# design 1

==> design_1/final_clocks.png <==
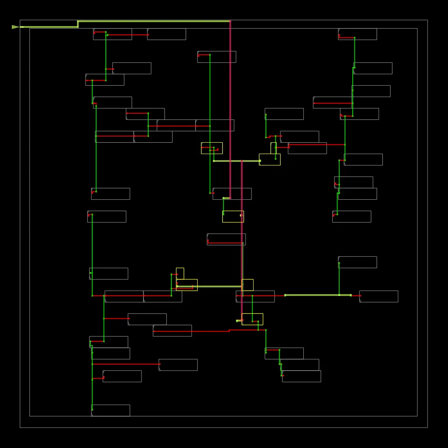

### src/rtl/noc_pkg.sv
// Shared NoC router definitions: default flit width, input port indices
// and the number of input directions feeding each output allocator.
package noc_pkg;

  localparam int DATASIZE_DEF = 40;
  localparam int WIDTH_DEF    = 3;
  localparam int NUM_IN       = 4;

  localparam int PORT_N = 0;
  localparam int PORT_S = 1;
  localparam int PORT_W = 2;
  localparam int PORT_L = 3;

endpackage

### src/rtl/rr_arbiter_4.sv
// Four-way combinational round-robin arbiter. ptr names the highest
// priority requester; the search proceeds ptr, ptr+1, ... modulo 4 and
// the first active request receives a one-hot grant.
module rr_arbiter_4
  import noc_pkg::*;
(
  input  logic [NUM_IN-1:0] req,
  input  logic [1:0]        ptr,
  output logic [NUM_IN-1:0] gnt
);

  logic [1:0] idx;
  logic       found;

  // Rotating priority search starting at ptr
  always_comb begin
    gnt   = '0;
    found = 1'b0;
    idx   = ptr;
    for (int k = 0; k < NUM_IN; k++) begin
      idx = ptr + 2'(k);
      if (!found && req[idx]) begin
        gnt[idx] = 1'b1;
        found    = 1'b1;
      end
    end
  end

endmodule

### src/rtl/out_port_arb.sv
// Output-port allocator for one router output direction. Selects one of
// the N/S/W/L FIFO heads routed to this port, pops it, and registers the
// flit onto the link towards the next router.
// Optional build macro: PRESSURE_PRIO_EN -- prefer the candidate with the
// highest FIFO occupancy; round robin from ptr only breaks ties.
module out_port_arb
  import noc_pkg::*;
#(
  parameter int DATASIZE = DATASIZE_DEF,
  parameter int WIDTH    = WIDTH_DEF
) (
  input  logic                fifo_clk,
  input  logic                rst_n,
  input  logic [DATASIZE-1:0] N_data_in,
  input  logic [DATASIZE-1:0] S_data_in,
  input  logic [DATASIZE-1:0] W_data_in,
  input  logic [DATASIZE-1:0] L_data_in,
  input  logic                N_valid_in,
  input  logic                S_valid_in,
  input  logic                W_valid_in,
  input  logic                L_valid_in,
  input  logic                N_req_in,
  input  logic                S_req_in,
  input  logic                W_req_in,
  input  logic                L_req_in,
  input  logic [WIDTH:0]      N_pressure_in,
  input  logic [WIDTH:0]      S_pressure_in,
  input  logic [WIDTH:0]      W_pressure_in,
  input  logic [WIDTH:0]      L_pressure_in,
  output logic                fifo_ready_N,
  output logic                fifo_ready_S,
  output logic                fifo_ready_W,
  output logic                fifo_ready_L,
  output logic [DATASIZE-1:0] out_data,
  output logic                out_valid,
  input  logic                down_full
);

  logic [NUM_IN-1:0][DATASIZE-1:0] data_a;
  logic [NUM_IN-1:0]               cand;
  logic [NUM_IN-1:0]               prio_req;
  logic [NUM_IN-1:0]               arb_req;
  logic [NUM_IN-1:0]               gnt;
  logic [1:0]                      ptr;
  logic [1:0]                      gnt_idx;
  logic                            ld;
  logic [DATASIZE-1:0]             data_p1;
  logic                            vld_p1;

  assign data_a[PORT_N] = N_data_in;
  assign data_a[PORT_S] = S_data_in;
  assign data_a[PORT_W] = W_data_in;
  assign data_a[PORT_L] = L_data_in;

  assign cand[PORT_N] = N_valid_in && N_req_in;
  assign cand[PORT_S] = S_valid_in && S_req_in;
  assign cand[PORT_W] = W_valid_in && W_req_in;
  assign cand[PORT_L] = L_valid_in && L_req_in;

  // The output register may take a new flit when empty or draining this cycle.
  assign ld = !vld_p1 || !down_full;

`ifdef PRESSURE_PRIO_EN
  logic [NUM_IN-1:0][WIDTH:0] press_a;
  logic [WIDTH:0]             max_p;

  assign press_a[PORT_N] = N_pressure_in;
  assign press_a[PORT_S] = S_pressure_in;
  assign press_a[PORT_W] = W_pressure_in;
  assign press_a[PORT_L] = L_pressure_in;

  // Keep only candidates at the highest occupancy; the RR arbiter breaks ties.
  always_comb begin
    max_p    = '0;
    prio_req = '0;
    for (int i = 0; i < NUM_IN; i++) begin
      if (cand[i] && (press_a[i] > max_p)) max_p = press_a[i];
    end
    for (int i = 0; i < NUM_IN; i++) begin
      prio_req[i] = cand[i] && (press_a[i] == max_p);
    end
  end
`else
  logic unused_pressure;

  assign unused_pressure = ^{N_pressure_in, S_pressure_in, W_pressure_in, L_pressure_in};
  assign prio_req        = cand;
`endif

  assign arb_req = ld ? prio_req : '0;

  rr_arbiter_4 u_rr (
    .req (arb_req),
    .ptr (ptr),
    .gnt (gnt)
  );

  // One-hot grant to index, used both for the data mux and the pointer update.
  always_comb begin
    gnt_idx = 2'd0;
    for (int i = 0; i < NUM_IN; i++) begin
      if (gnt[i]) gnt_idx = 2'(i);
    end
  end

  // Pops are suppressed while reset is held so no FIFO loses a flit.
  assign fifo_ready_N = gnt[PORT_N] && rst_n;
  assign fifo_ready_S = gnt[PORT_S] && rst_n;
  assign fifo_ready_W = gnt[PORT_W] && rst_n;
  assign fifo_ready_L = gnt[PORT_L] && rst_n;

  // ---- stage p1: link output register and round-robin pointer ----
  always_ff @(posedge fifo_clk or negedge rst_n) begin
    if (!rst_n) begin
      data_p1 <= '0;
      vld_p1  <= 1'b0;
      ptr     <= 2'd0;
    end else if (ld) begin
      if (|gnt) begin
        data_p1 <= data_a[gnt_idx];
        vld_p1  <= 1'b1;
        ptr     <= gnt_idx + 2'd1;
      end else begin
        vld_p1  <= 1'b0;
      end
    end
  end

  assign out_data  = data_p1;
  assign out_valid = vld_p1;

endmodule

### config.mk
export PLATFORM = sky130hd
export DESIGN_NAME = out_port_arb
export DESIGN_NICKNAME = d
export VERILOG_FILES = /design/src/rtl/noc_pkg.sv /design/src/rtl/rr_arbiter_4.sv /design/src/rtl/out_port_arb.sv
export SDC_FILE = /design/constraint.sdc
export NUM_CORES = 1
export LEC_CHECK = 0
export CORE_MARGIN = 2
export CORE_UTILIZATION = 39
export DETAILED_ROUTE_END_ITERATION = 10
export GPL_ROUTABILITY_DRIVEN = 0
export HOLD_SLACK_MARGIN = 0.02
export PLACE_DENSITY = 0.91
export RECOVER_POWER = 25
export SETUP_SLACK_MARGIN = 0.02
export SYNTH_ARGS = -nofsm -noshare
export SYNTH_HDL_FRONTEND = slang
export SYNTH_SLANG_ARGS = --single-unit
### constraint.sdc
create_clock -name fifo_clk -period 4.88 [get_ports fifo_clk]
set_input_delay 0.976 -clock fifo_clk [delete_from_list [all_inputs] [get_ports fifo_clk]]
set_output_delay 0.976 -clock fifo_clk [all_outputs]
set_load 0.1 [all_outputs]
# design 2

--- src/rtl/branch_redirect_unit.sv ---
// Branch redirect unit: resolves one branch request at a time and owns the fetch PC.
// A taken branch redirects the PC and holds the front end in flush for FLUSH_CYCLES cycles.
module branch_redirect_unit #(
  parameter int               WIDTH        = 32,
  parameter logic [WIDTH-1:0] RESET_PC     = '0,
  parameter int               FLUSH_CYCLES = 2
) (
  input  logic             clk,
  input  logic             rst_n,
  input  logic             stall,
  input  logic             br_valid,
  output logic             br_ready,
  input  logic [2:0]       br_op,
  input  logic [WIDTH-1:0] br_a,
  input  logic [WIDTH-1:0] br_b,
  input  logic [WIDTH-1:0] br_pc,
  input  logic [WIDTH-1:0] br_imm,
  output logic [WIDTH-1:0] pc,
  output logic             resolved,
  output logic             taken,
  output logic             flush
);

  localparam logic [1:0] IDLE  = 2'd0;
  localparam logic [1:0] EVAL  = 2'd1;
  localparam logic [1:0] FLUSH = 2'd2;

  localparam int               CW         = (FLUSH_CYCLES > 1) ? $clog2(FLUSH_CYCLES) : 1;
  localparam logic [WIDTH-1:0] ALIGN_MASK = ~WIDTH'(3);

  localparam logic [2:0] OP_BEQ  = 3'b000;
  localparam logic [2:0] OP_BNE  = 3'b001;
  localparam logic [2:0] OP_RSVD = 3'b010;
  localparam logic [2:0] OP_JUMP = 3'b011;
  localparam logic [2:0] OP_BLT  = 3'b100;
  localparam logic [2:0] OP_BGE  = 3'b101;
  localparam logic [2:0] OP_BLTU = 3'b110;
  localparam logic [2:0] OP_BGEU = 3'b111;

  logic [1:0]       state;
  logic [CW-1:0]    flush_cnt;
  logic [2:0]       op_q;
  logic [WIDTH-1:0] a_q;
  logic [WIDTH-1:0] b_q;
  logic [WIDTH-1:0] bpc_q;
  logic [WIDTH-1:0] imm_q;

  logic [WIDTH:0]   diff;
  logic             eq;
  logic             lt;
  logic             ltu;
  logic             cond;
  logic [WIDTH-1:0] target;

  assign br_ready = (state == IDLE);

  // One subtractor serves all compares; the sign-mismatch path keeps signed lt overflow-safe.
  assign diff   = {1'b0, a_q} - {1'b0, b_q};
  assign eq     = ~|diff[WIDTH-1:0];
  assign ltu    = diff[WIDTH];
  assign lt     = (a_q[WIDTH-1] != b_q[WIDTH-1]) ? a_q[WIDTH-1] : diff[WIDTH-1];
  assign target = (bpc_q + imm_q) & ALIGN_MASK;

  always_comb begin
    cond = 1'b0;
    case (op_q)
      OP_BEQ:  cond = eq;
      OP_BNE:  cond = !eq;
      OP_RSVD: cond = 1'b0;
      OP_JUMP: cond = 1'b1;
      OP_BLT:  cond = lt;
      OP_BGE:  cond = !lt;
      OP_BLTU: cond = ltu;
      OP_BGEU: cond = !ltu;
      default: cond = 1'b0;
    endcase
  end

  always_ff @(posedge clk or negedge rst_n) begin
    if (!rst_n) begin
      state     <= IDLE;
      pc        <= RESET_PC;
      resolved  <= 1'b0;
      taken     <= 1'b0;
      flush     <= 1'b0;
      flush_cnt <= '0;
      op_q      <= '0;
      a_q       <= '0;
      b_q       <= '0;
      bpc_q     <= '0;
      imm_q     <= '0;
    end else begin
      resolved <= 1'b0;
      taken    <= 1'b0;
      case (state)
        IDLE: begin
          if (!stall) pc <= pc + WIDTH'(4);
          if (br_valid && br_ready) begin
            op_q  <= br_op;
            a_q   <= br_a;
            b_q   <= br_b;
            bpc_q <= br_pc;
            imm_q <= br_imm;
            state <= EVAL;
          end
        end
        EVAL: begin
          resolved <= 1'b1;
          if (cond) begin
            taken     <= 1'b1;
            pc        <= target;
            flush     <= 1'b1;
            flush_cnt <= CW'(FLUSH_CYCLES - 1);
            state     <= FLUSH;
          end else begin
            state <= IDLE;
          end
        end
        FLUSH: begin
          // Counter was preloaded so flush spans FLUSH_CYCLES cycles including the redirect cycle.
          if (flush_cnt == '0) begin
            flush <= 1'b0;
            state <= IDLE;
          end else begin
            flush_cnt <= flush_cnt - CW'(1);
          end
        end
        default: state <= IDLE;
      endcase
    end
  end

endmodule

--- config.mk ---
export PLATFORM = sky130hd
export DESIGN_NAME = branch_redirect_unit
export DESIGN_NICKNAME = d
export VERILOG_FILES = /design/src/rtl/branch_redirect_unit.sv
export SDC_FILE = /design/constraint.sdc
export NUM_CORES = 1
export LEC_CHECK = 0
export CAP_MARGIN = 20
export CORE_AREA = 2 2 137 139
export CTS_CLUSTER_SIZE = 12
export DETAILED_ROUTE_END_ITERATION = 10
export DIE_AREA = 0 0 139 141
export DONT_BUFFER_PORTS = 1
export GPL_ROUTABILITY_DRIVEN = 0
export MAX_ROUTING_LAYER = met4
export PLACE_DENSITY = 0.73
export SLEW_MARGIN = 20
export SYNTH_ARGS = -nofsm -noshare
export SYNTH_HDL_FRONTEND = slang
export SYNTH_SLANG_ARGS = --single-unit
--- constraint.sdc ---
create_clock -name clk -period 4.7 [get_ports clk]
set_input_delay 1.175 -clock clk [delete_from_list [all_inputs] [get_ports clk]]
set_output_delay 1.175 -clock clk [all_outputs]
set_load 0.02 [all_outputs]
# design 3

===== src/rtl/core_int_arbiter_pkg.sv =====
// Shared types and constants for the interrupt arbiter: FSM state encoding,
// default cause width, standard machine interrupt cause codes.
package core_int_arbiter_pkg;

    localparam int unsigned DEF_CAUSE_W = 7;

    typedef enum logic [1:0] {
        ST_IDLE = 2'd0,
        ST_REQ  = 2'd1,
        ST_HOLD = 2'd2
    } int_state_e;

    localparam logic [DEF_CAUSE_W-1:0] TRAP_INT_MSI = 7'd3;
    localparam logic [DEF_CAUSE_W-1:0] TRAP_INT_MTI = 7'd7;
    localparam logic [DEF_CAUSE_W-1:0] TRAP_INT_MEI = 7'd11;

    // Index width that stays legal for a single source.
    function automatic int unsigned idx_w(input int unsigned n);
        return (n > 1) ? $clog2(n) : 1;
    endfunction

endpackage


===== src/rtl/core_int_prio_tree.sv =====
// Combinational winner select: highest priority among eligible sources,
// ties resolved towards the lowest index.
module core_int_prio_tree
    import core_int_arbiter_pkg::*;
#(
    parameter int unsigned NINT   = 16,
    parameter int unsigned PRIO_W = 3,
    parameter int unsigned IDX_W  = idx_w(NINT)
) (
    input  logic [NINT-1:0]        elig,
    input  logic [NINT*PRIO_W-1:0] prio,
    output logic                   valid,
    output logic [IDX_W-1:0]       index,
    output logic [PRIO_W-1:0]      best_prio
);

    always_comb begin
        valid     = 1'b0;
        index     = '0;
        best_prio = '0;
        // Strict compare keeps the earlier (lower) index on a tie.
        for (int i = 0; i < int'(NINT); i++) begin
            if (elig[i] && (!valid || (prio[i*PRIO_W +: PRIO_W] > best_prio))) begin
                valid     = 1'b1;
                index     = IDX_W'(i);
                best_prio = prio[i*PRIO_W +: PRIO_W];
            end
        end
    end

endmodule


===== src/rtl/core_int_arbiter.sv =====
// NINT-source interrupt arbiter: pending latch, priority/threshold select,
// registered request/cause/vector with ack handshake. Option: CORE_INT_SYNC_EN.
module core_int_arbiter
    import core_int_arbiter_pkg::*;
#(
    parameter int unsigned XLEN    = 64,
    parameter int unsigned NINT    = 16,
    parameter int unsigned PRIO_W  = 3,
    parameter int unsigned CAUSE_W = DEF_CAUSE_W,
    parameter logic [NINT-1:0] EDGE_MASK = '0
) (
    input  logic                   g_clk,
    input  logic                   g_resetn,
    input  logic [NINT-1:0]        int_src,
    input  logic [NINT-1:0]        int_en,
    input  logic [NINT*PRIO_W-1:0] int_prio,
    input  logic [PRIO_W-1:0]      int_thresh,
    input  logic [NINT-1:0]        int_clr,
    input  logic                   mstatus_mie,
    input  logic [XLEN-1:0]        mtvec_base,
    input  logic [1:0]             mtvec_mode,
    output logic [NINT-1:0]        int_pending,
    output logic                   int_request,
    output logic [CAUSE_W-1:0]     int_cause,
    output logic [XLEN-1:0]        int_tvec,
    input  logic                   int_ack
);

    localparam int unsigned IDX_W = idx_w(NINT);

    logic [NINT-1:0]   src_s;
    logic [NINT-1:0]   src_prev;
    logic [NINT-1:0]   pend;
    logic [NINT-1:0]   pend_next;
    logic [NINT-1:0]   rise;
    logic [NINT-1:0]   ack_clr;
    logic [NINT-1:0]   elig;
    int_state_e        state;
    logic [IDX_W-1:0]  cause_idx;
    logic              win_valid;
    logic [IDX_W-1:0]  win_idx;
    logic [PRIO_W-1:0] win_prio_unused;
    logic [PRIO_W-1:0] cur_prio;
    logic              cur_elig;
    logic [XLEN-1:0]   tvec_calc;
    logic              mode_unused;

    assign mode_unused = mtvec_mode[1];

    // Input stage: optional two-flop synchroniser ahead of edge detect.
`ifdef CORE_INT_SYNC_EN
    logic [NINT-1:0] src_p0;
    logic [NINT-1:0] src_p1;

    always_ff @(posedge g_clk) begin
        if (!g_resetn) begin
            src_p0 <= '0;
            src_p1 <= '0;
        end else begin
            src_p0 <= int_src;
            src_p1 <= src_p0;
        end
    end

    assign src_s = src_p1;
`else
    assign src_s = int_src;
`endif

    // Pending stage: edge bits latch with set-over-clear, level bits track the input.
    assign rise      = src_s & ~src_prev;
    assign ack_clr   = (state == ST_REQ && int_ack) ? (NINT'(1) << cause_idx) : '0;
    assign pend_next = (EDGE_MASK & (rise | (pend & ~(int_clr | ack_clr))))
                     | (~EDGE_MASK & src_s);

    always_ff @(posedge g_clk) begin
        if (!g_resetn) begin
            src_prev <= '0;
            pend     <= '0;
        end else begin
            src_prev <= src_s;
            pend     <= pend_next;
        end
    end

    assign int_pending = pend;

    always_comb begin
        elig = '0;
        for (int i = 0; i < int'(NINT); i++) begin
            elig[i] = pend[i] && int_en[i] && (int_prio[i*PRIO_W +: PRIO_W] > int_thresh);
        end
    end

    core_int_prio_tree #(
        .NINT   (NINT),
        .PRIO_W (PRIO_W),
        .IDX_W  (IDX_W)
    ) u_prio_tree (
        .elig      (elig),
        .prio      (int_prio),
        .valid     (win_valid),
        .index     (win_idx),
        .best_prio (win_prio_unused)
    );

    assign cur_prio  = int_prio[int'(cause_idx)*PRIO_W +: PRIO_W];
    assign cur_elig  = pend[cause_idx] && int_en[cause_idx] && (cur_prio > int_thresh);
    assign tvec_calc = mtvec_base + (mtvec_mode[0] ? (XLEN'(win_idx) << 2) : '0);

    // Request stage: present, hold stable until ack or withdrawal, then one quiet cycle.
    always_ff @(posedge g_clk) begin
        if (!g_resetn) begin
            state       <= ST_IDLE;
            cause_idx   <= '0;
            int_request <= 1'b0;
            int_cause   <= '0;
            int_tvec    <= '0;
        end else begin
            case (state)
                ST_IDLE: begin
                    if (win_valid && mstatus_mie) begin
                        cause_idx   <= win_idx;
                        int_cause   <= CAUSE_W'(win_idx);
                        int_tvec    <= tvec_calc;
                        int_request <= 1'b1;
                        state       <= ST_REQ;
                    end
                end
                ST_REQ: begin
                    if (int_ack) begin
                        int_request <= 1'b0;
                        state       <= ST_HOLD;
                    end else if (!cur_elig || !mstatus_mie) begin
                        int_request <= 1'b0;
                        state       <= ST_IDLE;
                    end
                end
                ST_HOLD: begin
                    int_request <= 1'b0;
                    state       <= ST_IDLE;
                end
                default: begin
                    int_request <= 1'b0;
                    state       <= ST_IDLE;
                end
            endcase
        end
    end

endmodule

===== config.mk =====
export PLATFORM = sky130hd
export DESIGN_NAME = core_int_arbiter
export DESIGN_NICKNAME = d
export VERILOG_FILES = /design/src/rtl/core_int_arbiter_pkg.sv /design/src/rtl/core_int_prio_tree.sv /design/src/rtl/core_int_arbiter.sv
export SDC_FILE = /design/constraint.sdc
export NUM_CORES = 1
export LEC_CHECK = 0
export CORE_MARGIN = 5
export CORE_UTILIZATION = 49
export DETAILED_ROUTE_END_ITERATION = 8
export MAX_ROUTING_LAYER = met4
export PLACE_DENSITY_LB_ADDON = 0.25
export RECOVER_POWER = 100
export SLEW_MARGIN = 0
export SYNTH_ARGS = -nofsm -noshare
export SYNTH_HDL_FRONTEND = slang
export SYNTH_HIERARCHICAL = 1
export SYNTH_SLANG_ARGS = --single-unit
export TNS_END_PERCENT = 20

===== constraint.sdc =====
create_clock -name g_clk -period 40.1 [get_ports g_clk]
set_input_delay 12.03 -clock g_clk [delete_from_list [all_inputs] [get_ports g_clk]]
set_output_delay 12.03 -clock g_clk [all_outputs]
set_load 0.01 [all_outputs]


==> screenshots <==
M2 wires.
image #1
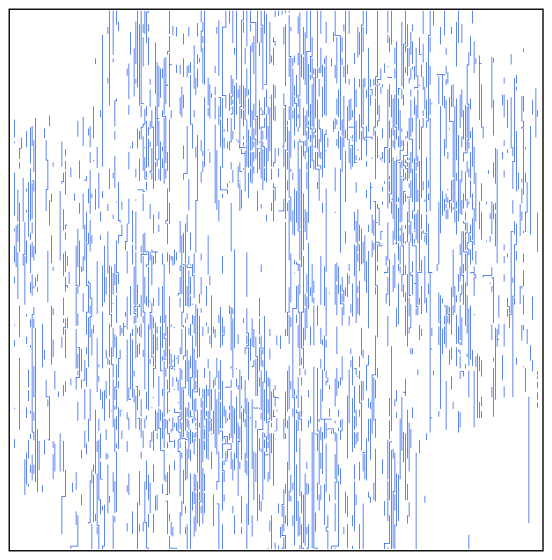
image #2
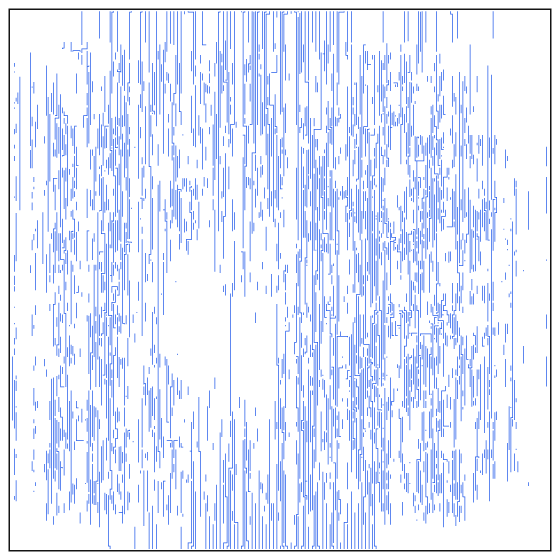
image #3
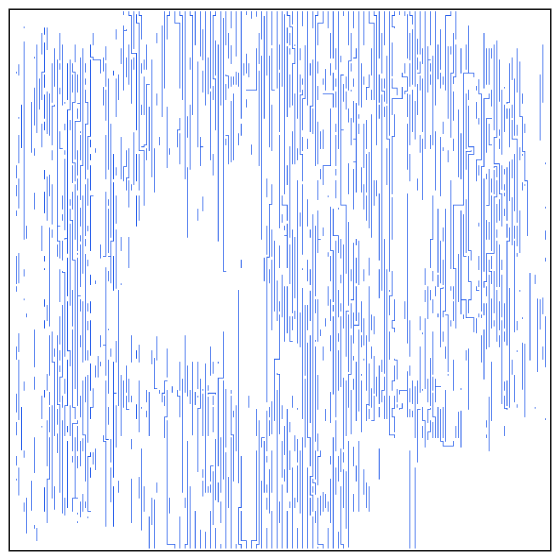
image #1: design 2
image #2: design 3
image #3: design 1

Key to image #2:
longest straight run: 69.2 um
share of all routed wire: 47%

==> design_2/met1.png <==
Bar = 50 um.
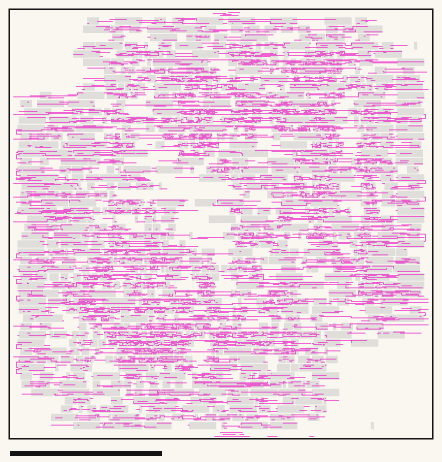
share of all routed wire: 45%
main direction: horizontal
nets with wire on the layer: 1194
longest straight run: 44.8 um

==> flow_summary.ini, design 2 <==
; generated from flow reports
[yosys]
yosys.cell_count.top_type = sky130_fd_sc_hd__dfrtp_1
synthArstFlopShare = 1.00
yosysTopAreaCellShare = 0.405
synth_cell_type_count = 67

[outcome]
status = finished with violations
failing_checks = setup timing

[critical_path]
ff2ff_path_depth = 20

[sta]
setup_ws_ns = -0.227
report.final.setup_viol = 34

[clocking]
worst_setup_hold_path_clk_slew_ns = 0.07

[drt]
drcViolationCount = 0

[layout]
seq_share = 0.348
antenna_cells_inserted = 4
final_cell_count_no_fill = 1363
area.growth.synth_to_final_pct = 16.3
n_sequential_cell = 167

[grt]
groute.layer.met1.usage = 0.333

[placed_design]
dpl_cell_area_sq_um = 11100
place_inst = 1321
numPortBuffers = 0
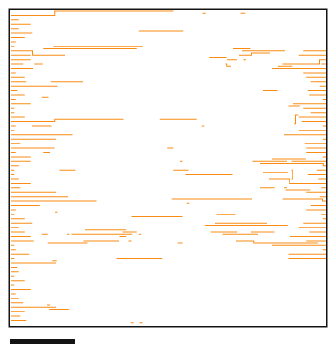
(design_1/met3.png)
Bar = 20 um.
nets with wire on the layer: 153
wire length on this layer: 1200 um
share of all routed wire: 8.7%
longest straight run: 36.3 um

Notes on design_1/final_clocks.png above:
Layout Skew: 0.00601 ns
clk ins delay skew pair: 0.30 ns
number of sequential cells: 43

==> flow_summary.ini, design 1 <==
; generated from flow reports
[layout]
buffer_area_frac = 0.401
antenna_cells_inserted = 0
clk_share = 0.0148
fillCellCount = 671
largest_cell_class = non-clock buffers

[drt]
drt_iter0_markers = 207
number_of_iterations_in_the_first_detailed_routing_pass = 4
final_antenna_net_count = 0

[outcome]
status = finished clean

[critical_path]
cell_occurring_most_often_along_the_worst_timing_path = sky130_fd_sc_hd__and2_1
worst_setup_path_endpoint = fifo_ready_W

[sta]
max_slew_margin = 0.0828
hold_viol = 0

[placed_design]
dpl_cell_area_sq_um = 5670
hpwl_mm = 9.89

[floorplanning]
die-area_sq_um = 9450

[yosys]
yosysTopAreaCellShare = 0.318
adder_share_synth = 0.0295
==> design_3/met1.png <==
Bar = 50 um.
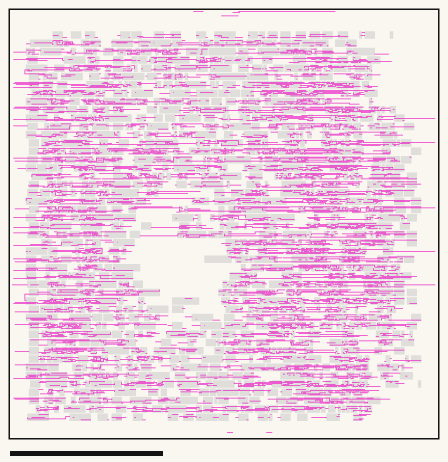
share of all routed wire: 40%
nets with wire on the layer: 1388
main direction: horizontal
longest straight run: 32.2 um
wire length on this layer: 10800 um
Routed WL: 26.9 mm
met1 track utilization from global routing: 0.330
detailed-route via count: 8692

==> flow_summary.ini, design 3 <==
; generated from flow reports
[clocking]
clk_root_buffer_cell = sky130_fd_sc_hd__clkbuf_16
tritoncts = built
clock_tree.htree_level_count = 3
resized_gates_after_cts = 0

[critical_path]
crit_path_top_delay_cell = sky130_fd_sc_hd__clkdlybuf4s50_1
crit_type = in -> reg
cp_max_fo = 17
cp_top_family = AND-OR/OR-AND gates
ff2ff_path_depth = 114
critPathRequiredTime_ns = 40.36

[sta]
report.final.slew_viol_count = 71
setup_ws_ns = 1.62
report.final.setup_viol = 0
finalCriticalPeriod_ns = 38.48

[drt]
detailroute.wirelength.met3_mm = 2.59
route.detailed.vias_per_inst = 5.84
wl_met2_mm = 12.8

[layout]
fillCellCount = 1447
area.share.combinational = 0.547
non_clock_inverter_count = 89

[yosys]
synthesis.instances = 1048
ys_warn_count = 6

[grt]
global_route.overflow_total = 0
globalRouteMet2Util = 0.439
globalRouteTotalUtil = 0.273

[outcome]
failing_checks = capacitance limit, slew limit
status = finished with violations

[job]
drv.max_cap_violation_count = 1

[floorplanning]
die-area_sq_um = 19600
tap_cells = 220
standard_cell_row_count = 47

# design 4

==> design_4/met1.png <==
Bar = 50 um.
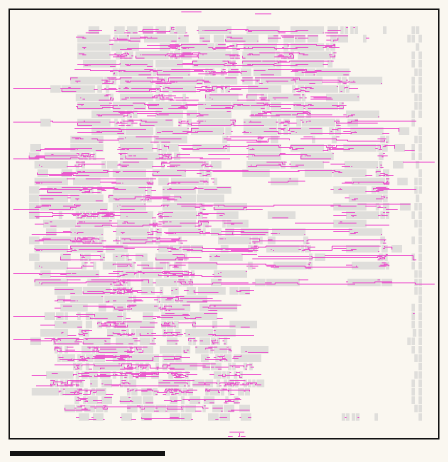

## src/rtl/streamed_data_broadcast_fifo_if.sv

```systemverilog
// Stream bundle for the broadcast FIFO: producer side (s_*), consumer side (m_*) and occupancy.
// master = producers/consumers around the block, slave = the FIFO itself.
//
// Ports (all packed per stream, index [stream]):
//   s_data     DATA_W        producer data
//   s_valid    1             producer valid
//   s_ready    1             FIFO can accept
//   m_data     DATA_W        head entry, shared by all consumers of a stream
//   m_valid    NUM_CONSUMERS per-consumer valid
//   m_ready    NUM_CONSUMERS per-consumer ready
//   occupancy  CNT_W         entries held
interface streamed_data_broadcast_fifo_if #(
    parameter int NUM_STREAMS   = 32,
    parameter int DATA_W        = 1024,
    parameter int NUM_CONSUMERS = 2,
    parameter int CNT_W         = 3
);
    logic [NUM_STREAMS-1:0][DATA_W-1:0]        s_data;
    logic [NUM_STREAMS-1:0]                    s_valid;
    logic [NUM_STREAMS-1:0]                    s_ready;
    logic [NUM_STREAMS-1:0][DATA_W-1:0]        m_data;
    logic [NUM_STREAMS-1:0][NUM_CONSUMERS-1:0] m_valid;
    logic [NUM_STREAMS-1:0][NUM_CONSUMERS-1:0] m_ready;
    logic [NUM_STREAMS-1:0][CNT_W-1:0]         occupancy;

    modport master (
        output s_data,
        output s_valid,
        input  s_ready,
        input  m_data,
        input  m_valid,
        output m_ready,
        input  occupancy
    );

    modport slave (
        input  s_data,
        input  s_valid,
        output s_ready,
        output m_data,
        output m_valid,
        input  m_ready,
        output occupancy
    );
endinterface

```

## src/rtl/streamed_data_broadcast_fifo.sv

```systemverilog
// Per-stream FIFO whose head entry is broadcast to several consumers; an entry
// retires once every enabled consumer has taken it.
//
// Ports:
//   clk              rising-edge clock
//   resetn           asynchronous active-low reset
//   flush            synchronous clear of all FIFOs and served state
//   consumer_enable  mask of consumers that must take each entry
//   bus              stream bundle (slave side): s_data/s_valid/s_ready,
//                    m_data/m_valid/m_ready, occupancy
module streamed_data_broadcast_fifo #(
    parameter int NUMBER_OF_READ_STREAMS       = 32,
    parameter int ACTIVATION_BANK_BIT_WIDTH    = 32,
    parameter int ACTIVATION_BUFFER_BANK_COUNT = 32,
    parameter int NUMBER_OF_CONSUMERS          = 2,
    parameter int FIFO_DEPTH                   = 4
) (
    input  logic                           clk,
    input  logic                           resetn,
    input  logic                           flush,
    input  logic [NUMBER_OF_CONSUMERS-1:0] consumer_enable,
    streamed_data_broadcast_fifo_if.slave  bus
);

    localparam int NS     = NUMBER_OF_READ_STREAMS;
    localparam int NC     = NUMBER_OF_CONSUMERS;
    localparam int DATA_W = ACTIVATION_BANK_BIT_WIDTH * ACTIVATION_BUFFER_BANK_COUNT;
    localparam int CNT_W  = $clog2(FIFO_DEPTH + 1);
    localparam int PTR_W  = $clog2(FIFO_DEPTH);

    localparam logic [CNT_W-1:0] CNT_FULL = CNT_W'(FIFO_DEPTH);
    localparam logic [PTR_W-1:0] PTR_LAST = PTR_W'(FIFO_DEPTH - 1);

    function automatic logic [PTR_W-1:0] ptr_inc(input logic [PTR_W-1:0] p);
        return (p == PTR_LAST) ? '0 : p + 1'b1;
    endfunction

    // Held low through reset and set by the first edge after release, so
    // producers never see ready while the block is still being reset.
    logic alive_q;
    logic alive_d;

    assign alive_d = 1'b1;

    always_ff @(posedge clk or negedge resetn) begin
        if (!resetn) begin
            alive_q <= 1'b0;
        end else begin
            alive_q <= alive_d;
        end
    end

    logic [NS-1:0]             s_ready_w;
    logic [NS-1:0][DATA_W-1:0] m_data_w;
    logic [NS-1:0][NC-1:0]     m_valid_w;
    logic [NS-1:0][CNT_W-1:0]  occ_w;

    for (genvar s = 0; s < NS; s++) begin : g_stream
        logic [CNT_W-1:0]  count_q;
        logic [CNT_W-1:0]  count_d;
        logic [PTR_W-1:0]  wr_ptr_q;
        logic [PTR_W-1:0]  wr_ptr_d;
        logic [PTR_W-1:0]  rd_ptr_q;
        logic [PTR_W-1:0]  rd_ptr_d;
        logic [NC-1:0]     served_q;
        logic [NC-1:0]     served_d;
        logic [DATA_W-1:0] mem_q [FIFO_DEPTH];

        logic              empty;
        logic              ready;
        logic              push;
        logic              pop;
        logic [NC-1:0]     valid;
        logic [NC-1:0]     hs;
        logic [NC-1:0]     done;

        always_comb begin
            empty = (count_q == '0);
            // Ready looks only at the registered count: a full FIFO does
            // not accept in the cycle it pops.
            ready = alive_q && !flush && (count_q < CNT_FULL);
            push  = bus.s_valid[s] && ready;
            valid = {NC{!empty}} & consumer_enable & ~served_q;
            hs    = valid & bus.m_ready[s];
            // A consumer is finished with the head if it is disabled,
            // already served, or handshaking right now.
            done  = ~consumer_enable | served_q | hs;
            pop   = (|consumer_enable) && !empty && (&done);

            count_d  = count_q;
            wr_ptr_d = wr_ptr_q;
            rd_ptr_d = rd_ptr_q;
            served_d = served_q;

            if (flush) begin
                count_d  = '0;
                wr_ptr_d = '0;
                rd_ptr_d = '0;
                served_d = '0;
            end else begin
                if (pop) begin
                    rd_ptr_d = ptr_inc(rd_ptr_q);
                    served_d = '0;
                end else begin
                    // Disabled consumers never handshake, so their
                    // served bits simply hold until the pop.
                    served_d = served_q | hs;
                end
                if (push) begin
                    wr_ptr_d = ptr_inc(wr_ptr_q);
                end
                count_d = count_q + CNT_W'(push) - CNT_W'(pop);
            end
        end

        always_ff @(posedge clk or negedge resetn) begin
            if (!resetn) begin
                count_q  <= '0;
                wr_ptr_q <= '0;
                rd_ptr_q <= '0;
                served_q <= '0;
            end else begin
                count_q  <= count_d;
                wr_ptr_q <= wr_ptr_d;
                rd_ptr_q <= rd_ptr_d;
                served_q <= served_d;
            end
        end

        // Storage carries no reset; contents are only observed when the
        // count says they are valid.
        always_ff @(posedge clk) begin
            if (push) begin
                mem_q[wr_ptr_q] <= bus.s_data[s];
            end
        end

        assign s_ready_w[s] = ready;
        assign m_valid_w[s] = valid;
        assign m_data_w[s]  = mem_q[rd_ptr_q];
        assign occ_w[s]     = count_q;
    end

    assign bus.s_ready   = s_ready_w;
    assign bus.m_valid   = m_valid_w;
    assign bus.m_data    = m_data_w;
    assign bus.occupancy = occ_w;

endmodule

```

## src/flat_wrapper.sv

```systemverilog
// flat-port wrapper written by rule: the top's interface ports become plain ports
module streamed_data_broadcast_fifo_flat 
#(
    parameter int NUMBER_OF_READ_STREAMS       = 32,
    parameter int ACTIVATION_BANK_BIT_WIDTH    = 32,
    parameter int ACTIVATION_BUFFER_BANK_COUNT = 32,
    parameter int NUMBER_OF_CONSUMERS          = 2,
    parameter int FIFO_DEPTH                   = 4
)
  (clk, resetn, flush, consumer_enable, bus_s_data, bus_s_valid, bus_s_ready, bus_m_data, bus_m_valid, bus_m_ready, bus_occupancy);
  streamed_data_broadcast_fifo_if #(.NUM_STREAMS((4)), .DATA_W(((8) * (4))), .NUM_CONSUMERS((2)), .CNT_W(($clog2((4) + 1)))) bus_i ();
  input  logic clk;
  input  logic resetn;
  input  logic flush;
  input  logic [NUMBER_OF_CONSUMERS-1:0] consumer_enable;
  input wire logic [$bits(bus_i.s_data)-1:0] bus_s_data;
  input wire logic [$bits(bus_i.s_valid)-1:0] bus_s_valid;
  output wire logic [$bits(bus_i.s_ready)-1:0] bus_s_ready;
  output wire logic [$bits(bus_i.m_data)-1:0] bus_m_data;
  output wire logic [$bits(bus_i.m_valid)-1:0] bus_m_valid;
  input wire logic [$bits(bus_i.m_ready)-1:0] bus_m_ready;
  output wire logic [$bits(bus_i.occupancy)-1:0] bus_occupancy;
  assign bus_i.s_data = bus_s_data;
  assign bus_i.s_valid = bus_s_valid;
  assign bus_s_ready = bus_i.s_ready;
  assign bus_m_data = bus_i.m_data;
  assign bus_m_valid = bus_i.m_valid;
  assign bus_i.m_ready = bus_m_ready;
  assign bus_occupancy = bus_i.occupancy;
  streamed_data_broadcast_fifo #(.NUMBER_OF_READ_STREAMS(NUMBER_OF_READ_STREAMS), .ACTIVATION_BANK_BIT_WIDTH(ACTIVATION_BANK_BIT_WIDTH), .ACTIVATION_BUFFER_BANK_COUNT(ACTIVATION_BUFFER_BANK_COUNT), .NUMBER_OF_CONSUMERS(NUMBER_OF_CONSUMERS), .FIFO_DEPTH(FIFO_DEPTH)) u_core (.clk(clk), .resetn(resetn), .flush(flush), .consumer_enable(consumer_enable), .bus(bus_i));
endmodule
```

## config.mk

```make
export PLATFORM = sky130hd
export DESIGN_NAME = streamed_data_broadcast_fifo_flat
export DESIGN_NICKNAME = d
export VERILOG_FILES = /design/src/rtl/streamed_data_broadcast_fifo_if.sv /design/src/rtl/streamed_data_broadcast_fifo.sv /design/src/flat_wrapper.sv
export SDC_FILE = /design/constraint.sdc
export NUM_CORES = 1
export LEC_CHECK = 0
export ABC_AREA = 1
export CORE_MARGIN = 5
export CORE_UTILIZATION = 43
export DETAILED_ROUTE_END_ITERATION = 10
export HOLD_SLACK_MARGIN = 0.06
export PLACE_DENSITY = 0.78
export SKIP_CTS_REPAIR_TIMING = 1
export SYNTH_ARGS = -nofsm -noshare
export SYNTH_HDL_FRONTEND = slang
export SYNTH_SLANG_ARGS = --single-unit
export TNS_END_PERCENT = 10
```

## constraint.sdc

```tcl
create_clock -name clk -period 2.75 [get_ports clk]
set_input_delay 0.55 -clock clk [delete_from_list [all_inputs] [get_ports clk]]
set_output_delay 0.55 -clock clk [all_outputs]
set_load 0.01 [all_outputs]
```

# design 5

**config.mk**
```make
export PLATFORM = sky130hd
export DESIGN_NAME = data_memory_sync
export DESIGN_NICKNAME = d
export VERILOG_FILES = /design/src/rtl/dmem_pkg.sv /design/src/rtl/dm_ram_core.sv /design/src/rtl/data_memory_sync.sv
export SDC_FILE = /design/constraint.sdc
export NUM_CORES = 1
export LEC_CHECK = 0
export CORE_ASPECT_RATIO = 0.75
export CORE_MARGIN = 5
export CORE_UTILIZATION = 63
export DETAILED_ROUTE_END_ITERATION = 6
export DONT_BUFFER_PORTS = 1
export PLACE_DENSITY = 0.78
export SYNTH_ARGS = -nofsm -noshare
export SYNTH_HDL_FRONTEND = slang
export SYNTH_SLANG_ARGS = --single-unit
```
**constraint.sdc**
```tcl
create_clock -name clk -period 2.89 [get_ports clk]
set_clock_uncertainty 0.15 [all_clocks]
set_input_delay 0.578 -clock clk [delete_from_list [all_inputs] [get_ports clk]]
set_output_delay 0.578 -clock clk [all_outputs]
set_load 0.01 [all_outputs]
```
**src/rtl/dmem_pkg.sv**
```systemverilog
// Shared types and default sizes for the clocked data memory.
package dmem_pkg;

  typedef enum logic {DM_INIT, DM_IDLE} dm_state_t;

  localparam int DM_DATA_W_DEF = 8;
  localparam int DM_ADDR_W_DEF = 8;
  localparam int DM_DEPTH_DEF  = 36;

endpackage

```
**src/rtl/dm_ram_core.sv**
```systemverilog
// Single-port word array: synchronous write, combinational read.
// The top owns the output register, so this infers as distributed RAM.
module dm_ram_core #(
  parameter  int DATA_W = 8,
  parameter  int DEPTH  = 36,
  localparam int AW     = (DEPTH > 1) ? $clog2(DEPTH) : 1
) (
  input  logic              clk,
  input  logic              we,
  input  logic [AW-1:0]     waddr,
  input  logic [DATA_W-1:0] wdata,
  input  logic [AW-1:0]     raddr,
  output logic [DATA_W-1:0] rdata
);

  logic [DATA_W-1:0] mem [DEPTH];

  always_ff @(posedge clk) begin
    if (we) mem[waddr] <= wdata;
  end

  // Out-of-range raddr values are masked by the caller.
  assign rdata = mem[raddr];

endmodule

```
**src/rtl/data_memory_sync.sv**
```systemverilog
// Clocked data memory: zero-fill sweep after reset, registered read,
// read-over-write priority and address range checking.
module data_memory_sync
  import dmem_pkg::*;
#(
  parameter int DATA_W    = DM_DATA_W_DEF,
  parameter int ADDR_W    = DM_ADDR_W_DEF,
  parameter int DEPTH     = DM_DEPTH_DEF,
  parameter int INIT_ZERO = 1
) (
  input  logic              clk,
  input  logic              rst,
  input  logic              rd_en,
  input  logic              wr_en,
  input  logic [ADDR_W-1:0] addr,
  input  logic [DATA_W-1:0] wr_data,
  output logic [DATA_W-1:0] rd_data,
  output logic              rd_valid,
  output logic              addr_err,
  output logic              busy
);

  localparam int AW = (DEPTH > 1) ? $clog2(DEPTH) : 1;
  localparam logic [AW-1:0] LAST = AW'(DEPTH - 1);
  localparam dm_state_t RST_STATE = (INIT_ZERO != 0) ? DM_INIT : DM_IDLE;

  if (DEPTH < 1 || DEPTH > (2 ** ADDR_W)) begin : g_depth_chk
    $error("data_memory_sync: DEPTH must be in 1..2**ADDR_W");
  end

  dm_state_t         state_q, state_d;
  logic [AW-1:0]     init_cnt_q, init_cnt_d;
  logic              in_range, acc, acc_rd;
  logic              ram_we;
  logic [AW-1:0]     ram_waddr;
  logic [DATA_W-1:0] ram_wdata, ram_rdata;

  // Unsigned compare with one spare bit so DEPTH == 2**ADDR_W still fits.
  assign in_range = ({1'b0, addr} < (ADDR_W + 1)'(DEPTH));
  assign busy     = rst | (state_q == DM_INIT);
  assign acc      = !busy & (rd_en | wr_en);
  assign acc_rd   = acc & rd_en;

  always_ff @(posedge clk or posedge rst) begin
    if (rst) begin
      state_q    <= RST_STATE;
      init_cnt_q <= '0;
    end else begin
      state_q    <= state_d;
      init_cnt_q <= init_cnt_d;
    end
  end

  always_comb begin
    state_d    = state_q;
    init_cnt_d = init_cnt_q;
    ram_we     = acc & wr_en & !rd_en & in_range;
    ram_waddr  = addr[AW-1:0];
    ram_wdata  = wr_data;
    case (state_q)
      DM_INIT: begin
        // Sweep owns the write port; user requests are dropped while busy.
        ram_we     = 1'b1;
        ram_waddr  = init_cnt_q;
        ram_wdata  = '0;
        init_cnt_d = init_cnt_q + AW'(1);
        if (init_cnt_q == LAST) begin
          state_d    = DM_IDLE;
          init_cnt_d = '0;
        end
      end
      default: state_d = DM_IDLE;
    endcase
  end

  dm_ram_core #(
    .DATA_W(DATA_W),
    .DEPTH (DEPTH)
  ) u_ram (
    .clk  (clk),
    .we   (ram_we),
    .waddr(ram_waddr),
    .wdata(ram_wdata),
    .raddr(addr[AW-1:0]),
    .rdata(ram_rdata)
  );

  always_ff @(posedge clk or posedge rst) begin
    if (rst) begin
      rd_data  <= '0;
      rd_valid <= 1'b0;
      addr_err <= 1'b0;
    end else begin
      rd_valid <= acc_rd;
      addr_err <= acc & !in_range;
      if (acc_rd) rd_data <= in_range ? ram_rdata : '0;
    end
  end

endmodule
```
# design 6

==> config.mk <==
export PLATFORM = sky130hd
export DESIGN_NAME = mem_responder
export DESIGN_NICKNAME = d
export VERILOG_FILES = /design/src/rtl/mem_responder.sv
export SDC_FILE = /design/constraint.sdc
export NUM_CORES = 2
export LEC_CHECK = 0
export ABC_CLOCK_PERIOD_IN_PS = 5900
export CAP_MARGIN = 15
export CORE_MARGIN = 3
export CORE_UTILIZATION = 63
export DETAILED_ROUTE_END_ITERATION = 12
export PLACE_DENSITY = 0.78
export SYNTH_ARGS = -nofsm -noshare
export SYNTH_HDL_FRONTEND = slang
export SYNTH_SLANG_ARGS = --single-unit
==> constraint.sdc <==
create_clock -name clk -period 5.9 [get_ports clk]
set_input_delay 0.59 -clock clk [delete_from_list [all_inputs] [get_ports clk]]
set_output_delay 0.59 -clock clk [all_outputs]
set_load 0.005 [all_outputs]
==> src/rtl/mem_responder.sv <==
// ---------------------------------------------------------------------------
// mem_responder
//   Data-memory responder for a simple stalling CPU. It holds a
//   2^ADDR_W x 16-bit RAM and serves one load or store at a time.
//   While an access is in progress mem_busy stalls the CPU. A load
//   finishes with a single-cycle mem_ready pulse and rd_data registered.
//   A store is posted: it commits on its last busy cycle and never
//   raises mem_ready.
//
//   Handshake: a request (ram_read / ram_write) is accepted only on a
//   rising edge where the FSM is IDLE and rst=0. A request seen in any
//   other state is ignored; the stalled CPU re-presents it once mem_busy
//   drops. The CPU holds addr stable while mem_busy=1. If both strobes
//   are high on an accepting edge, the write wins.
//
//   Optional feature macro: MEM_WAIT_EN
//     defined   -> the busy phase lasts WAIT_CYCLES cycles (1..15)
//     undefined -> the busy phase lasts exactly 1 cycle
//
// Ports
//   clk        in   clock; all state updates on its rising edge
//   rst        in   synchronous active-high reset (RAM is not cleared)
//   addr       in   16-bit word address; only addr[ADDR_W-1:0] is used
//   wr_data    in   16-bit store data
//   ram_read   in   load request
//   ram_write  in   store request
//   mem_busy   out  access in progress, CPU must stall (registered decode)
//   mem_ready  out  load data valid this cycle (registered decode)
//   rd_data    out  16-bit load result, held until the next load completes
// ---------------------------------------------------------------------------
module mem_responder #(
   parameter int ADDR_W      = 8,
   parameter int WAIT_CYCLES = 2
) (
   input  logic        clk,
   input  logic        rst,
   input  logic [15:0] addr,
   input  logic [15:0] wr_data,
   input  logic        ram_read,
   input  logic        ram_write,
   output logic        mem_busy,
   output logic        mem_ready,
   output logic [15:0] rd_data
);

   typedef enum logic [1:0] {
      IDLE    = 2'd0,
      BUSY_RD = 2'd1,
      BUSY_WR = 2'd2,
      READY   = 2'd3
   } state_e;

`ifdef MEM_WAIT_EN
   localparam logic [3:0] BUSY_LEN = 4'(WAIT_CYCLES);
`else
   localparam logic [3:0] BUSY_LEN = 4'd1;
   // The wait length is fixed at one cycle in this build.
   localparam int unused_wait_cycles = WAIT_CYCLES;
`endif

   localparam int DEPTH = 2 ** ADDR_W;

   state_e              state_q, state_d;
   logic [3:0]          cnt_q, cnt_d;
   logic [ADDR_W-1:0]   addr_q, addr_d;
   logic [15:0]         wdata_q, wdata_d;
   logic [15:0]         rd_data_q, rd_data_d;
   logic                mem_we;

   logic [15:0]         mem_q [DEPTH];

   // Upper address bits are intentionally dropped so addresses wrap.
   if (ADDR_W < 16) begin : g_addr_hi
      logic unused_addr_hi;
      assign unused_addr_hi = ^addr[15:ADDR_W];
   end

   // Next-state / datapath decisions
   always_comb begin
      state_d   = state_q;
      cnt_d     = cnt_q;
      addr_d    = addr_q;
      wdata_d   = wdata_q;
      rd_data_d = rd_data_q;
      mem_we    = 1'b0;

      unique case (state_q)
         IDLE: begin
            if (ram_write) begin
               // Write has priority; a simultaneous read is dropped.
               addr_d  = addr[ADDR_W-1:0];
               wdata_d = wr_data;
               cnt_d   = BUSY_LEN;
               state_d = BUSY_WR;
            end else if (ram_read) begin
               addr_d  = addr[ADDR_W-1:0];
               cnt_d   = BUSY_LEN;
               state_d = BUSY_RD;
            end
         end

         BUSY_WR: begin
            cnt_d = cnt_q - 4'd1;
            if (cnt_q == 4'd1) begin
               mem_we  = 1'b1;
               state_d = IDLE;
            end
         end

         BUSY_RD: begin
            cnt_d = cnt_q - 4'd1;
            if (cnt_q == 4'd1) begin
               rd_data_d = mem_q[addr_q];
               state_d   = READY;
            end
         end

         READY: begin
            state_d = IDLE;
         end

         default: begin
            state_d = IDLE;
         end
      endcase
   end

   always_ff @(posedge clk) begin
      if (rst) begin
         state_q   <= IDLE;
         cnt_q     <= 4'd0;
         addr_q    <= '0;
         wdata_q   <= 16'd0;
         rd_data_q <= 16'd0;
      end else begin
         state_q   <= state_d;
         cnt_q     <= cnt_d;
         addr_q    <= addr_d;
         wdata_q   <= wdata_d;
         rd_data_q <= rd_data_d;
      end
   end

   // RAM has no reset. A reset coinciding with the commit cycle
   // suppresses the write so the uncommitted store is discarded.
   always_ff @(posedge clk) begin
      if (mem_we && !rst) begin
         mem_q[addr_q] <= wdata_q;
      end
   end

   assign mem_busy  = (state_q == BUSY_RD) || (state_q == BUSY_WR);
   assign mem_ready = (state_q == READY);
   assign rd_data   = rd_data_q;

endmodule

# design 7

`src/rtl/pc_sequencer.sv`:
```
// Program-counter sequencer.
// It steps the CPU fetch address from the datapath's next-address candidate
// and holds that address while the current instruction is stalled.
// It halts on a self-loop or on an illegal target, and counts retired
// instructions. Leaving HALT requires Restart.
module pc_sequencer #(
    parameter logic [31:0] RESET_VECTOR = 32'h0000_0000,
    parameter int          IM_BYTES     = 1024
) (
    input  logic        clk,
    input  logic        rst_n,
    input  logic [31:0] NextAddr,
    input  logic        Stall,
    input  logic        Restart,
    output logic [31:0] PC,
    output logic        PCValid,
    output logic        Halted,
    output logic        Fault,
    output logic [1:0]  State,
    output logic [31:0] InstrCount
);

    typedef enum logic [1:0] {
        ST_IDLE  = 2'b00,
        ST_RUN   = 2'b01,
        ST_STALL = 2'b10,
        ST_HALT  = 2'b11
    } state_t;

    // Highest word-aligned address that still lies inside instruction memory.
    localparam logic [31:0] IM_LAST = 32'(IM_BYTES - 4);

    state_t      state_q, state_d;
    logic [31:0] pc_q, pc_d;
    logic [31:0] cnt_q, cnt_d;
    logic        fault_q, fault_d;
    logic        pcvalid_q;
    logic        halted_q;

    // A target is illegal when it is misaligned or beyond the last word.
    function automatic logic addr_illegal(input logic [31:0] addr);
        return (addr[1:0] != 2'b00) || (addr > IM_LAST);
    endfunction

    // The retired-instruction counter sticks at all-ones instead of wrapping.
    function automatic logic [31:0] sat_inc(input logic [31:0] val);
        return (val == 32'hFFFF_FFFF) ? val : (val + 32'd1);
    endfunction

    // State register with asynchronous reset. PCValid and Halted are registered from the next state.
    always_ff @(posedge clk or negedge rst_n) begin
        if (!rst_n) begin
            state_q   <= ST_IDLE;
            pc_q      <= RESET_VECTOR;
            cnt_q     <= 32'd0;
            fault_q   <= 1'b0;
            pcvalid_q <= 1'b0;
            halted_q  <= 1'b0;
        end else begin
            state_q   <= state_d;
            pc_q      <= pc_d;
            cnt_q     <= cnt_d;
            fault_q   <= fault_d;
            pcvalid_q <= (state_d == ST_RUN) || (state_d == ST_STALL);
            halted_q  <= (state_d == ST_HALT);
        end
    end

    // Next-state logic. A commit checks for an illegal target first, then a self-loop, then takes a normal step.
    always_comb begin
        state_d = state_q;
        pc_d    = pc_q;
        cnt_d   = cnt_q;
        fault_d = fault_q;
        case (state_q)
            ST_IDLE: begin
                state_d = ST_RUN;
            end
            ST_RUN, ST_STALL: begin
                if (Stall) begin
                    state_d = ST_STALL;
                end else if (addr_illegal(NextAddr)) begin
                    state_d = ST_HALT;
                    fault_d = 1'b1;
                    cnt_d   = sat_inc(cnt_q);
                end else if (NextAddr == pc_q) begin
                    state_d = ST_HALT;
                    cnt_d   = sat_inc(cnt_q);
                end else begin
                    state_d = ST_RUN;
                    pc_d    = NextAddr;
                    cnt_d   = sat_inc(cnt_q);
                end
            end
            ST_HALT: begin
                if (Restart) begin
                    state_d = ST_IDLE;
                    pc_d    = RESET_VECTOR;
                    cnt_d   = 32'd0;
                    fault_d = 1'b0;
                end else begin
                    state_d = ST_HALT;
                end
            end
            default: begin
                state_d = ST_IDLE;
                pc_d    = RESET_VECTOR;
                cnt_d   = 32'd0;
                fault_d = 1'b0;
            end
        endcase
    end

    assign PC         = pc_q;
    assign State      = state_q;
    assign InstrCount = cnt_q;
    assign Fault      = fault_q;
    assign PCValid    = pcvalid_q;
    assign Halted     = halted_q;

endmodule

```
`config.mk`:
```
export PLATFORM = sky130hd
export DESIGN_NAME = pc_sequencer
export DESIGN_NICKNAME = d
export VERILOG_FILES = /design/src/rtl/pc_sequencer.sv
export SDC_FILE = /design/constraint.sdc
export NUM_CORES = 1
export LEC_CHECK = 0
export ABC_CLOCK_PERIOD_IN_PS = 2100
export CAP_MARGIN = 25
export CORE_UTILIZATION = 44
export DETAILED_ROUTE_END_ITERATION = 10
export GPL_TIMING_DRIVEN = 0
export PLACE_DENSITY = 0.86
export SYNTH_ARGS = -nofsm -noshare
export SYNTH_HDL_FRONTEND = slang
export SYNTH_SLANG_ARGS = --single-unit
```
`constraint.sdc`:
```
create_clock -name clk -period 2.1 [get_ports clk]
set_input_delay 0.21 -clock clk [delete_from_list [all_inputs] [get_ports clk]]
set_output_delay 0.21 -clock clk [all_outputs]
set_load 0.1 [all_outputs]
```
==> design_6/met3.png <==
Bar = 200 um.
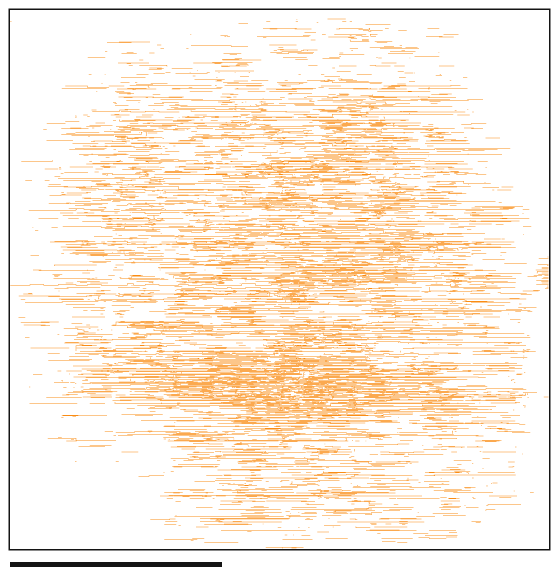
nets with wire on the layer: 1558
wire length on this layer: 74.5 mm
share of all routed wire: 16%
longest straight run: 279 um

==> flow_summary.ini, design 6 <==
; generated from flow reports
[outcome]
status = finished with violations
failing_checks = capacitance limit, slew limit

[floorplanning]
die-area_sq_um = 258000
die_height_um = 508

[clocking]
clock_tree.htree_level_count = 5
cts_max_path_buffers = 4

[power]
totalPowerFinal_uw = 70800
share_clk_of_total_power = 0.358
worst_ir_drop_vdd_mv = 0.372
switching_share = 0.269

[job]
drv.max_cap_violation_count = 1

[grt]
top_usage_layer = met2

[yosys]
yosys.area_share.xor_xnor = 0.000110
yosys.cell_count.top_type = sky130_fd_sc_hd__edfxtp_1
synth.largest_area_cell = sky130_fd_sc_hd__edfxtp_1
synthesis.instances = 7329
mappedNetlistArea_sq_um = 159000

[sta]
fin_skew_ns = 0.106
setup_ws_ns = 1.18
report.final.slew_viol_count = 88
hold_viol = 0

[drt]
routed_wirelength_mm = 460
final_antenna_net_count = 0
drcViolationCount = 0
routedLengthMet1_mm = 144

[hold_path]
hp-class = in -> reg
hold_path_end = wdata_q[12]$_SDFFE_PP0P_
worst_hold_start = wr_data[12]

[critical_path]
critPathRequiredTime_ns = 6.81
crit_path_top_delay_cell = sky130_fd_sc_hd__dfxtp_4

[layout]
final_layout_size_suffix_gt1_frac = 0.258
regArea_sq_um = 124000
combGateArea_sq_um = 32400

[placed_design]
numPortBuffers = 45
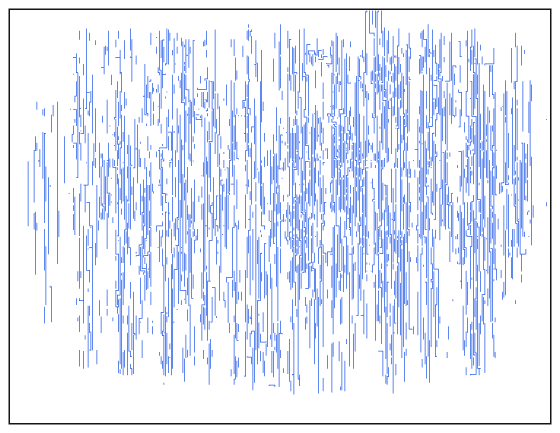
(design_5/met2.png)
main direction: vertical
share of all routed wire: 45%
wire length on this layer: 12400 um

==> design_5/met3.png <==
Bar = 50 um.
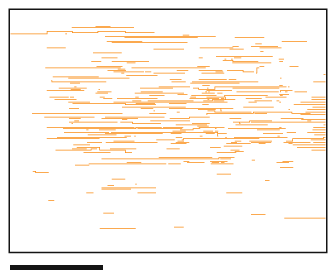
wire length on this layer: 3550 um
share of all routed wire: 13%
longest straight run: 63.0 um
main direction: horizontal
detailed-route via count: 6561
global-route met3 utilization: 0.0560

==> flow_summary.ini, design 5 <==
; generated from flow reports
[sta]
max_slew_margin = 0.493
tns_ns = 0
worstMarginPinSlew_ns = 0.759
hold_ws_ns = 0.0667
finalCriticalPeriod_ns = 2.75

[power]
power.group.top = sequential cells
p_comb_frac = 0.039
net-switching-power_uw = 1710
power_report.internal_total_uw = 7040
pwr.group.clock_uw = 3560
power_density_nw_per_um2 = 646

[layout]
clock_buffers = 31
final_design_area_no_fill_sq_um = 13500
combGateArea_sq_um = 2860
antenna_cells_inserted = 0

[yosys]
synth_seq_share = 0.748
synth_cell_type_count = 44
ys_sh_aoi = 0.0472
post_synth_tally_of_flip_flops_with_integrated_enable = 288
synth.largest_area_cell = sky130_fd_sc_hd__edfxtp_1

[clocking]
clk_root_buffer_cell = sky130_fd_sc_hd__clkbuf_16
worst_setup_hold_path_clk_slew_ns = 0.07
worstSkewPairLatency_ns = 0.53
clock-sinks = 305

[critical_path]
cp.buffers_inverters = 1
crit_path_top_delay_cell = sky130_fd_sc_hd__or4b_2
worst_setup_path_endpoint = u_ram.mem[12][6]$_DFFE_PP_
timing.critical_path.from = state_q$_DFF_PP0_
worst-path-stages = 6

[outcome]
status = finished clean

[drt]
final_antenna_net_count = 0
number_of_iterations_in_the_first_detailed_routing_pass = 5

[grt]
globalRouteMet2Util = 0.382

[floorplanning]
die-area_sq_um = 22200
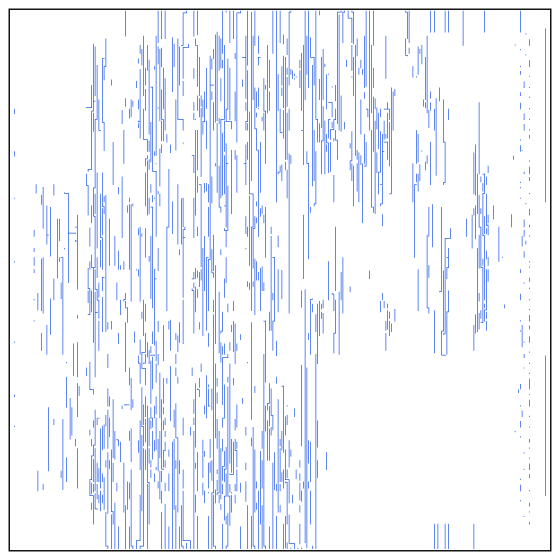
(design_4/met2.png)
nets with wire on the layer: 655
main direction: vertical
share of all routed wire: 51%
longest straight run: 64.9 um

==> design_4/met3.png <==
Bar = 50 um.
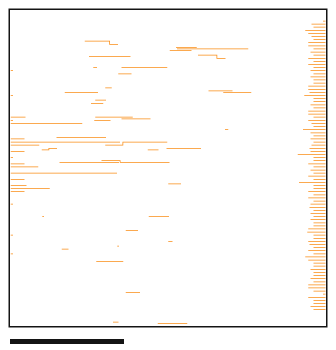
main direction: horizontal
nets with wire on the layer: 130
longest straight run: 47.6 um
share of all routed wire: 8.1%
wire length on this layer: 1170 um
detailed-route via count: 4422
global-route met3 utilization: 0.0407
Routed WL: 14.4 mm

Notes on design_4/met1.png above:
wire length on this layer: 5700 um
nets with wire on the layer: 656
share of all routed wire: 40%

==> flow_summary.ini, design 4 <==
; generated from flow reports
[drt]
topRoutingLayerUsed = met4
final_antenna_net_count = 0
routedWlPerCell_um = 14.9
drcViolationCount = 0
route.detailed.vias_per_inst = 4.57

[yosys]
syn_area_cell_sq_um = 11.5
synthesis.instances = 615
ys.flops = 153
yosys-stat-area_sq_um = 7090
mux_share = 0
dominantRegCellSynth = sky130_fd_sc_hd__edfxtp_1
synth_stat.cells = 615
ys_warn_count = 0
adder_share_synth = 0.0342
synthArstFlopShare = 0.163
post_synth_simple_gate_area = 0.0986

[power]
net-switching-power_uw = 2370
p_comb_frac = 0.327
totalPowerFinal_uw = 7610
power.share.sequential = 0.367
power_density_nw_per_um2 = 862

[sta]
tns_ns = 0

[critical_path]
timing.critical_path.from = consumer_enable[1]
critical_path.reg2reg.startpoint = u_core.g_stream[2].count_q[2]$_DFF_PN0_
regToRegSetupSlack_ns = 0.55
cp_top_family = buffers and inverters
cp_max_fo = 6

[job]
tally_of_openroad_warnings = 126

[clocking]
worstSkewPairLatency_ns = 0.41
tritoncts = built
cts_max_path_buffers = 2

[layout]
final_cell_mix = 128 x sky130_fd_sc_hd__edfxtp_1, 104 x sky130_fd_sc_hd__clkdlybuf4s50_1, 97 x sky130_fd_sc_hd__conb_1
antenna_cells_inserted = 0
combGateArea_sq_um = 1970
final_cell_count_no_fill = 968
top_regs = u_core.g_stream.mem_q (128), u_core.g_stream.count_q (12), u_core.g_stream.served_q (8)
mostFrequentLayoutCell = sky130_fd_sc_hd__edfxtp_1

[floorplanning]
die-area_sq_um = 19200

[outcome]
status = finished clean

[grt]
number_of_global_route_vias_before_repair = 4193
top_usage_layer = met2
==> design_7/final_clocks.png <==
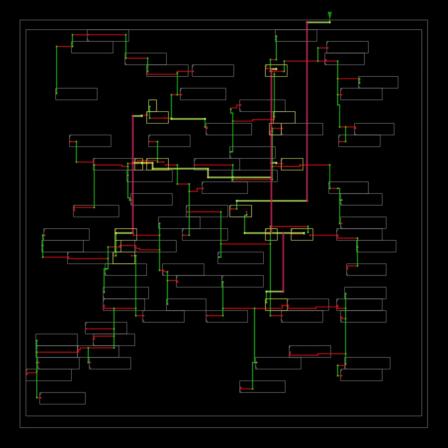
count of clock buffers in the final design: 11
number of sinks on the clock net: 69
Num CTS Buffers: 9

==> design_7/met2.png <==
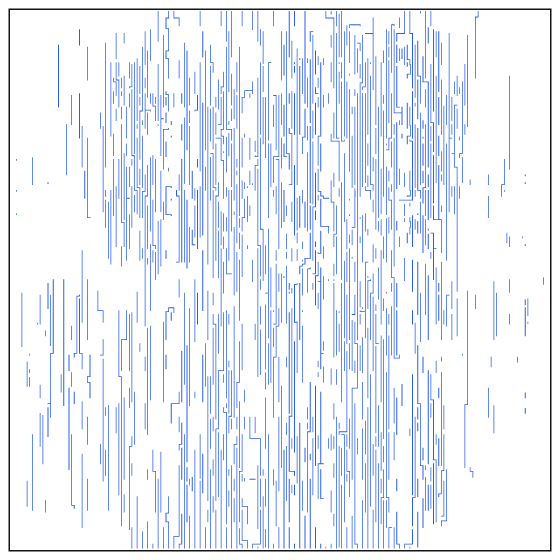
share of all routed wire: 50%
longest straight run: 43.2 um
Routed WL: 12.5 mm
detailed-route via count: 3819
met2 track utilization from global routing: 0.417

==> flow_summary.ini, design 7 <==
; generated from flow reports
[outcome]
failing_checks = hold timing, setup timing
status = finished with violations

[grt]
grt_max_degree = 70
top_usage_layer = met2

[critical_path]
critical_path.reg2reg.startpoint = State[1]$_DFF_PN0_
timing.critical_path.from = State[1]$_DFF_PN0_
cp_max_fo = 6

[drt]
drcViolationCount = 0

[yosys]
yosys.area_share.xor_xnor = 0.0741
ys.flops = 69
mux_share = 0.0294

[sta]
hold_viol = 37
report.final.setup_viol = 7
hold_ws_ns = -0.0255
setup_ws_ns = -0.110
fin_skew_ns = 0.00964

[layout]
final_cell_count_no_fill = 628

[clocking]
cts_max_path_buffers = 2

==> screenshots <==
The metal 1 layer.
picture 1
Bar = 50 um.
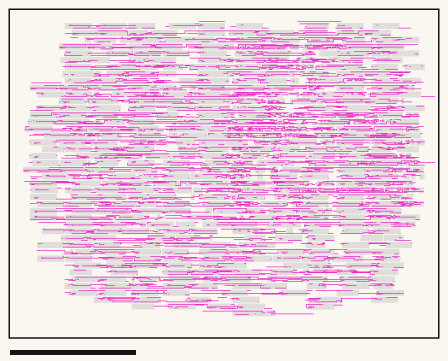
picture 2
Bar = 20 um.
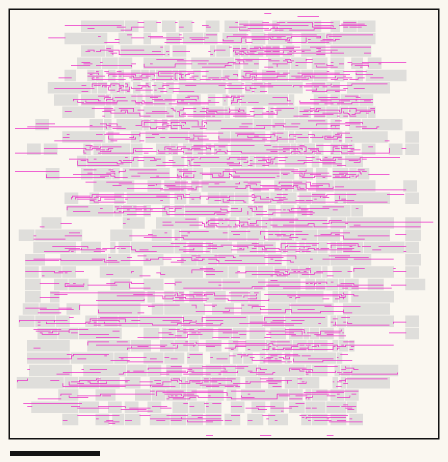
picture 3
Bar = 200 um.
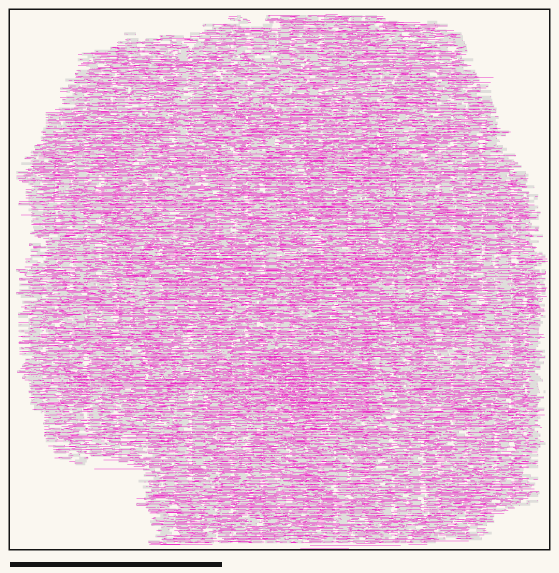
| from | picture |
|---|---|
| design 6 | picture 3 |
| design 5 | picture 1 |
| design 7 | picture 2 |
The one with the smallest die is picture 2.
The one with the largest die is picture 3.


# design 8

==> design_8/met3.png <==
Bar = 10 um.
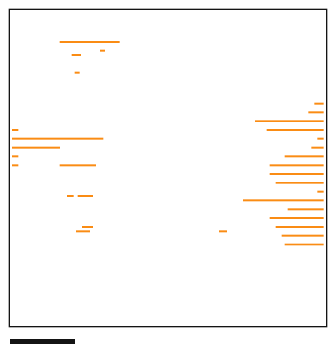

==> src/rtl/mcc_pkg.sv <==
// Shared encodings for the multicycle controller: opcodes, ALU/mux codes, states, control bundle.
// No logic; latency n/a; no backpressure.
// Imported by mcc_outdec and multicycle_ctrl.
package mcc_pkg;

    localparam logic [5:0] OP_RTYPE = 6'b000000;
    localparam logic [5:0] OP_LW    = 6'b100011;
    localparam logic [5:0] OP_SW    = 6'b101011;
    localparam logic [5:0] OP_BEQ   = 6'b000100;
    localparam logic [5:0] OP_J     = 6'b000010;
    localparam logic [5:0] OP_ADDI  = 6'b001000;
    localparam logic [5:0] OP_SLTI  = 6'b001010;
    localparam logic [5:0] OP_ANDI  = 6'b001100;
    localparam logic [5:0] OP_ORI   = 6'b001101;

    localparam logic [2:0] ALU_SUB   = 3'b000;
    localparam logic [2:0] ALU_ADD   = 3'b001;
    localparam logic [2:0] ALU_SLT   = 3'b010;
    localparam logic [2:0] ALU_AND   = 3'b011;
    localparam logic [2:0] ALU_OR    = 3'b100;
    localparam logic [2:0] ALU_RTYPE = 3'b111;

    localparam logic [1:0] SRCB_B      = 2'b00;
    localparam logic [1:0] SRCB_FOUR   = 2'b01;
    localparam logic [1:0] SRCB_IMM    = 2'b10;
    localparam logic [1:0] SRCB_IMMSH2 = 2'b11;

    localparam logic [1:0] PCSRC_ALU    = 2'b00;
    localparam logic [1:0] PCSRC_ALUOUT = 2'b01;
    localparam logic [1:0] PCSRC_JUMP   = 2'b10;

    typedef enum logic [3:0] {
        S_FETCH  = 4'd0,
        S_DECODE = 4'd1,
        S_MEMADR = 4'd2,
        S_MEMRD  = 4'd3,
        S_MEMWB  = 4'd4,
        S_MEMWR  = 4'd5,
        S_REXEC  = 4'd6,
        S_RWB    = 4'd7,
        S_BEQ    = 4'd8,
        S_IMMEX  = 4'd9,
        S_IMMWB  = 4'd10,
        S_JUMP   = 4'd11
    } state_t;

    typedef struct packed {
        logic       pc_write;
        logic       pc_write_cond;
        logic       iord;
        logic       mem_read;
        logic       mem_write;
        logic       ir_write;
        logic       reg_dst;
        logic       mem_to_reg;
        logic       reg_write;
        logic       alu_src_a;
        logic [1:0] alu_src_b;
        logic [2:0] alu_op;
        logic [1:0] pc_source;
        logic       illegal_op;
    } ctrl_t;

    function automatic logic is_legal_op(input logic [5:0] op);
        case (op)
            OP_RTYPE, OP_LW, OP_SW, OP_BEQ, OP_J,
            OP_ADDI, OP_SLTI, OP_ANDI, OP_ORI: is_legal_op = 1'b1;
            default:                            is_legal_op = 1'b0;
        endcase
    endfunction

endpackage

==> src/rtl/mcc_outdec.sv <==
// Control decode: state (+opcode in DECODE/IMMEX, +mem_ready in FETCH) -> datapath controls.
// Latency: combinational; backpressure: mem_ready=0 suppresses pc_write/ir_write in FETCH.
// reset forces every strobe and illegal_op low.
module mcc_outdec
    import mcc_pkg::*;
(
    input  state_t     state,
    input  logic [5:0] opcode,
    input  logic       mem_ready,
    input  logic       reset,
    output ctrl_t      ctrl
);

    always_comb begin
        ctrl        = '0;
        ctrl.alu_op = ALU_ADD;
        case (state)
            S_FETCH: begin
                ctrl.mem_read  = 1'b1;
                ctrl.ir_write  = mem_ready;
                ctrl.pc_write  = mem_ready;
                ctrl.alu_src_b = SRCB_FOUR;
                ctrl.pc_source = PCSRC_ALU;
            end
            S_DECODE: begin
                ctrl.alu_src_b  = SRCB_IMMSH2;
                ctrl.illegal_op = !is_legal_op(opcode);
            end
            S_MEMADR: begin
                ctrl.alu_src_a = 1'b1;
                ctrl.alu_src_b = SRCB_IMM;
            end
            S_MEMRD: begin
                ctrl.mem_read = 1'b1;
                ctrl.iord     = 1'b1;
            end
            S_MEMWB: begin
                ctrl.reg_write  = 1'b1;
                ctrl.mem_to_reg = 1'b1;
            end
            S_MEMWR: begin
                ctrl.mem_write = 1'b1;
                ctrl.iord      = 1'b1;
            end
            S_REXEC: begin
                ctrl.alu_src_a = 1'b1;
                ctrl.alu_src_b = SRCB_B;
                ctrl.alu_op    = ALU_RTYPE;
            end
            S_RWB: begin
                ctrl.reg_write = 1'b1;
                ctrl.reg_dst   = 1'b1;
            end
            S_BEQ: begin
                ctrl.alu_src_a     = 1'b1;
                ctrl.alu_src_b     = SRCB_B;
                ctrl.alu_op        = ALU_SUB;
                ctrl.pc_write_cond = 1'b1;
                ctrl.pc_source     = PCSRC_ALUOUT;
            end
            S_IMMEX: begin
                ctrl.alu_src_a = 1'b1;
                ctrl.alu_src_b = SRCB_IMM;
                case (opcode)
                    OP_SLTI: ctrl.alu_op = ALU_SLT;
                    OP_ANDI: ctrl.alu_op = ALU_AND;
                    OP_ORI:  ctrl.alu_op = ALU_OR;
                    default: ctrl.alu_op = ALU_ADD;
                endcase
            end
            S_IMMWB: ctrl.reg_write = 1'b1;
            S_JUMP: begin
                ctrl.pc_write  = 1'b1;
                ctrl.pc_source = PCSRC_JUMP;
            end
            default: ;
        endcase

        // Reset lands on FETCH, whose strobes must not fire until reset drops.
        if (reset) begin
            ctrl.pc_write      = 1'b0;
            ctrl.pc_write_cond = 1'b0;
            ctrl.mem_read      = 1'b0;
            ctrl.mem_write     = 1'b0;
            ctrl.ir_write      = 1'b0;
            ctrl.reg_write     = 1'b0;
            ctrl.illegal_op    = 1'b0;
        end
    end

endmodule

==> src/rtl/multicycle_ctrl.sv <==
// Multicycle MIPS-style main controller: state register + next-state; decode lives in mcc_outdec.
// Latency: lw 5, sw/R/imm 4, beq/j 3, illegal 2 cycles; MCC_MEM_WAIT_EN makes FETCH/MEMRD/MEMWR hold on mem_ready=0.
// Without MCC_MEM_WAIT_EN mem_ready is ignored.
module multicycle_ctrl
    import mcc_pkg::*;
(
    input  logic       clk,
    input  logic       reset,
    input  logic [5:0] opcode,
    input  logic       mem_ready,
    output logic       pc_write,
    output logic       pc_write_cond,
    output logic       iord,
    output logic       mem_read,
    output logic       mem_write,
    output logic       ir_write,
    output logic       reg_dst,
    output logic       mem_to_reg,
    output logic       reg_write,
    output logic       alu_src_a,
    output logic [1:0] alu_src_b,
    output logic [2:0] alu_op,
    output logic [1:0] pc_source,
    output logic       illegal_op,
    output logic [3:0] state
);

    state_t r_state;
    state_t w_next;
    logic   w_mem_ok;
    ctrl_t  w_ctrl;

`ifdef MCC_MEM_WAIT_EN
    assign w_mem_ok = mem_ready;
`else
    logic w_unused_mem_ready;
    assign w_unused_mem_ready = mem_ready;
    assign w_mem_ok           = 1'b1;
`endif

    always_ff @(posedge clk) begin
        if (reset) r_state <= S_FETCH;
        else       r_state <= w_next;
    end

    always_comb begin
        w_next = S_FETCH;
        case (r_state)
            S_FETCH:  w_next = w_mem_ok ? S_DECODE : S_FETCH;
            S_DECODE: begin
                case (opcode)
                    OP_RTYPE:                         w_next = S_REXEC;
                    OP_LW, OP_SW:                     w_next = S_MEMADR;
                    OP_BEQ:                           w_next = S_BEQ;
                    OP_J:                             w_next = S_JUMP;
                    OP_ADDI, OP_SLTI, OP_ANDI, OP_ORI: w_next = S_IMMEX;
                    default:                          w_next = S_FETCH;
                endcase
            end
            // An opcode that is neither lw nor sw here is abandoned back to FETCH.
            S_MEMADR: begin
                if (opcode == OP_LW)      w_next = S_MEMRD;
                else if (opcode == OP_SW) w_next = S_MEMWR;
                else                      w_next = S_FETCH;
            end
            S_MEMRD:  w_next = w_mem_ok ? S_MEMWB : S_MEMRD;
            S_MEMWB:  w_next = S_FETCH;
            S_MEMWR:  w_next = w_mem_ok ? S_FETCH : S_MEMWR;
            S_REXEC:  w_next = S_RWB;
            S_RWB:    w_next = S_FETCH;
            S_BEQ:    w_next = S_FETCH;
            S_IMMEX:  w_next = S_IMMWB;
            S_IMMWB:  w_next = S_FETCH;
            S_JUMP:   w_next = S_FETCH;
            default:  w_next = S_FETCH;
        endcase
    end

    mcc_outdec u_outdec (
        .state     (r_state),
        .opcode    (opcode),
        .mem_ready (w_mem_ok),
        .reset     (reset),
        .ctrl      (w_ctrl)
    );

    assign pc_write      = w_ctrl.pc_write;
    assign pc_write_cond = w_ctrl.pc_write_cond;
    assign iord          = w_ctrl.iord;
    assign mem_read      = w_ctrl.mem_read;
    assign mem_write     = w_ctrl.mem_write;
    assign ir_write      = w_ctrl.ir_write;
    assign reg_dst       = w_ctrl.reg_dst;
    assign mem_to_reg    = w_ctrl.mem_to_reg;
    assign reg_write     = w_ctrl.reg_write;
    assign alu_src_a     = w_ctrl.alu_src_a;
    assign alu_src_b     = w_ctrl.alu_src_b;
    assign alu_op        = w_ctrl.alu_op;
    assign pc_source     = w_ctrl.pc_source;
    assign illegal_op    = w_ctrl.illegal_op;
    assign state         = r_state;

endmodule

==> config.mk <==
export PLATFORM = sky130hd
export DESIGN_NAME = multicycle_ctrl
export DESIGN_NICKNAME = d
export VERILOG_FILES = /design/src/rtl/mcc_pkg.sv /design/src/rtl/mcc_outdec.sv /design/src/rtl/multicycle_ctrl.sv
export SDC_FILE = /design/constraint.sdc
export NUM_CORES = 1
export LEC_CHECK = 0
export CORE_MARGIN = 5
export CORE_UTILIZATION = 42
export CTS_BUF_LIST = sky130_fd_sc_hd__clkbuf_8 sky130_fd_sc_hd__clkbuf_16
export DETAILED_ROUTE_END_ITERATION = 16
export HOLD_SLACK_MARGIN = 0.03
export PLACE_DENSITY = 0.84
export SLEW_MARGIN = 5
export SYNTH_ARGS = -nofsm -noshare
export SYNTH_HDL_FRONTEND = slang
export SYNTH_HIERARCHICAL = 1
export SYNTH_SLANG_ARGS = --single-unit
==> constraint.sdc <==
create_clock -name clk -period 2.52 [get_ports clk]
set_input_delay 0.378 -clock clk [delete_from_list [all_inputs] [get_ports clk]]
set_output_delay 0.378 -clock clk [all_outputs]
set_load 0.05 [all_outputs]
# design 9

File: src/rtl/decade_logger.sv
// Wrap logger for a 0..WRAP_VAL up-counter: BCD wrap total, legality checking,
// and a small FIFO of timestamped per-wrap records drained over valid/ready.
module decade_logger #(
   parameter int CNT_W      = 8,
   parameter int WRAP_VAL   = 10,
   parameter int NDIGITS    = 3,
   parameter int TS_W       = 16,
   parameter int FIFO_DEPTH = 4
) (
   input  logic                   decade_logger_clk,
   input  logic                   decade_logger_reset,
   input  logic [CNT_W-1:0]       decade_logger_cnt_in,
   input  logic                   decade_logger_en,
   input  logic                   decade_logger_clr,
   output logic [4*NDIGITS-1:0]   decade_logger_total_bcd,
   output logic                   decade_logger_rec_valid,
   input  logic                   decade_logger_rec_ready,
   output logic [4*NDIGITS-1:0]   decade_logger_rec_bcd,
   output logic [TS_W-1:0]        decade_logger_rec_ts,
   output logic                   decade_logger_ovf,
   output logic                   decade_logger_bcd_wrap,
   output logic                   decade_logger_err
);

   localparam int BW = 4 * NDIGITS;
   localparam int AW = $clog2(FIFO_DEPTH);
   localparam logic [CNT_W-1:0] WRAP_V = CNT_W'(WRAP_VAL);
   localparam logic [AW:0]      FULL_V = (AW+1)'(FIFO_DEPTH);

   logic [CNT_W-1:0] r_prev;
   logic             r_primed;
   logic [TS_W-1:0]  r_ts;
   logic [BW-1:0]    r_total;
   logic             r_ovf;
   logic             r_bcd_wrap;
   logic             r_err;
   logic [BW-1:0]    r_mem_bcd [FIFO_DEPTH];
   logic [TS_W-1:0]  r_mem_ts  [FIFO_DEPTH];
   logic [AW-1:0]    r_wr_ptr;
   logic [AW-1:0]    r_rd_ptr;
   logic [AW:0]      r_occ;

   logic          w_active;
   logic          w_wrap_evt;
   logic          w_step_ok;
   logic          w_step_bad;
   logic [BW-1:0] w_total_inc;
   logic          w_all9;
   logic          w_push;
   logic          w_pop;
   logic          w_full;
   logic          w_do_push;

   assign w_active   = decade_logger_en & r_primed;
   assign w_wrap_evt = w_active & (r_prev == WRAP_V) & (decade_logger_cnt_in == '0);
   // widened compare so prev+1 cannot alias to 0 at the top of the range
   assign w_step_ok  = ({1'b0, decade_logger_cnt_in} == {1'b0, r_prev}) |
                       ({1'b0, decade_logger_cnt_in} == ({1'b0, r_prev} + (CNT_W+1)'(1)));
   assign w_step_bad = w_active & ~w_wrap_evt &
                       ((decade_logger_cnt_in > WRAP_V) | ~w_step_ok);

   always_comb begin : bcd_inc
      logic v_carry;
      w_total_inc = r_total;
      v_carry     = 1'b1;
      for (int i = 0; i < NDIGITS; i++) begin
         if (v_carry) begin
            if (r_total[4*i +: 4] == 4'd9) begin
               w_total_inc[4*i +: 4] = 4'd0;
            end else begin
               w_total_inc[4*i +: 4] = r_total[4*i +: 4] + 4'd1;
               v_carry = 1'b0;
            end
         end
      end
      w_all9 = v_carry;
   end

   assign w_push    = w_wrap_evt & ~decade_logger_clr;
   assign w_full    = (r_occ == FULL_V);
   assign w_pop     = (r_occ != '0) & decade_logger_rec_ready;
   assign w_do_push = w_push & (~w_full | w_pop);

   always_ff @(posedge decade_logger_clk or negedge decade_logger_reset) begin
      if (!decade_logger_reset) begin
         r_prev     <= '0;
         r_primed   <= 1'b0;
         r_ts       <= '0;
         r_total    <= '0;
         r_ovf      <= 1'b0;
         r_bcd_wrap <= 1'b0;
         r_err      <= 1'b0;
      end else begin
         r_prev   <= decade_logger_cnt_in;
         r_primed <= decade_logger_en & ~decade_logger_clr;
         if (decade_logger_clr) begin
            r_ts       <= '0;
            r_total    <= '0;
            r_ovf      <= 1'b0;
            r_bcd_wrap <= 1'b0;
            r_err      <= 1'b0;
         end else begin
            r_ts <= r_ts + TS_W'(1);
            if (w_wrap_evt) begin
               r_total <= w_total_inc;
               if (w_all9) r_bcd_wrap <= 1'b1;
            end
            if (w_step_bad) r_err <= 1'b1;
            if (w_push & w_full & ~w_pop) r_ovf <= 1'b1;
         end
      end
   end

   always_ff @(posedge decade_logger_clk or negedge decade_logger_reset) begin
      if (!decade_logger_reset) begin
         for (int i = 0; i < FIFO_DEPTH; i++) begin
            r_mem_bcd[i] <= '0;
            r_mem_ts[i]  <= '0;
         end
         r_wr_ptr <= '0;
         r_rd_ptr <= '0;
         r_occ    <= '0;
      end else begin
         if (w_do_push) begin
            r_mem_bcd[r_wr_ptr] <= w_total_inc;
            r_mem_ts[r_wr_ptr]  <= r_ts;
            r_wr_ptr            <= r_wr_ptr + AW'(1);
         end
         if (w_pop) r_rd_ptr <= r_rd_ptr + AW'(1);
         if (w_do_push & ~w_pop)      r_occ <= r_occ + (AW+1)'(1);
         else if (~w_do_push & w_pop) r_occ <= r_occ - (AW+1)'(1);
      end
   end

   assign decade_logger_total_bcd = r_total;
   assign decade_logger_rec_valid = (r_occ != '0);
   assign decade_logger_rec_bcd   = (r_occ != '0) ? r_mem_bcd[r_rd_ptr] : '0;
   assign decade_logger_rec_ts    = (r_occ != '0) ? r_mem_ts[r_rd_ptr]  : '0;
   assign decade_logger_ovf       = r_ovf;
   assign decade_logger_bcd_wrap  = r_bcd_wrap;
   assign decade_logger_err       = r_err;

endmodule

File: config.mk
export PLATFORM = sky130hd
export DESIGN_NAME = decade_logger
export DESIGN_NICKNAME = d
export VERILOG_FILES = /design/src/rtl/decade_logger.sv
export SDC_FILE = /design/constraint.sdc
export NUM_CORES = 1
export LEC_CHECK = 0
export ABC_CLOCK_PERIOD_IN_PS = 2800
export CORE_ASPECT_RATIO = 0.7
export CORE_UTILIZATION = 40
export CTS_CLUSTER_SIZE = 12
export DETAILED_ROUTE_END_ITERATION = 10
export HOLD_SLACK_MARGIN = 0.02
export PLACE_DENSITY = 0.66
export SETUP_SLACK_MARGIN = 0.5
export SLEW_MARGIN = 20
export SYNTH_ARGS = -nofsm -noshare
export SYNTH_HDL_FRONTEND = slang
export SYNTH_SLANG_ARGS = --single-unit
File: constraint.sdc
create_clock -name decade_logger_clk -period 2.8 [get_ports decade_logger_clk]
set_input_delay 0.28 -clock decade_logger_clk [delete_from_list [all_inputs] [get_ports decade_logger_clk]]
set_output_delay 0.28 -clock decade_logger_clk [all_outputs]
set_load 0.05 [all_outputs]
# design 10

## config.mk

```make
export PLATFORM = sky130hd
export DESIGN_NAME = rom_arbiter_flat
export DESIGN_NICKNAME = d
export VERILOG_FILES = /design/src/rtl/rom_arb_pkg.sv /design/src/rtl/rom_arbiter_if.sv /design/src/rtl/rom_arb_tag_pipe.sv /design/src/rtl/rom_arbiter.sv /design/src/flat_wrapper.sv
export SDC_FILE = /design/constraint.sdc
export NUM_CORES = 1
export LEC_CHECK = 0
export ABC_CLOCK_PERIOD_IN_PS = 3760
export CAP_MARGIN = 20
export CORE_ASPECT_RATIO = 1.2
export CORE_MARGIN = 1
export CORE_UTILIZATION = 41
export DETAILED_ROUTE_END_ITERATION = 7
export GPL_TIMING_DRIVEN = 1
export HOLD_SLACK_MARGIN = 0.12
export PLACE_DENSITY = 0.94
export SLEW_MARGIN = 25
export SYNTH_ARGS = -nofsm -noshare
export SYNTH_HDL_FRONTEND = slang
export SYNTH_HIERARCHICAL = 1
export SYNTH_SLANG_ARGS = --single-unit
```

## constraint.sdc

```tcl
create_clock -name clk -period 3.76 [get_ports clk]
set_clock_uncertainty 0.15 [all_clocks]
set_input_delay 0.376 -clock clk [delete_from_list [all_inputs] [get_ports clk]]
set_output_delay 0.376 -clock clk [all_outputs]
set_load 0.02 [all_outputs]
```

## src/rtl/rom_arb_pkg.sv

```systemverilog
// Shared types and default widths for the image ROM arbiter.
// The widths fit a 4:4:4 RGB pixel ROM with 4096 entries.
package rom_arb_pkg;

  localparam int ADDR_W_DEF = 12;
  localparam int DATA_W_DEF = 12;

  typedef enum logic [1:0] {
    GNT_NONE,
    GNT_A,
    GNT_B
  } grant_t;

endpackage

```

## src/rtl/rom_arbiter_if.sv

```systemverilog
// Requester-side bundle of the ROM arbiter: two read request/response channels plus the priority select.
interface rom_arbiter_if
  import rom_arb_pkg::*;
#(
  parameter int ADDR_W = ADDR_W_DEF,
  parameter int DATA_W = DATA_W_DEF
);

  logic              prio_a;
  logic              req_a;
  logic [ADDR_W-1:0] addr_a;
  logic              gnt_a;
  logic              rvalid_a;
  logic [DATA_W-1:0] rdata_a;
  logic              req_b;
  logic [ADDR_W-1:0] addr_b;
  logic              gnt_b;
  logic              rvalid_b;
  logic [DATA_W-1:0] rdata_b;

  modport slave (
    input  prio_a, req_a, addr_a, req_b, addr_b,
    output gnt_a, rvalid_a, rdata_a, gnt_b, rvalid_b, rdata_b
  );

  modport master (
    output prio_a, req_a, addr_a, req_b, addr_b,
    input  gnt_a, rvalid_a, rdata_a, gnt_b, rvalid_b, rdata_b
  );

endinterface

```

## src/rtl/rom_arb_tag_pipe.sv

```systemverilog
// Shift register of grant tags that tracks reads in flight through the address register and the ROM.
// A grant in cycle N emerges from the last stage in cycle N+1+ROM_LAT.
module rom_arb_tag_pipe
  import rom_arb_pkg::*;
#(
  parameter int ROM_LAT = 1
) (
  input  logic   clk,
  input  logic   rst,
  input  grant_t sel,
  output logic   rvalid_a,
  output logic   rvalid_b
);

  grant_t stages [ROM_LAT:0];

  always_ff @(posedge clk or negedge rst) begin
    if (!rst) begin
      for (int i = 0; i <= ROM_LAT; i++) begin
        stages[i] <= GNT_NONE;
      end
    end else begin
      stages[0] <= sel;
      for (int i = 1; i <= ROM_LAT; i++) begin
        stages[i] <= stages[i-1];
      end
    end
  end

  assign rvalid_a = (stages[ROM_LAT] == GNT_A);
  assign rvalid_b = (stages[ROM_LAT] == GNT_B);

endmodule

```

## src/rtl/rom_arbiter.sv

```systemverilog
// Two-port arbiter in front of a single image ROM: strict or round-robin priority,
// with a starvation guard that forces a grant to B after MAX_WAIT denied cycles.
module rom_arbiter
  import rom_arb_pkg::*;
#(
  parameter int ADDR_W   = ADDR_W_DEF,
  parameter int DATA_W   = DATA_W_DEF,
  parameter int ROM_LAT  = 1,
  parameter int MAX_WAIT = 15
) (
  input  logic              clk,
  input  logic              rst,
  rom_arbiter_if.slave      bus,
  output logic [ADDR_W-1:0] rom_addr,
  input  logic [DATA_W-1:0] rom_rgb
);

  localparam logic [7:0] WAIT_LIMIT = 8'(MAX_WAIT);

  grant_t     sel;
  grant_t     last_gnt;
  logic [7:0] wait_cnt;
  logic       force_b;

  assign force_b = (wait_cnt == WAIT_LIMIT);

  // Grants are gated by reset so nothing is accepted while the pipeline is held clear.
  always_comb begin
    sel = GNT_NONE;
    if (rst) begin
      if (bus.req_a && bus.req_b) begin
        if (force_b)                sel = GNT_B;
        else if (bus.prio_a)        sel = GNT_A;
        else if (last_gnt == GNT_A) sel = GNT_B;
        else                        sel = GNT_A;
      end else if (bus.req_a) begin
        sel = GNT_A;
      end else if (bus.req_b) begin
        sel = GNT_B;
      end
    end
  end

  assign bus.gnt_a = (sel == GNT_A);
  assign bus.gnt_b = (sel == GNT_B);

  always_ff @(posedge clk or negedge rst) begin
    if (!rst) begin
      rom_addr <= '0;
      last_gnt <= GNT_B;
      wait_cnt <= '0;
    end else begin
      case (sel)
        GNT_A: begin
          rom_addr <= bus.addr_a;
          last_gnt <= GNT_A;
        end
        GNT_B: begin
          rom_addr <= bus.addr_b;
          last_gnt <= GNT_B;
        end
        default: ;
      endcase
      if (sel == GNT_B)
        wait_cnt <= '0;
      else if (bus.req_b && !force_b)
        wait_cnt <= wait_cnt + 8'd1;
    end
  end

  rom_arb_tag_pipe #(
    .ROM_LAT (ROM_LAT)
  ) u_tag_pipe (
    .clk      (clk),
    .rst      (rst),
    .sel      (sel),
    .rvalid_a (bus.rvalid_a),
    .rvalid_b (bus.rvalid_b)
  );

  // ROM data is shared; only rvalid says whose it is.
  assign bus.rdata_a = rom_rgb;
  assign bus.rdata_b = rom_rgb;

endmodule

```

## src/flat_wrapper.sv

```systemverilog
// flat-port wrapper written by rule: the top's interface ports become plain ports
module rom_arbiter_flat import rom_arb_pkg::*;
#(
  parameter int ADDR_W   = ADDR_W_DEF,
  parameter int DATA_W   = DATA_W_DEF,
  parameter int ROM_LAT  = 1,
  parameter int MAX_WAIT = 15
)
  (clk, rst, rom_addr, rom_rgb, bus_prio_a, bus_req_a, bus_addr_a, bus_req_b, bus_addr_b, bus_gnt_a, bus_rvalid_a, bus_rdata_a, bus_gnt_b, bus_rvalid_b, bus_rdata_b);
  rom_arbiter_if #(.ADDR_W(ADDR_W), .DATA_W(DATA_W)) bus_i ();
  input  logic clk;
  input  logic rst;
  output logic [ADDR_W-1:0] rom_addr;
  input  logic [DATA_W-1:0] rom_rgb;
  input wire logic [$bits(bus_i.prio_a)-1:0] bus_prio_a;
  input wire logic [$bits(bus_i.req_a)-1:0] bus_req_a;
  input wire logic [$bits(bus_i.addr_a)-1:0] bus_addr_a;
  input wire logic [$bits(bus_i.req_b)-1:0] bus_req_b;
  input wire logic [$bits(bus_i.addr_b)-1:0] bus_addr_b;
  output wire logic [$bits(bus_i.gnt_a)-1:0] bus_gnt_a;
  output wire logic [$bits(bus_i.rvalid_a)-1:0] bus_rvalid_a;
  output wire logic [$bits(bus_i.rdata_a)-1:0] bus_rdata_a;
  output wire logic [$bits(bus_i.gnt_b)-1:0] bus_gnt_b;
  output wire logic [$bits(bus_i.rvalid_b)-1:0] bus_rvalid_b;
  output wire logic [$bits(bus_i.rdata_b)-1:0] bus_rdata_b;
  assign bus_i.prio_a = bus_prio_a;
  assign bus_i.req_a = bus_req_a;
  assign bus_i.addr_a = bus_addr_a;
  assign bus_i.req_b = bus_req_b;
  assign bus_i.addr_b = bus_addr_b;
  assign bus_gnt_a = bus_i.gnt_a;
  assign bus_rvalid_a = bus_i.rvalid_a;
  assign bus_rdata_a = bus_i.rdata_a;
  assign bus_gnt_b = bus_i.gnt_b;
  assign bus_rvalid_b = bus_i.rvalid_b;
  assign bus_rdata_b = bus_i.rdata_b;
  rom_arbiter #(.ADDR_W(ADDR_W), .DATA_W(DATA_W), .ROM_LAT(ROM_LAT), .MAX_WAIT(MAX_WAIT)) u_core (.clk(clk), .rst(rst), .bus(bus_i), .rom_addr(rom_addr), .rom_rgb(rom_rgb));
endmodule
```

==> design_8/met2.png <==
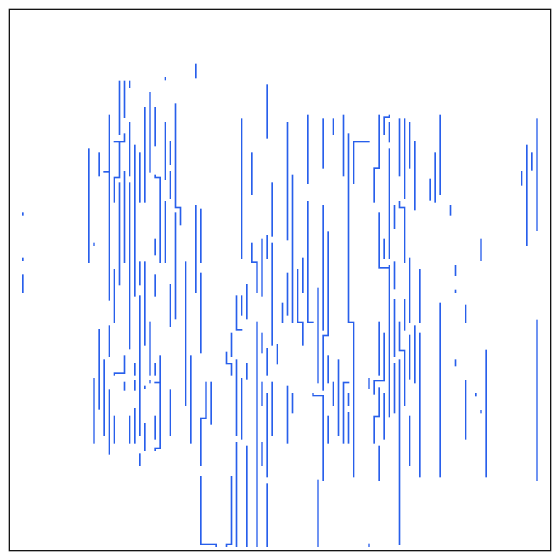
main direction: vertical
longest straight run: 20.2 um
wire length on this layer: 920 um
nets with wire on the layer: 118
share of all routed wire: 45%

==> design_8/drive_strength.png <==
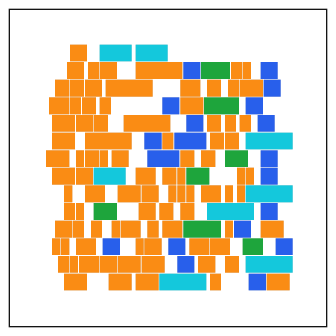
| colour | size | cells | share | most used |
|---|---|---|---|---|
| blue | drive 3 to 4 | 19 | 15% | buf_4 |
| cyan | drive 6 and up | 8 | 6.5% | buf_12 |
| orange | drive 1 or less | 90 | 73% | clkdlybuf4s50_1 |
| green | drive 2 | 7 | 5.6% | nor3_2 |
count of buffers not belonging to the clock network in the layout: 36
area delta synth->final: 65.9%
fin area: 1050 sq um

About design_8/met3.png:
nets with wire on the layer: 28
main direction: horizontal
longest straight run: 13.8 um
share of all routed wire: 7.1%
global-route met3 utilization: 0.0581
detailed-route via count: 807
Routed WL: 2.02 mm

==> flow_summary.ini, design 8 <==
; generated from flow reports
[outcome]
status = finished clean

[grt]
grt_max_degree = 17
globalRouteTotalUtil = 0.183
globalRouteMet2Util = 0.280

[yosys]
yosys-stat-area_sq_um = 632
yosys.cell_count.top_type = sky130_fd_sc_hd__nor2_1
yosys.area_share.xor_xnor = 0.0554
synth_cell_type_count = 39

[drt]
wl_met2_um = 919
number_of_iterations_in_the_first_detailed_routing_pass = 4
drt_iter0_markers = 13
detailroute.wirelength.met3_um = 144

[critical_path]
critPathRequiredTime_ns = 2.14
worst-endpoint-arrival_ns = 1.99
worst-path-stages = 4
path_cells = nor2b_4 > nand2_1 > inv_1 > clkdlybuf4s50_1

[sta]
max_slew_margin = 0.605
report.final.setup_viol = 0
max_freq_mhz = 422

[power]
totalPowerFinal_uw = 352
power.leakage_uw = 0.000415

[floorplanning]
die_width_um = 48.8

[clocking]
worstSkewPairLatency_ns = 0.22
cts-hold-fix-buffers = 0
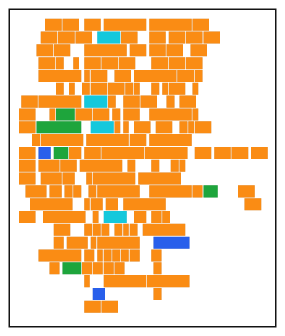
(design_10/drive_strength.png)
| colour | size | cells | share | most used |
|---|---|---|---|---|
| green | drive 2 | 5 | 3.0% | mux2_2 |
| cyan | drive 6 and up | 4 | 2.4% | clkbuf_8 |
| orange | drive 1 or less | 152 | 93% | clkdlybuf4s50_1 |
| blue | drive 3 to 4 | 3 | 1.8% | buf_4 |
area delta synth->final: 24.2%
fin area: 1800 sq um
count of buffers not belonging to the clock network in the layout: 46
worst setup slack after layout: 0.779 ns

==> flow_summary.ini, design 10 <==
; generated from flow reports
[yosys]
synth_seq_share = 0.451
adder_share_synth = 0.0346
post_synth_tally_of_flip_flops_with_integrated_enable = 0

[clocking]
clk_root_buffer_cell = sky130_fd_sc_hd__clkbuf_8
worstSkewPairLatency_ns = 0.26
tritoncts.num_buffers = 3

[floorplanning]
ios = 81
die_height_um = 67.0

[drt]
drcViolationCount = 0

[layout]
seq_share = 0.363
final_layout_size_suffix_gt1_frac = 0.0732
antenna_cells_inserted = 0
layout.comb_gates.multi_input = 85
non_clock_inverter_count = 3

[power]
totalPowerFinal_uw = 872

[outcome]
status = finished clean

[grt]
top_usage_layer = met2
global_route.overflow_total = 0

[job]
tally_of_openroad_warnings = 28

[critical_path]
critical_path.reg2reg.startpoint = u_core/wait_cnt[0]$_DFFE_PN0P_
==> design_9/final_clocks.png <==
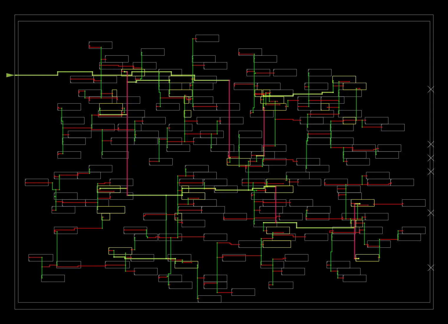
Num CTS Buffers: 17
power drawn by the clock network: 2380 uW
number of sequential cells: 159
count of clock buffers in the final design: 18
number of sinks on the clock net: 159

==> flow_summary.ini, design 9 <==
; generated from flow reports
[grt]
number_of_global_route_vias_before_repair = 5288
globalRouteTotalUtil = 0.191

[yosys]
adder_share_synth = 0.0159
ys_sh_aoi = 0.0573
yosys.area_share.xor_xnor = 0.0477

[layout]
fin_util = 0.521
count_of_buffers_not_belonging_to_the_clock_network_in_the_layout = 104
largest_cell_class = flip-flops and latches
final_layout_size_suffix_gt1_frac = 0.329
buffer_area_frac = 0.117

[critical_path]
path_cells = inv_2 > ha_4 > nor4bb_4 > nand4_1 > nor4_4 > ha_2 > inv_2 > fa_2 > xor2_1 > nor2_1 > xor2_1
timing.critical_path.from = r_prev[0]$_DFF_PN0_
slowest_delay_ns = 0.39
cp_max_fo = 2
ff2ff_path_depth = 11

[drt]
drt_iter0_markers = 347
drcViolationCount = 6

[outcome]
status = finished with violations
failing_checks = DRC

[sta]
finalCritPeriodShare = 0.866
report.final.slew_viol_count = 0
tns_ns = 0
report.final.setup_viol = 0

[power]
switching_share = 0.266
totalPowerFinal_uw = 5890

[clocking]
clock_tree.htree_level_count = 4
cts_setup_buffers = 12

[floorplanning]
floorplanUtilization = 0.414

[placed_design]
place_inst = 910
dpl_cell_area_sq_um = 8450

# design 11

==> design_11/met2.png <==
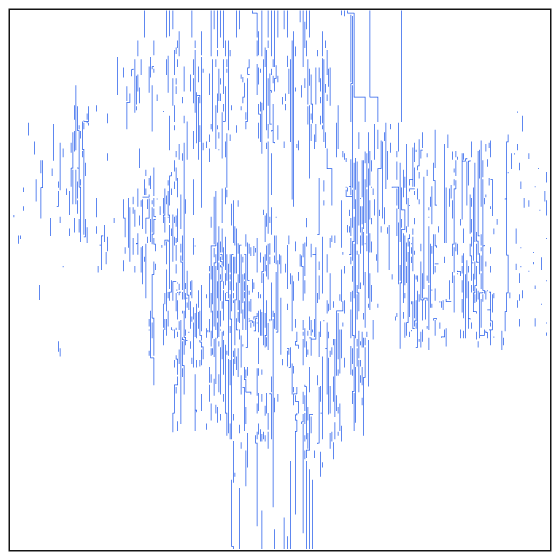

[src/rtl/jtag_host_pkg.sv]
// Shared types for the JTAG host: command encoding, host FSM states and
// the per-command TMS header patterns.
package jtag_host_pkg;

  typedef enum logic [1:0] {
    CMD_RESET   = 2'd0,
    CMD_SCAN_IR = 2'd1,
    CMD_SCAN_DR = 2'd2
  } jtag_host_cmd_t;

  typedef enum logic [2:0] {
    HOST_IDLE,
    TRST,
    TMS_HEADER,
    SHIFT,
    TMS_TRAILER,
    DONE
  } host_state_t;

  localparam int TRST_PERIODS = 2;

  // TMS values for the header, first period in bit 0.
  typedef struct packed {
    logic [5:0] tms;
    logic [2:0] len;
  } tms_seq_t;

  // A zero-length scan goes Capture -> Exit1 directly, skipping Shift.
  // Any non-scan command gets the post-TRST walk to Run-Test/Idle.
  function automatic tms_seq_t header_seq(jtag_host_cmd_t cmd, logic empty);
    tms_seq_t s;
    case (cmd)
      CMD_SCAN_IR: begin
        s.tms = empty ? 6'b001011 : 6'b000011;
        s.len = 3'd4;
      end
      CMD_SCAN_DR: begin
        s.tms = empty ? 6'b000101 : 6'b000001;
        s.len = 3'd3;
      end
      default: begin
        s.tms = 6'b011111;
        s.len = 3'd6;
      end
    endcase
    return s;
  endfunction

endpackage

[src/rtl/jtag_host_if.sv]
// JTAG pin bundle between the host and a target TAP.
interface jtag_interface;
  logic tck;
  logic tms;
  logic tdi;
  logic trst_n;
  logic tdo;

  modport host   (output tck, tms, tdi, trst_n, input  tdo);
  modport target (input  tck, tms, tdi, trst_n, output tdo);
endinterface

[src/rtl/jtag_host_synchronizer.sv]
// Two-flop synchronizer for bringing asynchronous inputs into the clk domain.
module synchronizer #(
  parameter int WIDTH = 1
) (
  input  logic             clk,
  input  logic             reset,
  input  logic [WIDTH-1:0] d,
  output logic [WIDTH-1:0] q
);

  logic [WIDTH-1:0] meta;

  always_ff @(posedge clk or posedge reset) begin
    if (reset) begin
      meta <= '0;
      q    <= '0;
    end else begin
      meta <= d;
      q    <= meta;
    end
  end

endmodule

[src/rtl/jtag_host.sv]
// JTAG host: runs one TAP reset or IR/DR scan per accepted command, with TCK
// derived from clk; TMS/TDI change on TCK falls, TDO is sampled on TCK rises.
module jtag_host
  import jtag_host_pkg::*;
#(
  parameter int CLK_DIVISOR = 8,
  parameter int MAX_SCAN    = 32
) (
  input  logic                      clk,
  input  logic                      reset,
  jtag_interface.host               jtag,
  input  logic                      cmd_valid,
  output logic                      cmd_ready,
  input  jtag_host_cmd_t            cmd_type,
  input  logic [$clog2(MAX_SCAN):0] cmd_length,
  input  logic [MAX_SCAN-1:0]       cmd_data,
  output logic                      rsp_valid,
  output logic [MAX_SCAN-1:0]       rsp_data
);

  localparam int                LEN_W    = $clog2(MAX_SCAN) + 1;
  localparam int                IDX_W    = $clog2(MAX_SCAN);
  localparam logic [7:0]        DIV_LAST = 8'(CLK_DIVISOR - 1);
  localparam logic [LEN_W-1:0]  MAX_LEN  = LEN_W'(MAX_SCAN);

  host_state_t         state;
  logic [7:0]          div_cnt;
  logic [2:0]          seq_cnt;
  logic [LEN_W-1:0]    bit_cnt;
  logic [LEN_W-1:0]    len;
  logic                is_reset;
  tms_seq_t            hdr;
  logic [MAX_SCAN-1:0] shift_reg;
  logic                tck_q, tms_q, tdi_q, trst_n_q;
  logic                tdo_sync;

  logic [LEN_W-1:0]    clamp_len;
  logic                reset_cmd;
  logic [2:0]          seq_next;
  logic                last_bit;

  synchronizer #(.WIDTH(1)) u_tdo_sync (
    .clk   (clk),
    .reset (reset),
    .d     (jtag.tdo),
    .q     (tdo_sync)
  );

  assign clamp_len = (cmd_length > MAX_LEN) ? MAX_LEN : cmd_length;
  assign reset_cmd = (cmd_type != CMD_SCAN_IR) && (cmd_type != CMD_SCAN_DR);
  assign seq_next  = seq_cnt + 3'd1;
  assign last_bit  = (bit_cnt == len - LEN_W'(1));

  assign jtag.tck    = tck_q;
  assign jtag.tms    = tms_q;
  assign jtag.tdi    = tdi_q;
  assign jtag.trst_n = trst_n_q;

  // NOTE: every register here is sequential state, so all updates use <=;
  // the reads below then see the pre-edge values of state, tck_q, etc.
  always_ff @(posedge clk or posedge reset) begin
    if (reset) begin
      state     <= HOST_IDLE;
      div_cnt   <= '0;
      seq_cnt   <= '0;
      bit_cnt   <= '0;
      len       <= '0;
      is_reset  <= 1'b0;
      hdr       <= '0;
      shift_reg <= '0;
      tck_q     <= 1'b0;
      tms_q     <= 1'b1;
      tdi_q     <= 1'b0;
      trst_n_q  <= 1'b1;
      cmd_ready <= 1'b1;
      rsp_valid <= 1'b0;
      rsp_data  <= '0;
    end else begin
      rsp_valid <= 1'b0;
      case (state)
        HOST_IDLE: begin
          if (cmd_valid && cmd_ready) begin
            state     <= reset_cmd ? TRST : TMS_HEADER;
            cmd_ready <= 1'b0;
            trst_n_q  <= !reset_cmd;
            is_reset  <= reset_cmd;
            len       <= clamp_len;
            hdr       <= header_seq(cmd_type, clamp_len == '0);
            shift_reg <= cmd_data;
            rsp_data  <= '0;
            seq_cnt   <= '0;
            bit_cnt   <= '0;
            div_cnt   <= '0;
          end
        end

        DONE: begin
          state     <= HOST_IDLE;
          cmd_ready <= 1'b1;
        end

        default: begin
          if (div_cnt != DIV_LAST) begin
            div_cnt <= div_cnt + 8'd1;
          end else begin
            div_cnt <= '0;
            tck_q   <= ~tck_q;
            if (!tck_q) begin
              // Rising TCK: the target's TDO has been stable since the last fall.
              if (state == SHIFT) rsp_data[bit_cnt[IDX_W-1:0]] <= tdo_sync;
            end else begin
              // Falling TCK ends a period: set TMS/TDI for the next one.
              case (state)
                TRST: begin
                  if (seq_cnt == 3'(TRST_PERIODS - 1)) begin
                    trst_n_q <= 1'b1;
                    state    <= TMS_HEADER;
                    seq_cnt  <= '0;
                    tms_q    <= hdr.tms[0];
                  end else begin
                    seq_cnt <= seq_next;
                    tms_q   <= 1'b1;
                  end
                end

                TMS_HEADER: begin
                  if (seq_cnt == hdr.len - 3'd1) begin
                    if (is_reset) begin
                      state     <= DONE;
                      rsp_valid <= 1'b1;
                      tms_q     <= 1'b1;
                    end else if (len == '0) begin
                      state   <= TMS_TRAILER;
                      seq_cnt <= '0;
                      tms_q   <= 1'b1;
                    end else begin
                      state     <= SHIFT;
                      tms_q     <= (len == LEN_W'(1));
                      tdi_q     <= shift_reg[0];
                      shift_reg <= shift_reg >> 1;
                    end
                  end else begin
                    seq_cnt <= seq_next;
                    tms_q   <= hdr.tms[seq_next];
                  end
                end

                SHIFT: begin
                  if (last_bit) begin
                    state   <= TMS_TRAILER;
                    seq_cnt <= '0;
                    tms_q   <= 1'b1;
                    tdi_q   <= 1'b0;
                  end else begin
                    bit_cnt   <= bit_cnt + LEN_W'(1);
                    tms_q     <= (bit_cnt + LEN_W'(2) == len);
                    tdi_q     <= shift_reg[0];
                    shift_reg <= shift_reg >> 1;
                  end
                end

                TMS_TRAILER: begin
                  if (seq_cnt == 3'd0) begin
                    seq_cnt <= 3'd1;
                    tms_q   <= 1'b0;
                  end else begin
                    state     <= DONE;
                    rsp_valid <= 1'b1;
                    tms_q     <= 1'b1;
                  end
                end

                default: ;
              endcase
            end
          end
        end
      endcase
    end
  end

endmodule

[src/flat_wrapper.sv]
// flat-port wrapper written by rule: the top's interface ports become plain ports
module jtag_host_flat import jtag_host_pkg::*;
#(
  parameter int CLK_DIVISOR = 8,
  parameter int MAX_SCAN    = 32
)
  (clk, reset, cmd_valid, cmd_ready, cmd_type, cmd_length, cmd_data, rsp_valid, rsp_data, jtag_tck, jtag_tms, jtag_tdi, jtag_trst_n, jtag_tdo);
  jtag_interface jtag_i ();
  input  logic clk;
  input  logic reset;
  input  logic cmd_valid;
  output logic cmd_ready;
  input  jtag_host_cmd_t cmd_type;
  input  logic [$clog2(MAX_SCAN):0] cmd_length;
  input  logic [MAX_SCAN-1:0] cmd_data;
  output logic rsp_valid;
  output logic [MAX_SCAN-1:0] rsp_data;
  output wire logic [$bits(jtag_i.tck)-1:0] jtag_tck;
  output wire logic [$bits(jtag_i.tms)-1:0] jtag_tms;
  output wire logic [$bits(jtag_i.tdi)-1:0] jtag_tdi;
  output wire logic [$bits(jtag_i.trst_n)-1:0] jtag_trst_n;
  input wire logic [$bits(jtag_i.tdo)-1:0] jtag_tdo;
  assign jtag_tck = jtag_i.tck;
  assign jtag_tms = jtag_i.tms;
  assign jtag_tdi = jtag_i.tdi;
  assign jtag_trst_n = jtag_i.trst_n;
  assign jtag_i.tdo = jtag_tdo;
  jtag_host #(.CLK_DIVISOR(CLK_DIVISOR), .MAX_SCAN(MAX_SCAN)) u_core (.clk(clk), .reset(reset), .jtag(jtag_i), .cmd_valid(cmd_valid), .cmd_ready(cmd_ready), .cmd_type(cmd_type), .cmd_length(cmd_length), .cmd_data(cmd_data), .rsp_valid(rsp_valid), .rsp_data(rsp_data));
endmodule
[config.mk]
export PLATFORM = sky130hd
export DESIGN_NAME = jtag_host_flat
export DESIGN_NICKNAME = d
export VERILOG_FILES = /design/src/rtl/jtag_host_pkg.sv /design/src/rtl/jtag_host_if.sv /design/src/rtl/jtag_host_synchronizer.sv /design/src/rtl/jtag_host.sv /design/src/flat_wrapper.sv
export SDC_FILE = /design/constraint.sdc
export NUM_CORES = 1
export LEC_CHECK = 0
export ABC_CLOCK_PERIOD_IN_PS = 6200
export CORE_MARGIN = 2
export CORE_UTILIZATION = 25
export CTS_BUF_LIST = sky130_fd_sc_hd__clkbuf_16
export DETAILED_ROUTE_END_ITERATION = 10
export GPL_ROUTABILITY_DRIVEN = 1
export SLEW_MARGIN = 20
export SYNTH_ARGS = -nofsm -noshare
export SYNTH_HDL_FRONTEND = slang
export SYNTH_SLANG_ARGS = --single-unit
[constraint.sdc]
create_clock -name clk -period 6.2 [get_ports clk]
set_clock_uncertainty 0.2 [all_clocks]
set_input_delay 1.24 -clock clk [delete_from_list [all_inputs] [get_ports clk]]
set_output_delay 1.24 -clock clk [all_outputs]
set_load 0.01 [all_outputs]
# design 12

[config.mk]
export PLATFORM = sky130hd
export DESIGN_NAME = reg_scoreboard
export DESIGN_NICKNAME = d
export VERILOG_FILES = /design/src/rtl/mips_pkg.sv /design/src/rtl/reg_scoreboard_pend_counter.sv /design/src/rtl/reg_scoreboard.sv
export SDC_FILE = /design/constraint.sdc
export NUM_CORES = 1
export LEC_CHECK = 0
export CAP_MARGIN = 25
export CORE_UTILIZATION = 45
export DETAILED_ROUTE_END_ITERATION = 10
export MAX_ROUTING_LAYER = met4
export PLACE_DENSITY = 0.7
export SLEW_MARGIN = 25
export SYNTH_ARGS = -nofsm -noshare
export SYNTH_HDL_FRONTEND = slang
export SYNTH_SLANG_ARGS = --single-unit
[constraint.sdc]
create_clock -name clk -period 7 [get_ports clk]
set_clock_uncertainty 0.15 [all_clocks]
set_input_delay 1.05 -clock clk [delete_from_list [all_inputs] [get_ports clk]]
set_output_delay 1.05 -clock clk [all_outputs]
set_load 0.01 [all_outputs]
[src/rtl/mips_pkg.sv]
// Shared definitions for the MIPS pipeline blocks.
//   NREG      : number of architectural registers (register 0 is hardwired)
//   REG_ZERO  : index of the hardwired zero register
//   reg_idx_t : 5-bit register index
package mips_pkg;

  localparam int NREG = 32;

  typedef logic [4:0] reg_idx_t;

  localparam reg_idx_t REG_ZERO = 5'd0;

endpackage

[src/rtl/reg_scoreboard_pend_counter.sv]
// pend_counter: one saturating up/down counter of outstanding writes to a
// single register.
//   clk, rst : clock, asynchronous active-high reset
//   inc      : a new write to this register was issued
//   dec      : a writeback to this register occurred (ignored when count is 0)
//   clr      : synchronous clear (flush); overrides inc/dec
//   nonzero  : count != 0 (register has a write in flight)
//   sat      : count is at its maximum
module pend_counter #(
  parameter int CNT_W = 2
) (
  input  logic clk,
  input  logic rst,
  input  logic inc,
  input  logic dec,
  input  logic clr,
  output logic nonzero,
  output logic sat
);

  logic [CNT_W-1:0] cnt;
  logic             dec_eff;

  assign nonzero = (cnt != '0);
  assign sat     = (cnt == '1);
  // A writeback to an idle register is not an underflow; just drop it.
  assign dec_eff = dec & nonzero;

  always_ff @(posedge clk or posedge rst) begin
    if (rst) begin
      cnt <= '0;
    end else if (clr) begin
      cnt <= '0;
    end else if (inc && !dec_eff && !sat) begin
      cnt <= cnt + 1'b1;
    end else if (dec_eff && !inc) begin
      cnt <= cnt - 1'b1;
    end
  end

endmodule

[src/rtl/reg_scoreboard.sv]
// reg_scoreboard: tracks registers with a result issued but not yet written
// back, and stalls decode on a read-after-write hazard.
//   clk, rst                      : clock, asynchronous active-high reset
//   issue_valid/rs/rt/uses_rt     : instruction presented by decode
//   issue_regwrite/issue_dest     : destination written by that instruction
//   wb_valid/wb_reg               : register-file writeback port
//   flush                         : synchronous clear of all pending state
//   stall                         : decode must hold (combinational)
//   issue_fire                    : instruction accepted this cycle
//   busy                          : some register has a write in flight
//   overflow_err                  : sticky, increment of a saturated counter
module reg_scoreboard #(
  parameter int NREG  = mips_pkg::NREG,
  parameter int CNT_W = 2
) (
  input  logic              clk,
  input  logic              rst,
  input  logic              issue_valid,
  input  mips_pkg::reg_idx_t issue_rs,
  input  mips_pkg::reg_idx_t issue_rt,
  input  logic              issue_uses_rt,
  input  logic              issue_regwrite,
  input  mips_pkg::reg_idx_t issue_dest,
  input  logic              wb_valid,
  input  mips_pkg::reg_idx_t wb_reg,
  input  logic              flush,
  output logic              stall,
  output logic              issue_fire,
  output logic              busy,
  output logic              overflow_err
);

  import mips_pkg::*;

  logic [NREG-1:0] nz;
  logic [NREG-1:0] sat;
  logic [NREG-1:0] inc;
  logic [NREG-1:0] dec;
  logic [NREG-1:0] ovf;
  logic            rs_hit;
  logic            rt_hit;

  // Register 0 never holds a pending write.
  assign nz[0]  = 1'b0;
  assign sat[0] = 1'b0;
  assign inc[0] = 1'b0;
  assign dec[0] = 1'b0;
  assign ovf[0] = 1'b0;

  generate
    for (genvar gi = 1; gi < NREG; gi++) begin : g_cnt
      assign inc[gi] = issue_fire & issue_regwrite & (issue_dest == reg_idx_t'(gi));
      assign dec[gi] = wb_valid & (wb_reg == reg_idx_t'(gi));
      // A matching writeback in the same cycle cancels the increment, so
      // the count stays correct and nothing has overflowed.
      assign ovf[gi] = inc[gi] & sat[gi] & ~(dec[gi] & nz[gi]);

      pend_counter #(
        .CNT_W(CNT_W)
      ) u_cnt (
        .clk    (clk),
        .rst    (rst),
        .inc    (inc[gi]),
        .dec    (dec[gi]),
        .clr    (flush),
        .nonzero(nz[gi]),
        .sat    (sat[gi])
      );
    end
  endgenerate

  assign rs_hit     = (issue_rs != REG_ZERO) & nz[issue_rs];
  assign rt_hit     = issue_uses_rt & (issue_rt != REG_ZERO) & nz[issue_rt];
  // A same-cycle writeback does not release the stall: the register file
  // only holds the new value after this edge.
  assign stall      = issue_valid & (rs_hit | rt_hit);
  assign issue_fire = issue_valid & ~stall;
  assign busy       = |nz;

  // Flush discards the cycle's issue, so it cannot raise an overflow.
  always_ff @(posedge clk or posedge rst) begin
    if (rst) begin
      overflow_err <= 1'b0;
    end else if (!flush && (|ovf)) begin
      overflow_err <= 1'b1;
    end
  end

endmodule

==> design_11/final_clocks.png <==
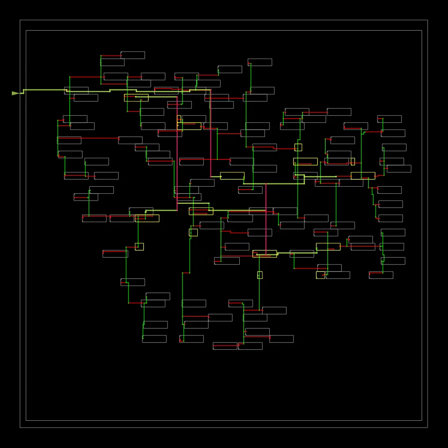
power drawn by the clock network: 542 uW
number of sequential cells: 105
number of sinks on the clock net: 105
clk ins delay skew pair: 0.36 ns

About design_11/met2.png:
nets with wire on the layer: 620
main direction: vertical
wire length on this layer: 6900 um
detailed-route via count: 4912
Routed WL: 14.8 mm
met2 track utilization from global routing: 0.195

==> flow_summary.ini, design 11 <==
; generated from flow reports
[outcome]
status = finished clean

[sta]
report.final.setup_viol = 0
hold_viol = 0

[yosys]
mux_share = 0.0708
syn-num-nets = 711
synthesis.instances = 652

[power]
net-switching-power_uw = 1030
totalPowerFinal_uw = 2610
pg_seq_uw = 1040
power_combinational_uw = 1030

[critical_path]
path_cells = clkdlybuf4s50_1 > nand2_1 > nor2_4 > a21oi_1 > or2_1 > a21oi_4 > mux2_2
crit_type = in -> reg
critical_path.reg2reg.startpoint = u_core.state[0]$_DFFE_PP0P_
setup.worst_path.end_class = register

[layout]
area.growth.synth_to_final_pct = 22.4
largest_cell_class = multi-input combinational cells

[hold_path]
hold_path_end = u_core.u_tdo_sync.q$_DFF_PP0_

[floorplanning]
tap_cells = 285

[drt]
routedWlPerCell_um = 14.8
routedLengthMet1_mm = 6.98

[job]
tally_of_openroad_warnings = 34

[placed_design]
dpl_cell_area_sq_um = 6830

[clocking]
cts_setup_buffers = 0
==> design_12/met4.png <==
Bar = 20 um.
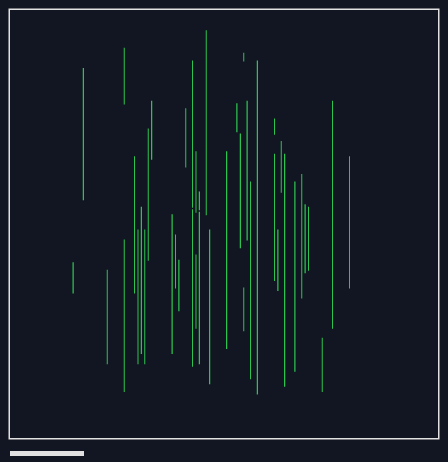
nets with wire on the layer: 34
share of all routed wire: 5.8%
longest straight run: 89.8 um
Routed WL: 22.4 mm
detailed-route via count: 6710

==> flow_summary.ini, design 12 <==
; generated from flow reports
[clocking]
clock-sinks = 63
clock_tree.htree_level_count = 3
resized_gates_after_cts = 0
cts_max_path_buffers = 2

[critical_path]
cell_occurring_most_often_along_the_worst_timing_path = sky130_fd_sc_hd__clkdlybuf4s50_1
ff2ff_path_depth = 9
crit_path_start_kind = input port

[sta]
report.final.setup_viol = 0
worstMarginPinSlew_ns = 1.05
hold_ws_ns = 0.394

[floorplanning]
tap_cells = 172
die-area_sq_um = 13300

[layout]
count_of_buffers_not_belonging_to_the_clock_network_in_the_layout = 37
area.growth.synth_to_final_pct = 10.9
area.share.combinational = 0.609
largest_cell_class = multi-input combinational cells
antenna_cells_inserted = 0
final_layout_size_suffix_gt1_frac = 0.0757
largest_register_ff_count = 62
n_sequential_cell = 63
seq_share = 0.246
mostFrequentLayoutCell = sky130_fd_sc_hd__nor2_1
layout.nets = 815

[grt]
groute.layer.met1.usage = 0.463
grt_pass1_wl_mm = 34.3
number_of_global_route_vias_before_repair = 6111
globalRouteMet2Util = 0.521

[yosys]
yosys-stat-area_sq_um = 5790
adder_share_synth = 0
synth_stat.cells = 790
synth_cell_type_count = 64
ys_sh_aoi = 0.241
dominantRegCellSynth = sky130_fd_sc_hd__dfrtp_1
ys.flops = 63
post_synth_simple_gate_area = 0.361

[drt]
routedLengthMet1_mm = 9.11
number_of_iterations_in_the_first_detailed_routing_pass = 7
routedWlPerCell_um = 23.2
wl_met2_mm = 9.76

[power]
power_combinational_uw = 144
power.group.top = clock

[placed_design]
numPortBuffers = 30
gp_routability_congestion = 0.969

[hold_path]
hp-class = reg -> reg

[outcome]
status = finished clean

==> notes/layouts.md <==
Pictures saved along the way, in no particular order.

The metal 1 layer.
(a)
Bar = 20 um.
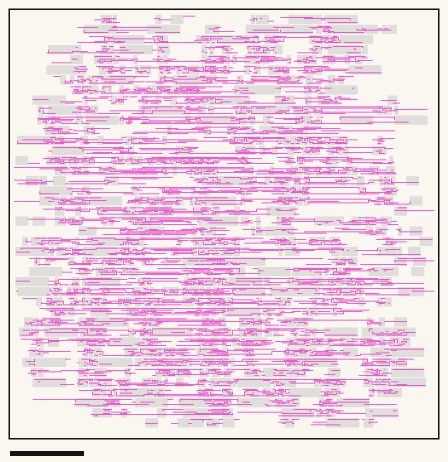
(b)
Bar = 50 um.
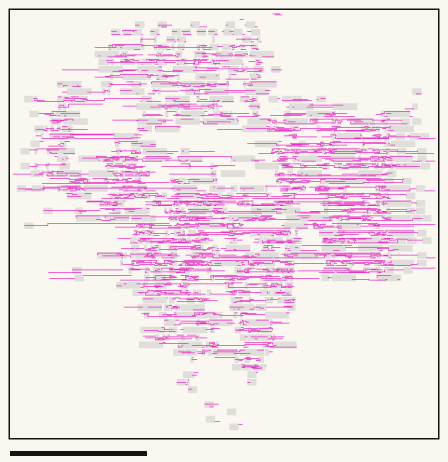
| picture | from |
|---|---|
| (b) | design 11 |
| (a) | design 12 |



==> gallery <==
The metal 3 layer.
panel A
Bar = 20 um.
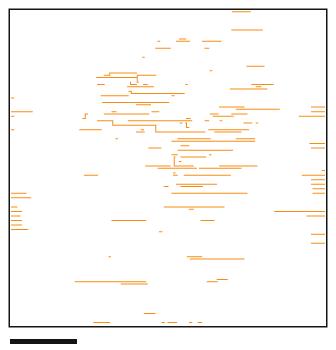
panel B
Bar = 50 um.
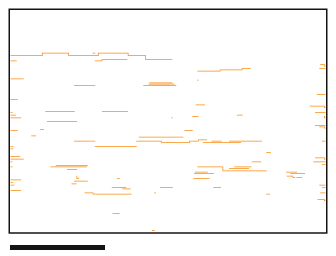
panel C
Bar = 50 um.
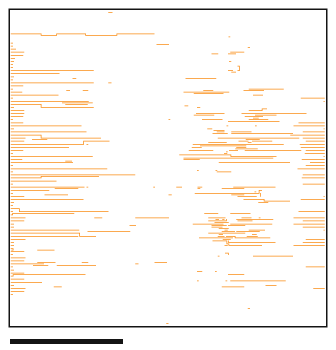
panel D
Bar = 50 um.
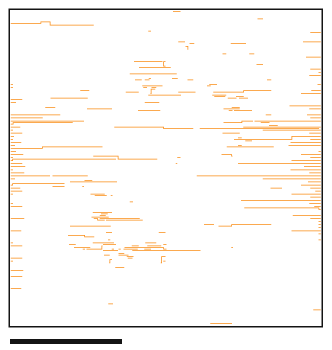
panel E
Bar = 50 um.
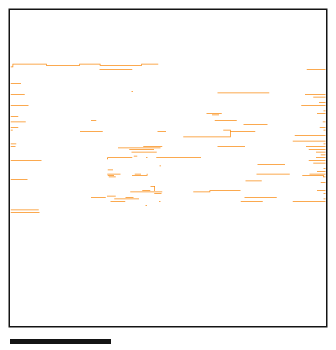
panel F
Bar = 20 um.
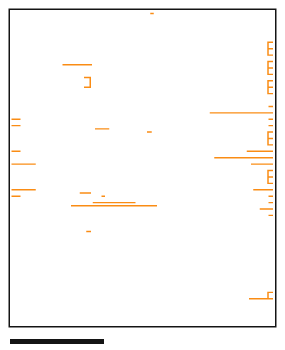
Panel F is design 10.
Panel C is design 3.
Panel A is design 7.
Panel E is design 11.
Panel B is design 9.
Panel D is design 2.
- smallest die: panel F
- largest die: panel E


## Gallery

The metal 1 layer.
shot_01.png
Bar = 50 um.
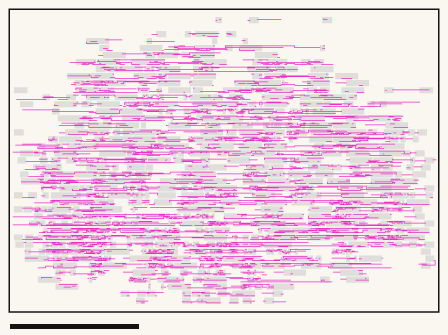
shot_02.png
Bar = 20 um.
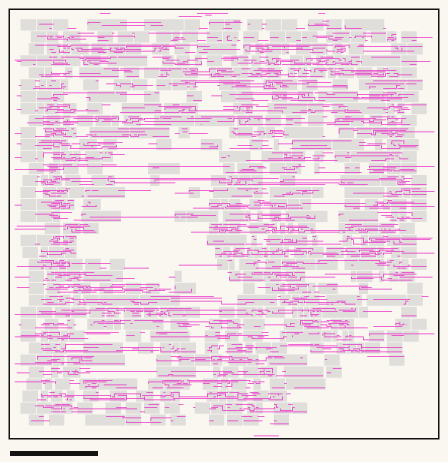
shot_03.png
Bar = 10 um.
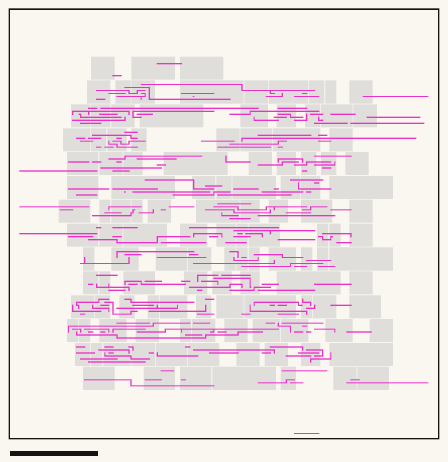
shot_04.png
Bar = 20 um.
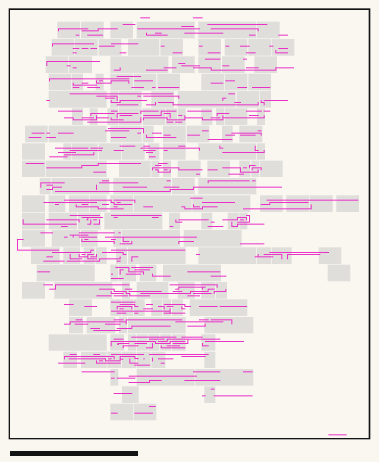
design 9: shot_01.png
design 10: shot_04.png
design 1: shot_02.png
design 8: shot_03.png

Key to shot_04.png:
nets with wire on the layer: 174
share of all routed wire: 39%
main direction: horizontal
wire length on this layer: 1160 um

Power is estimated from default activity; no workload was simulated.
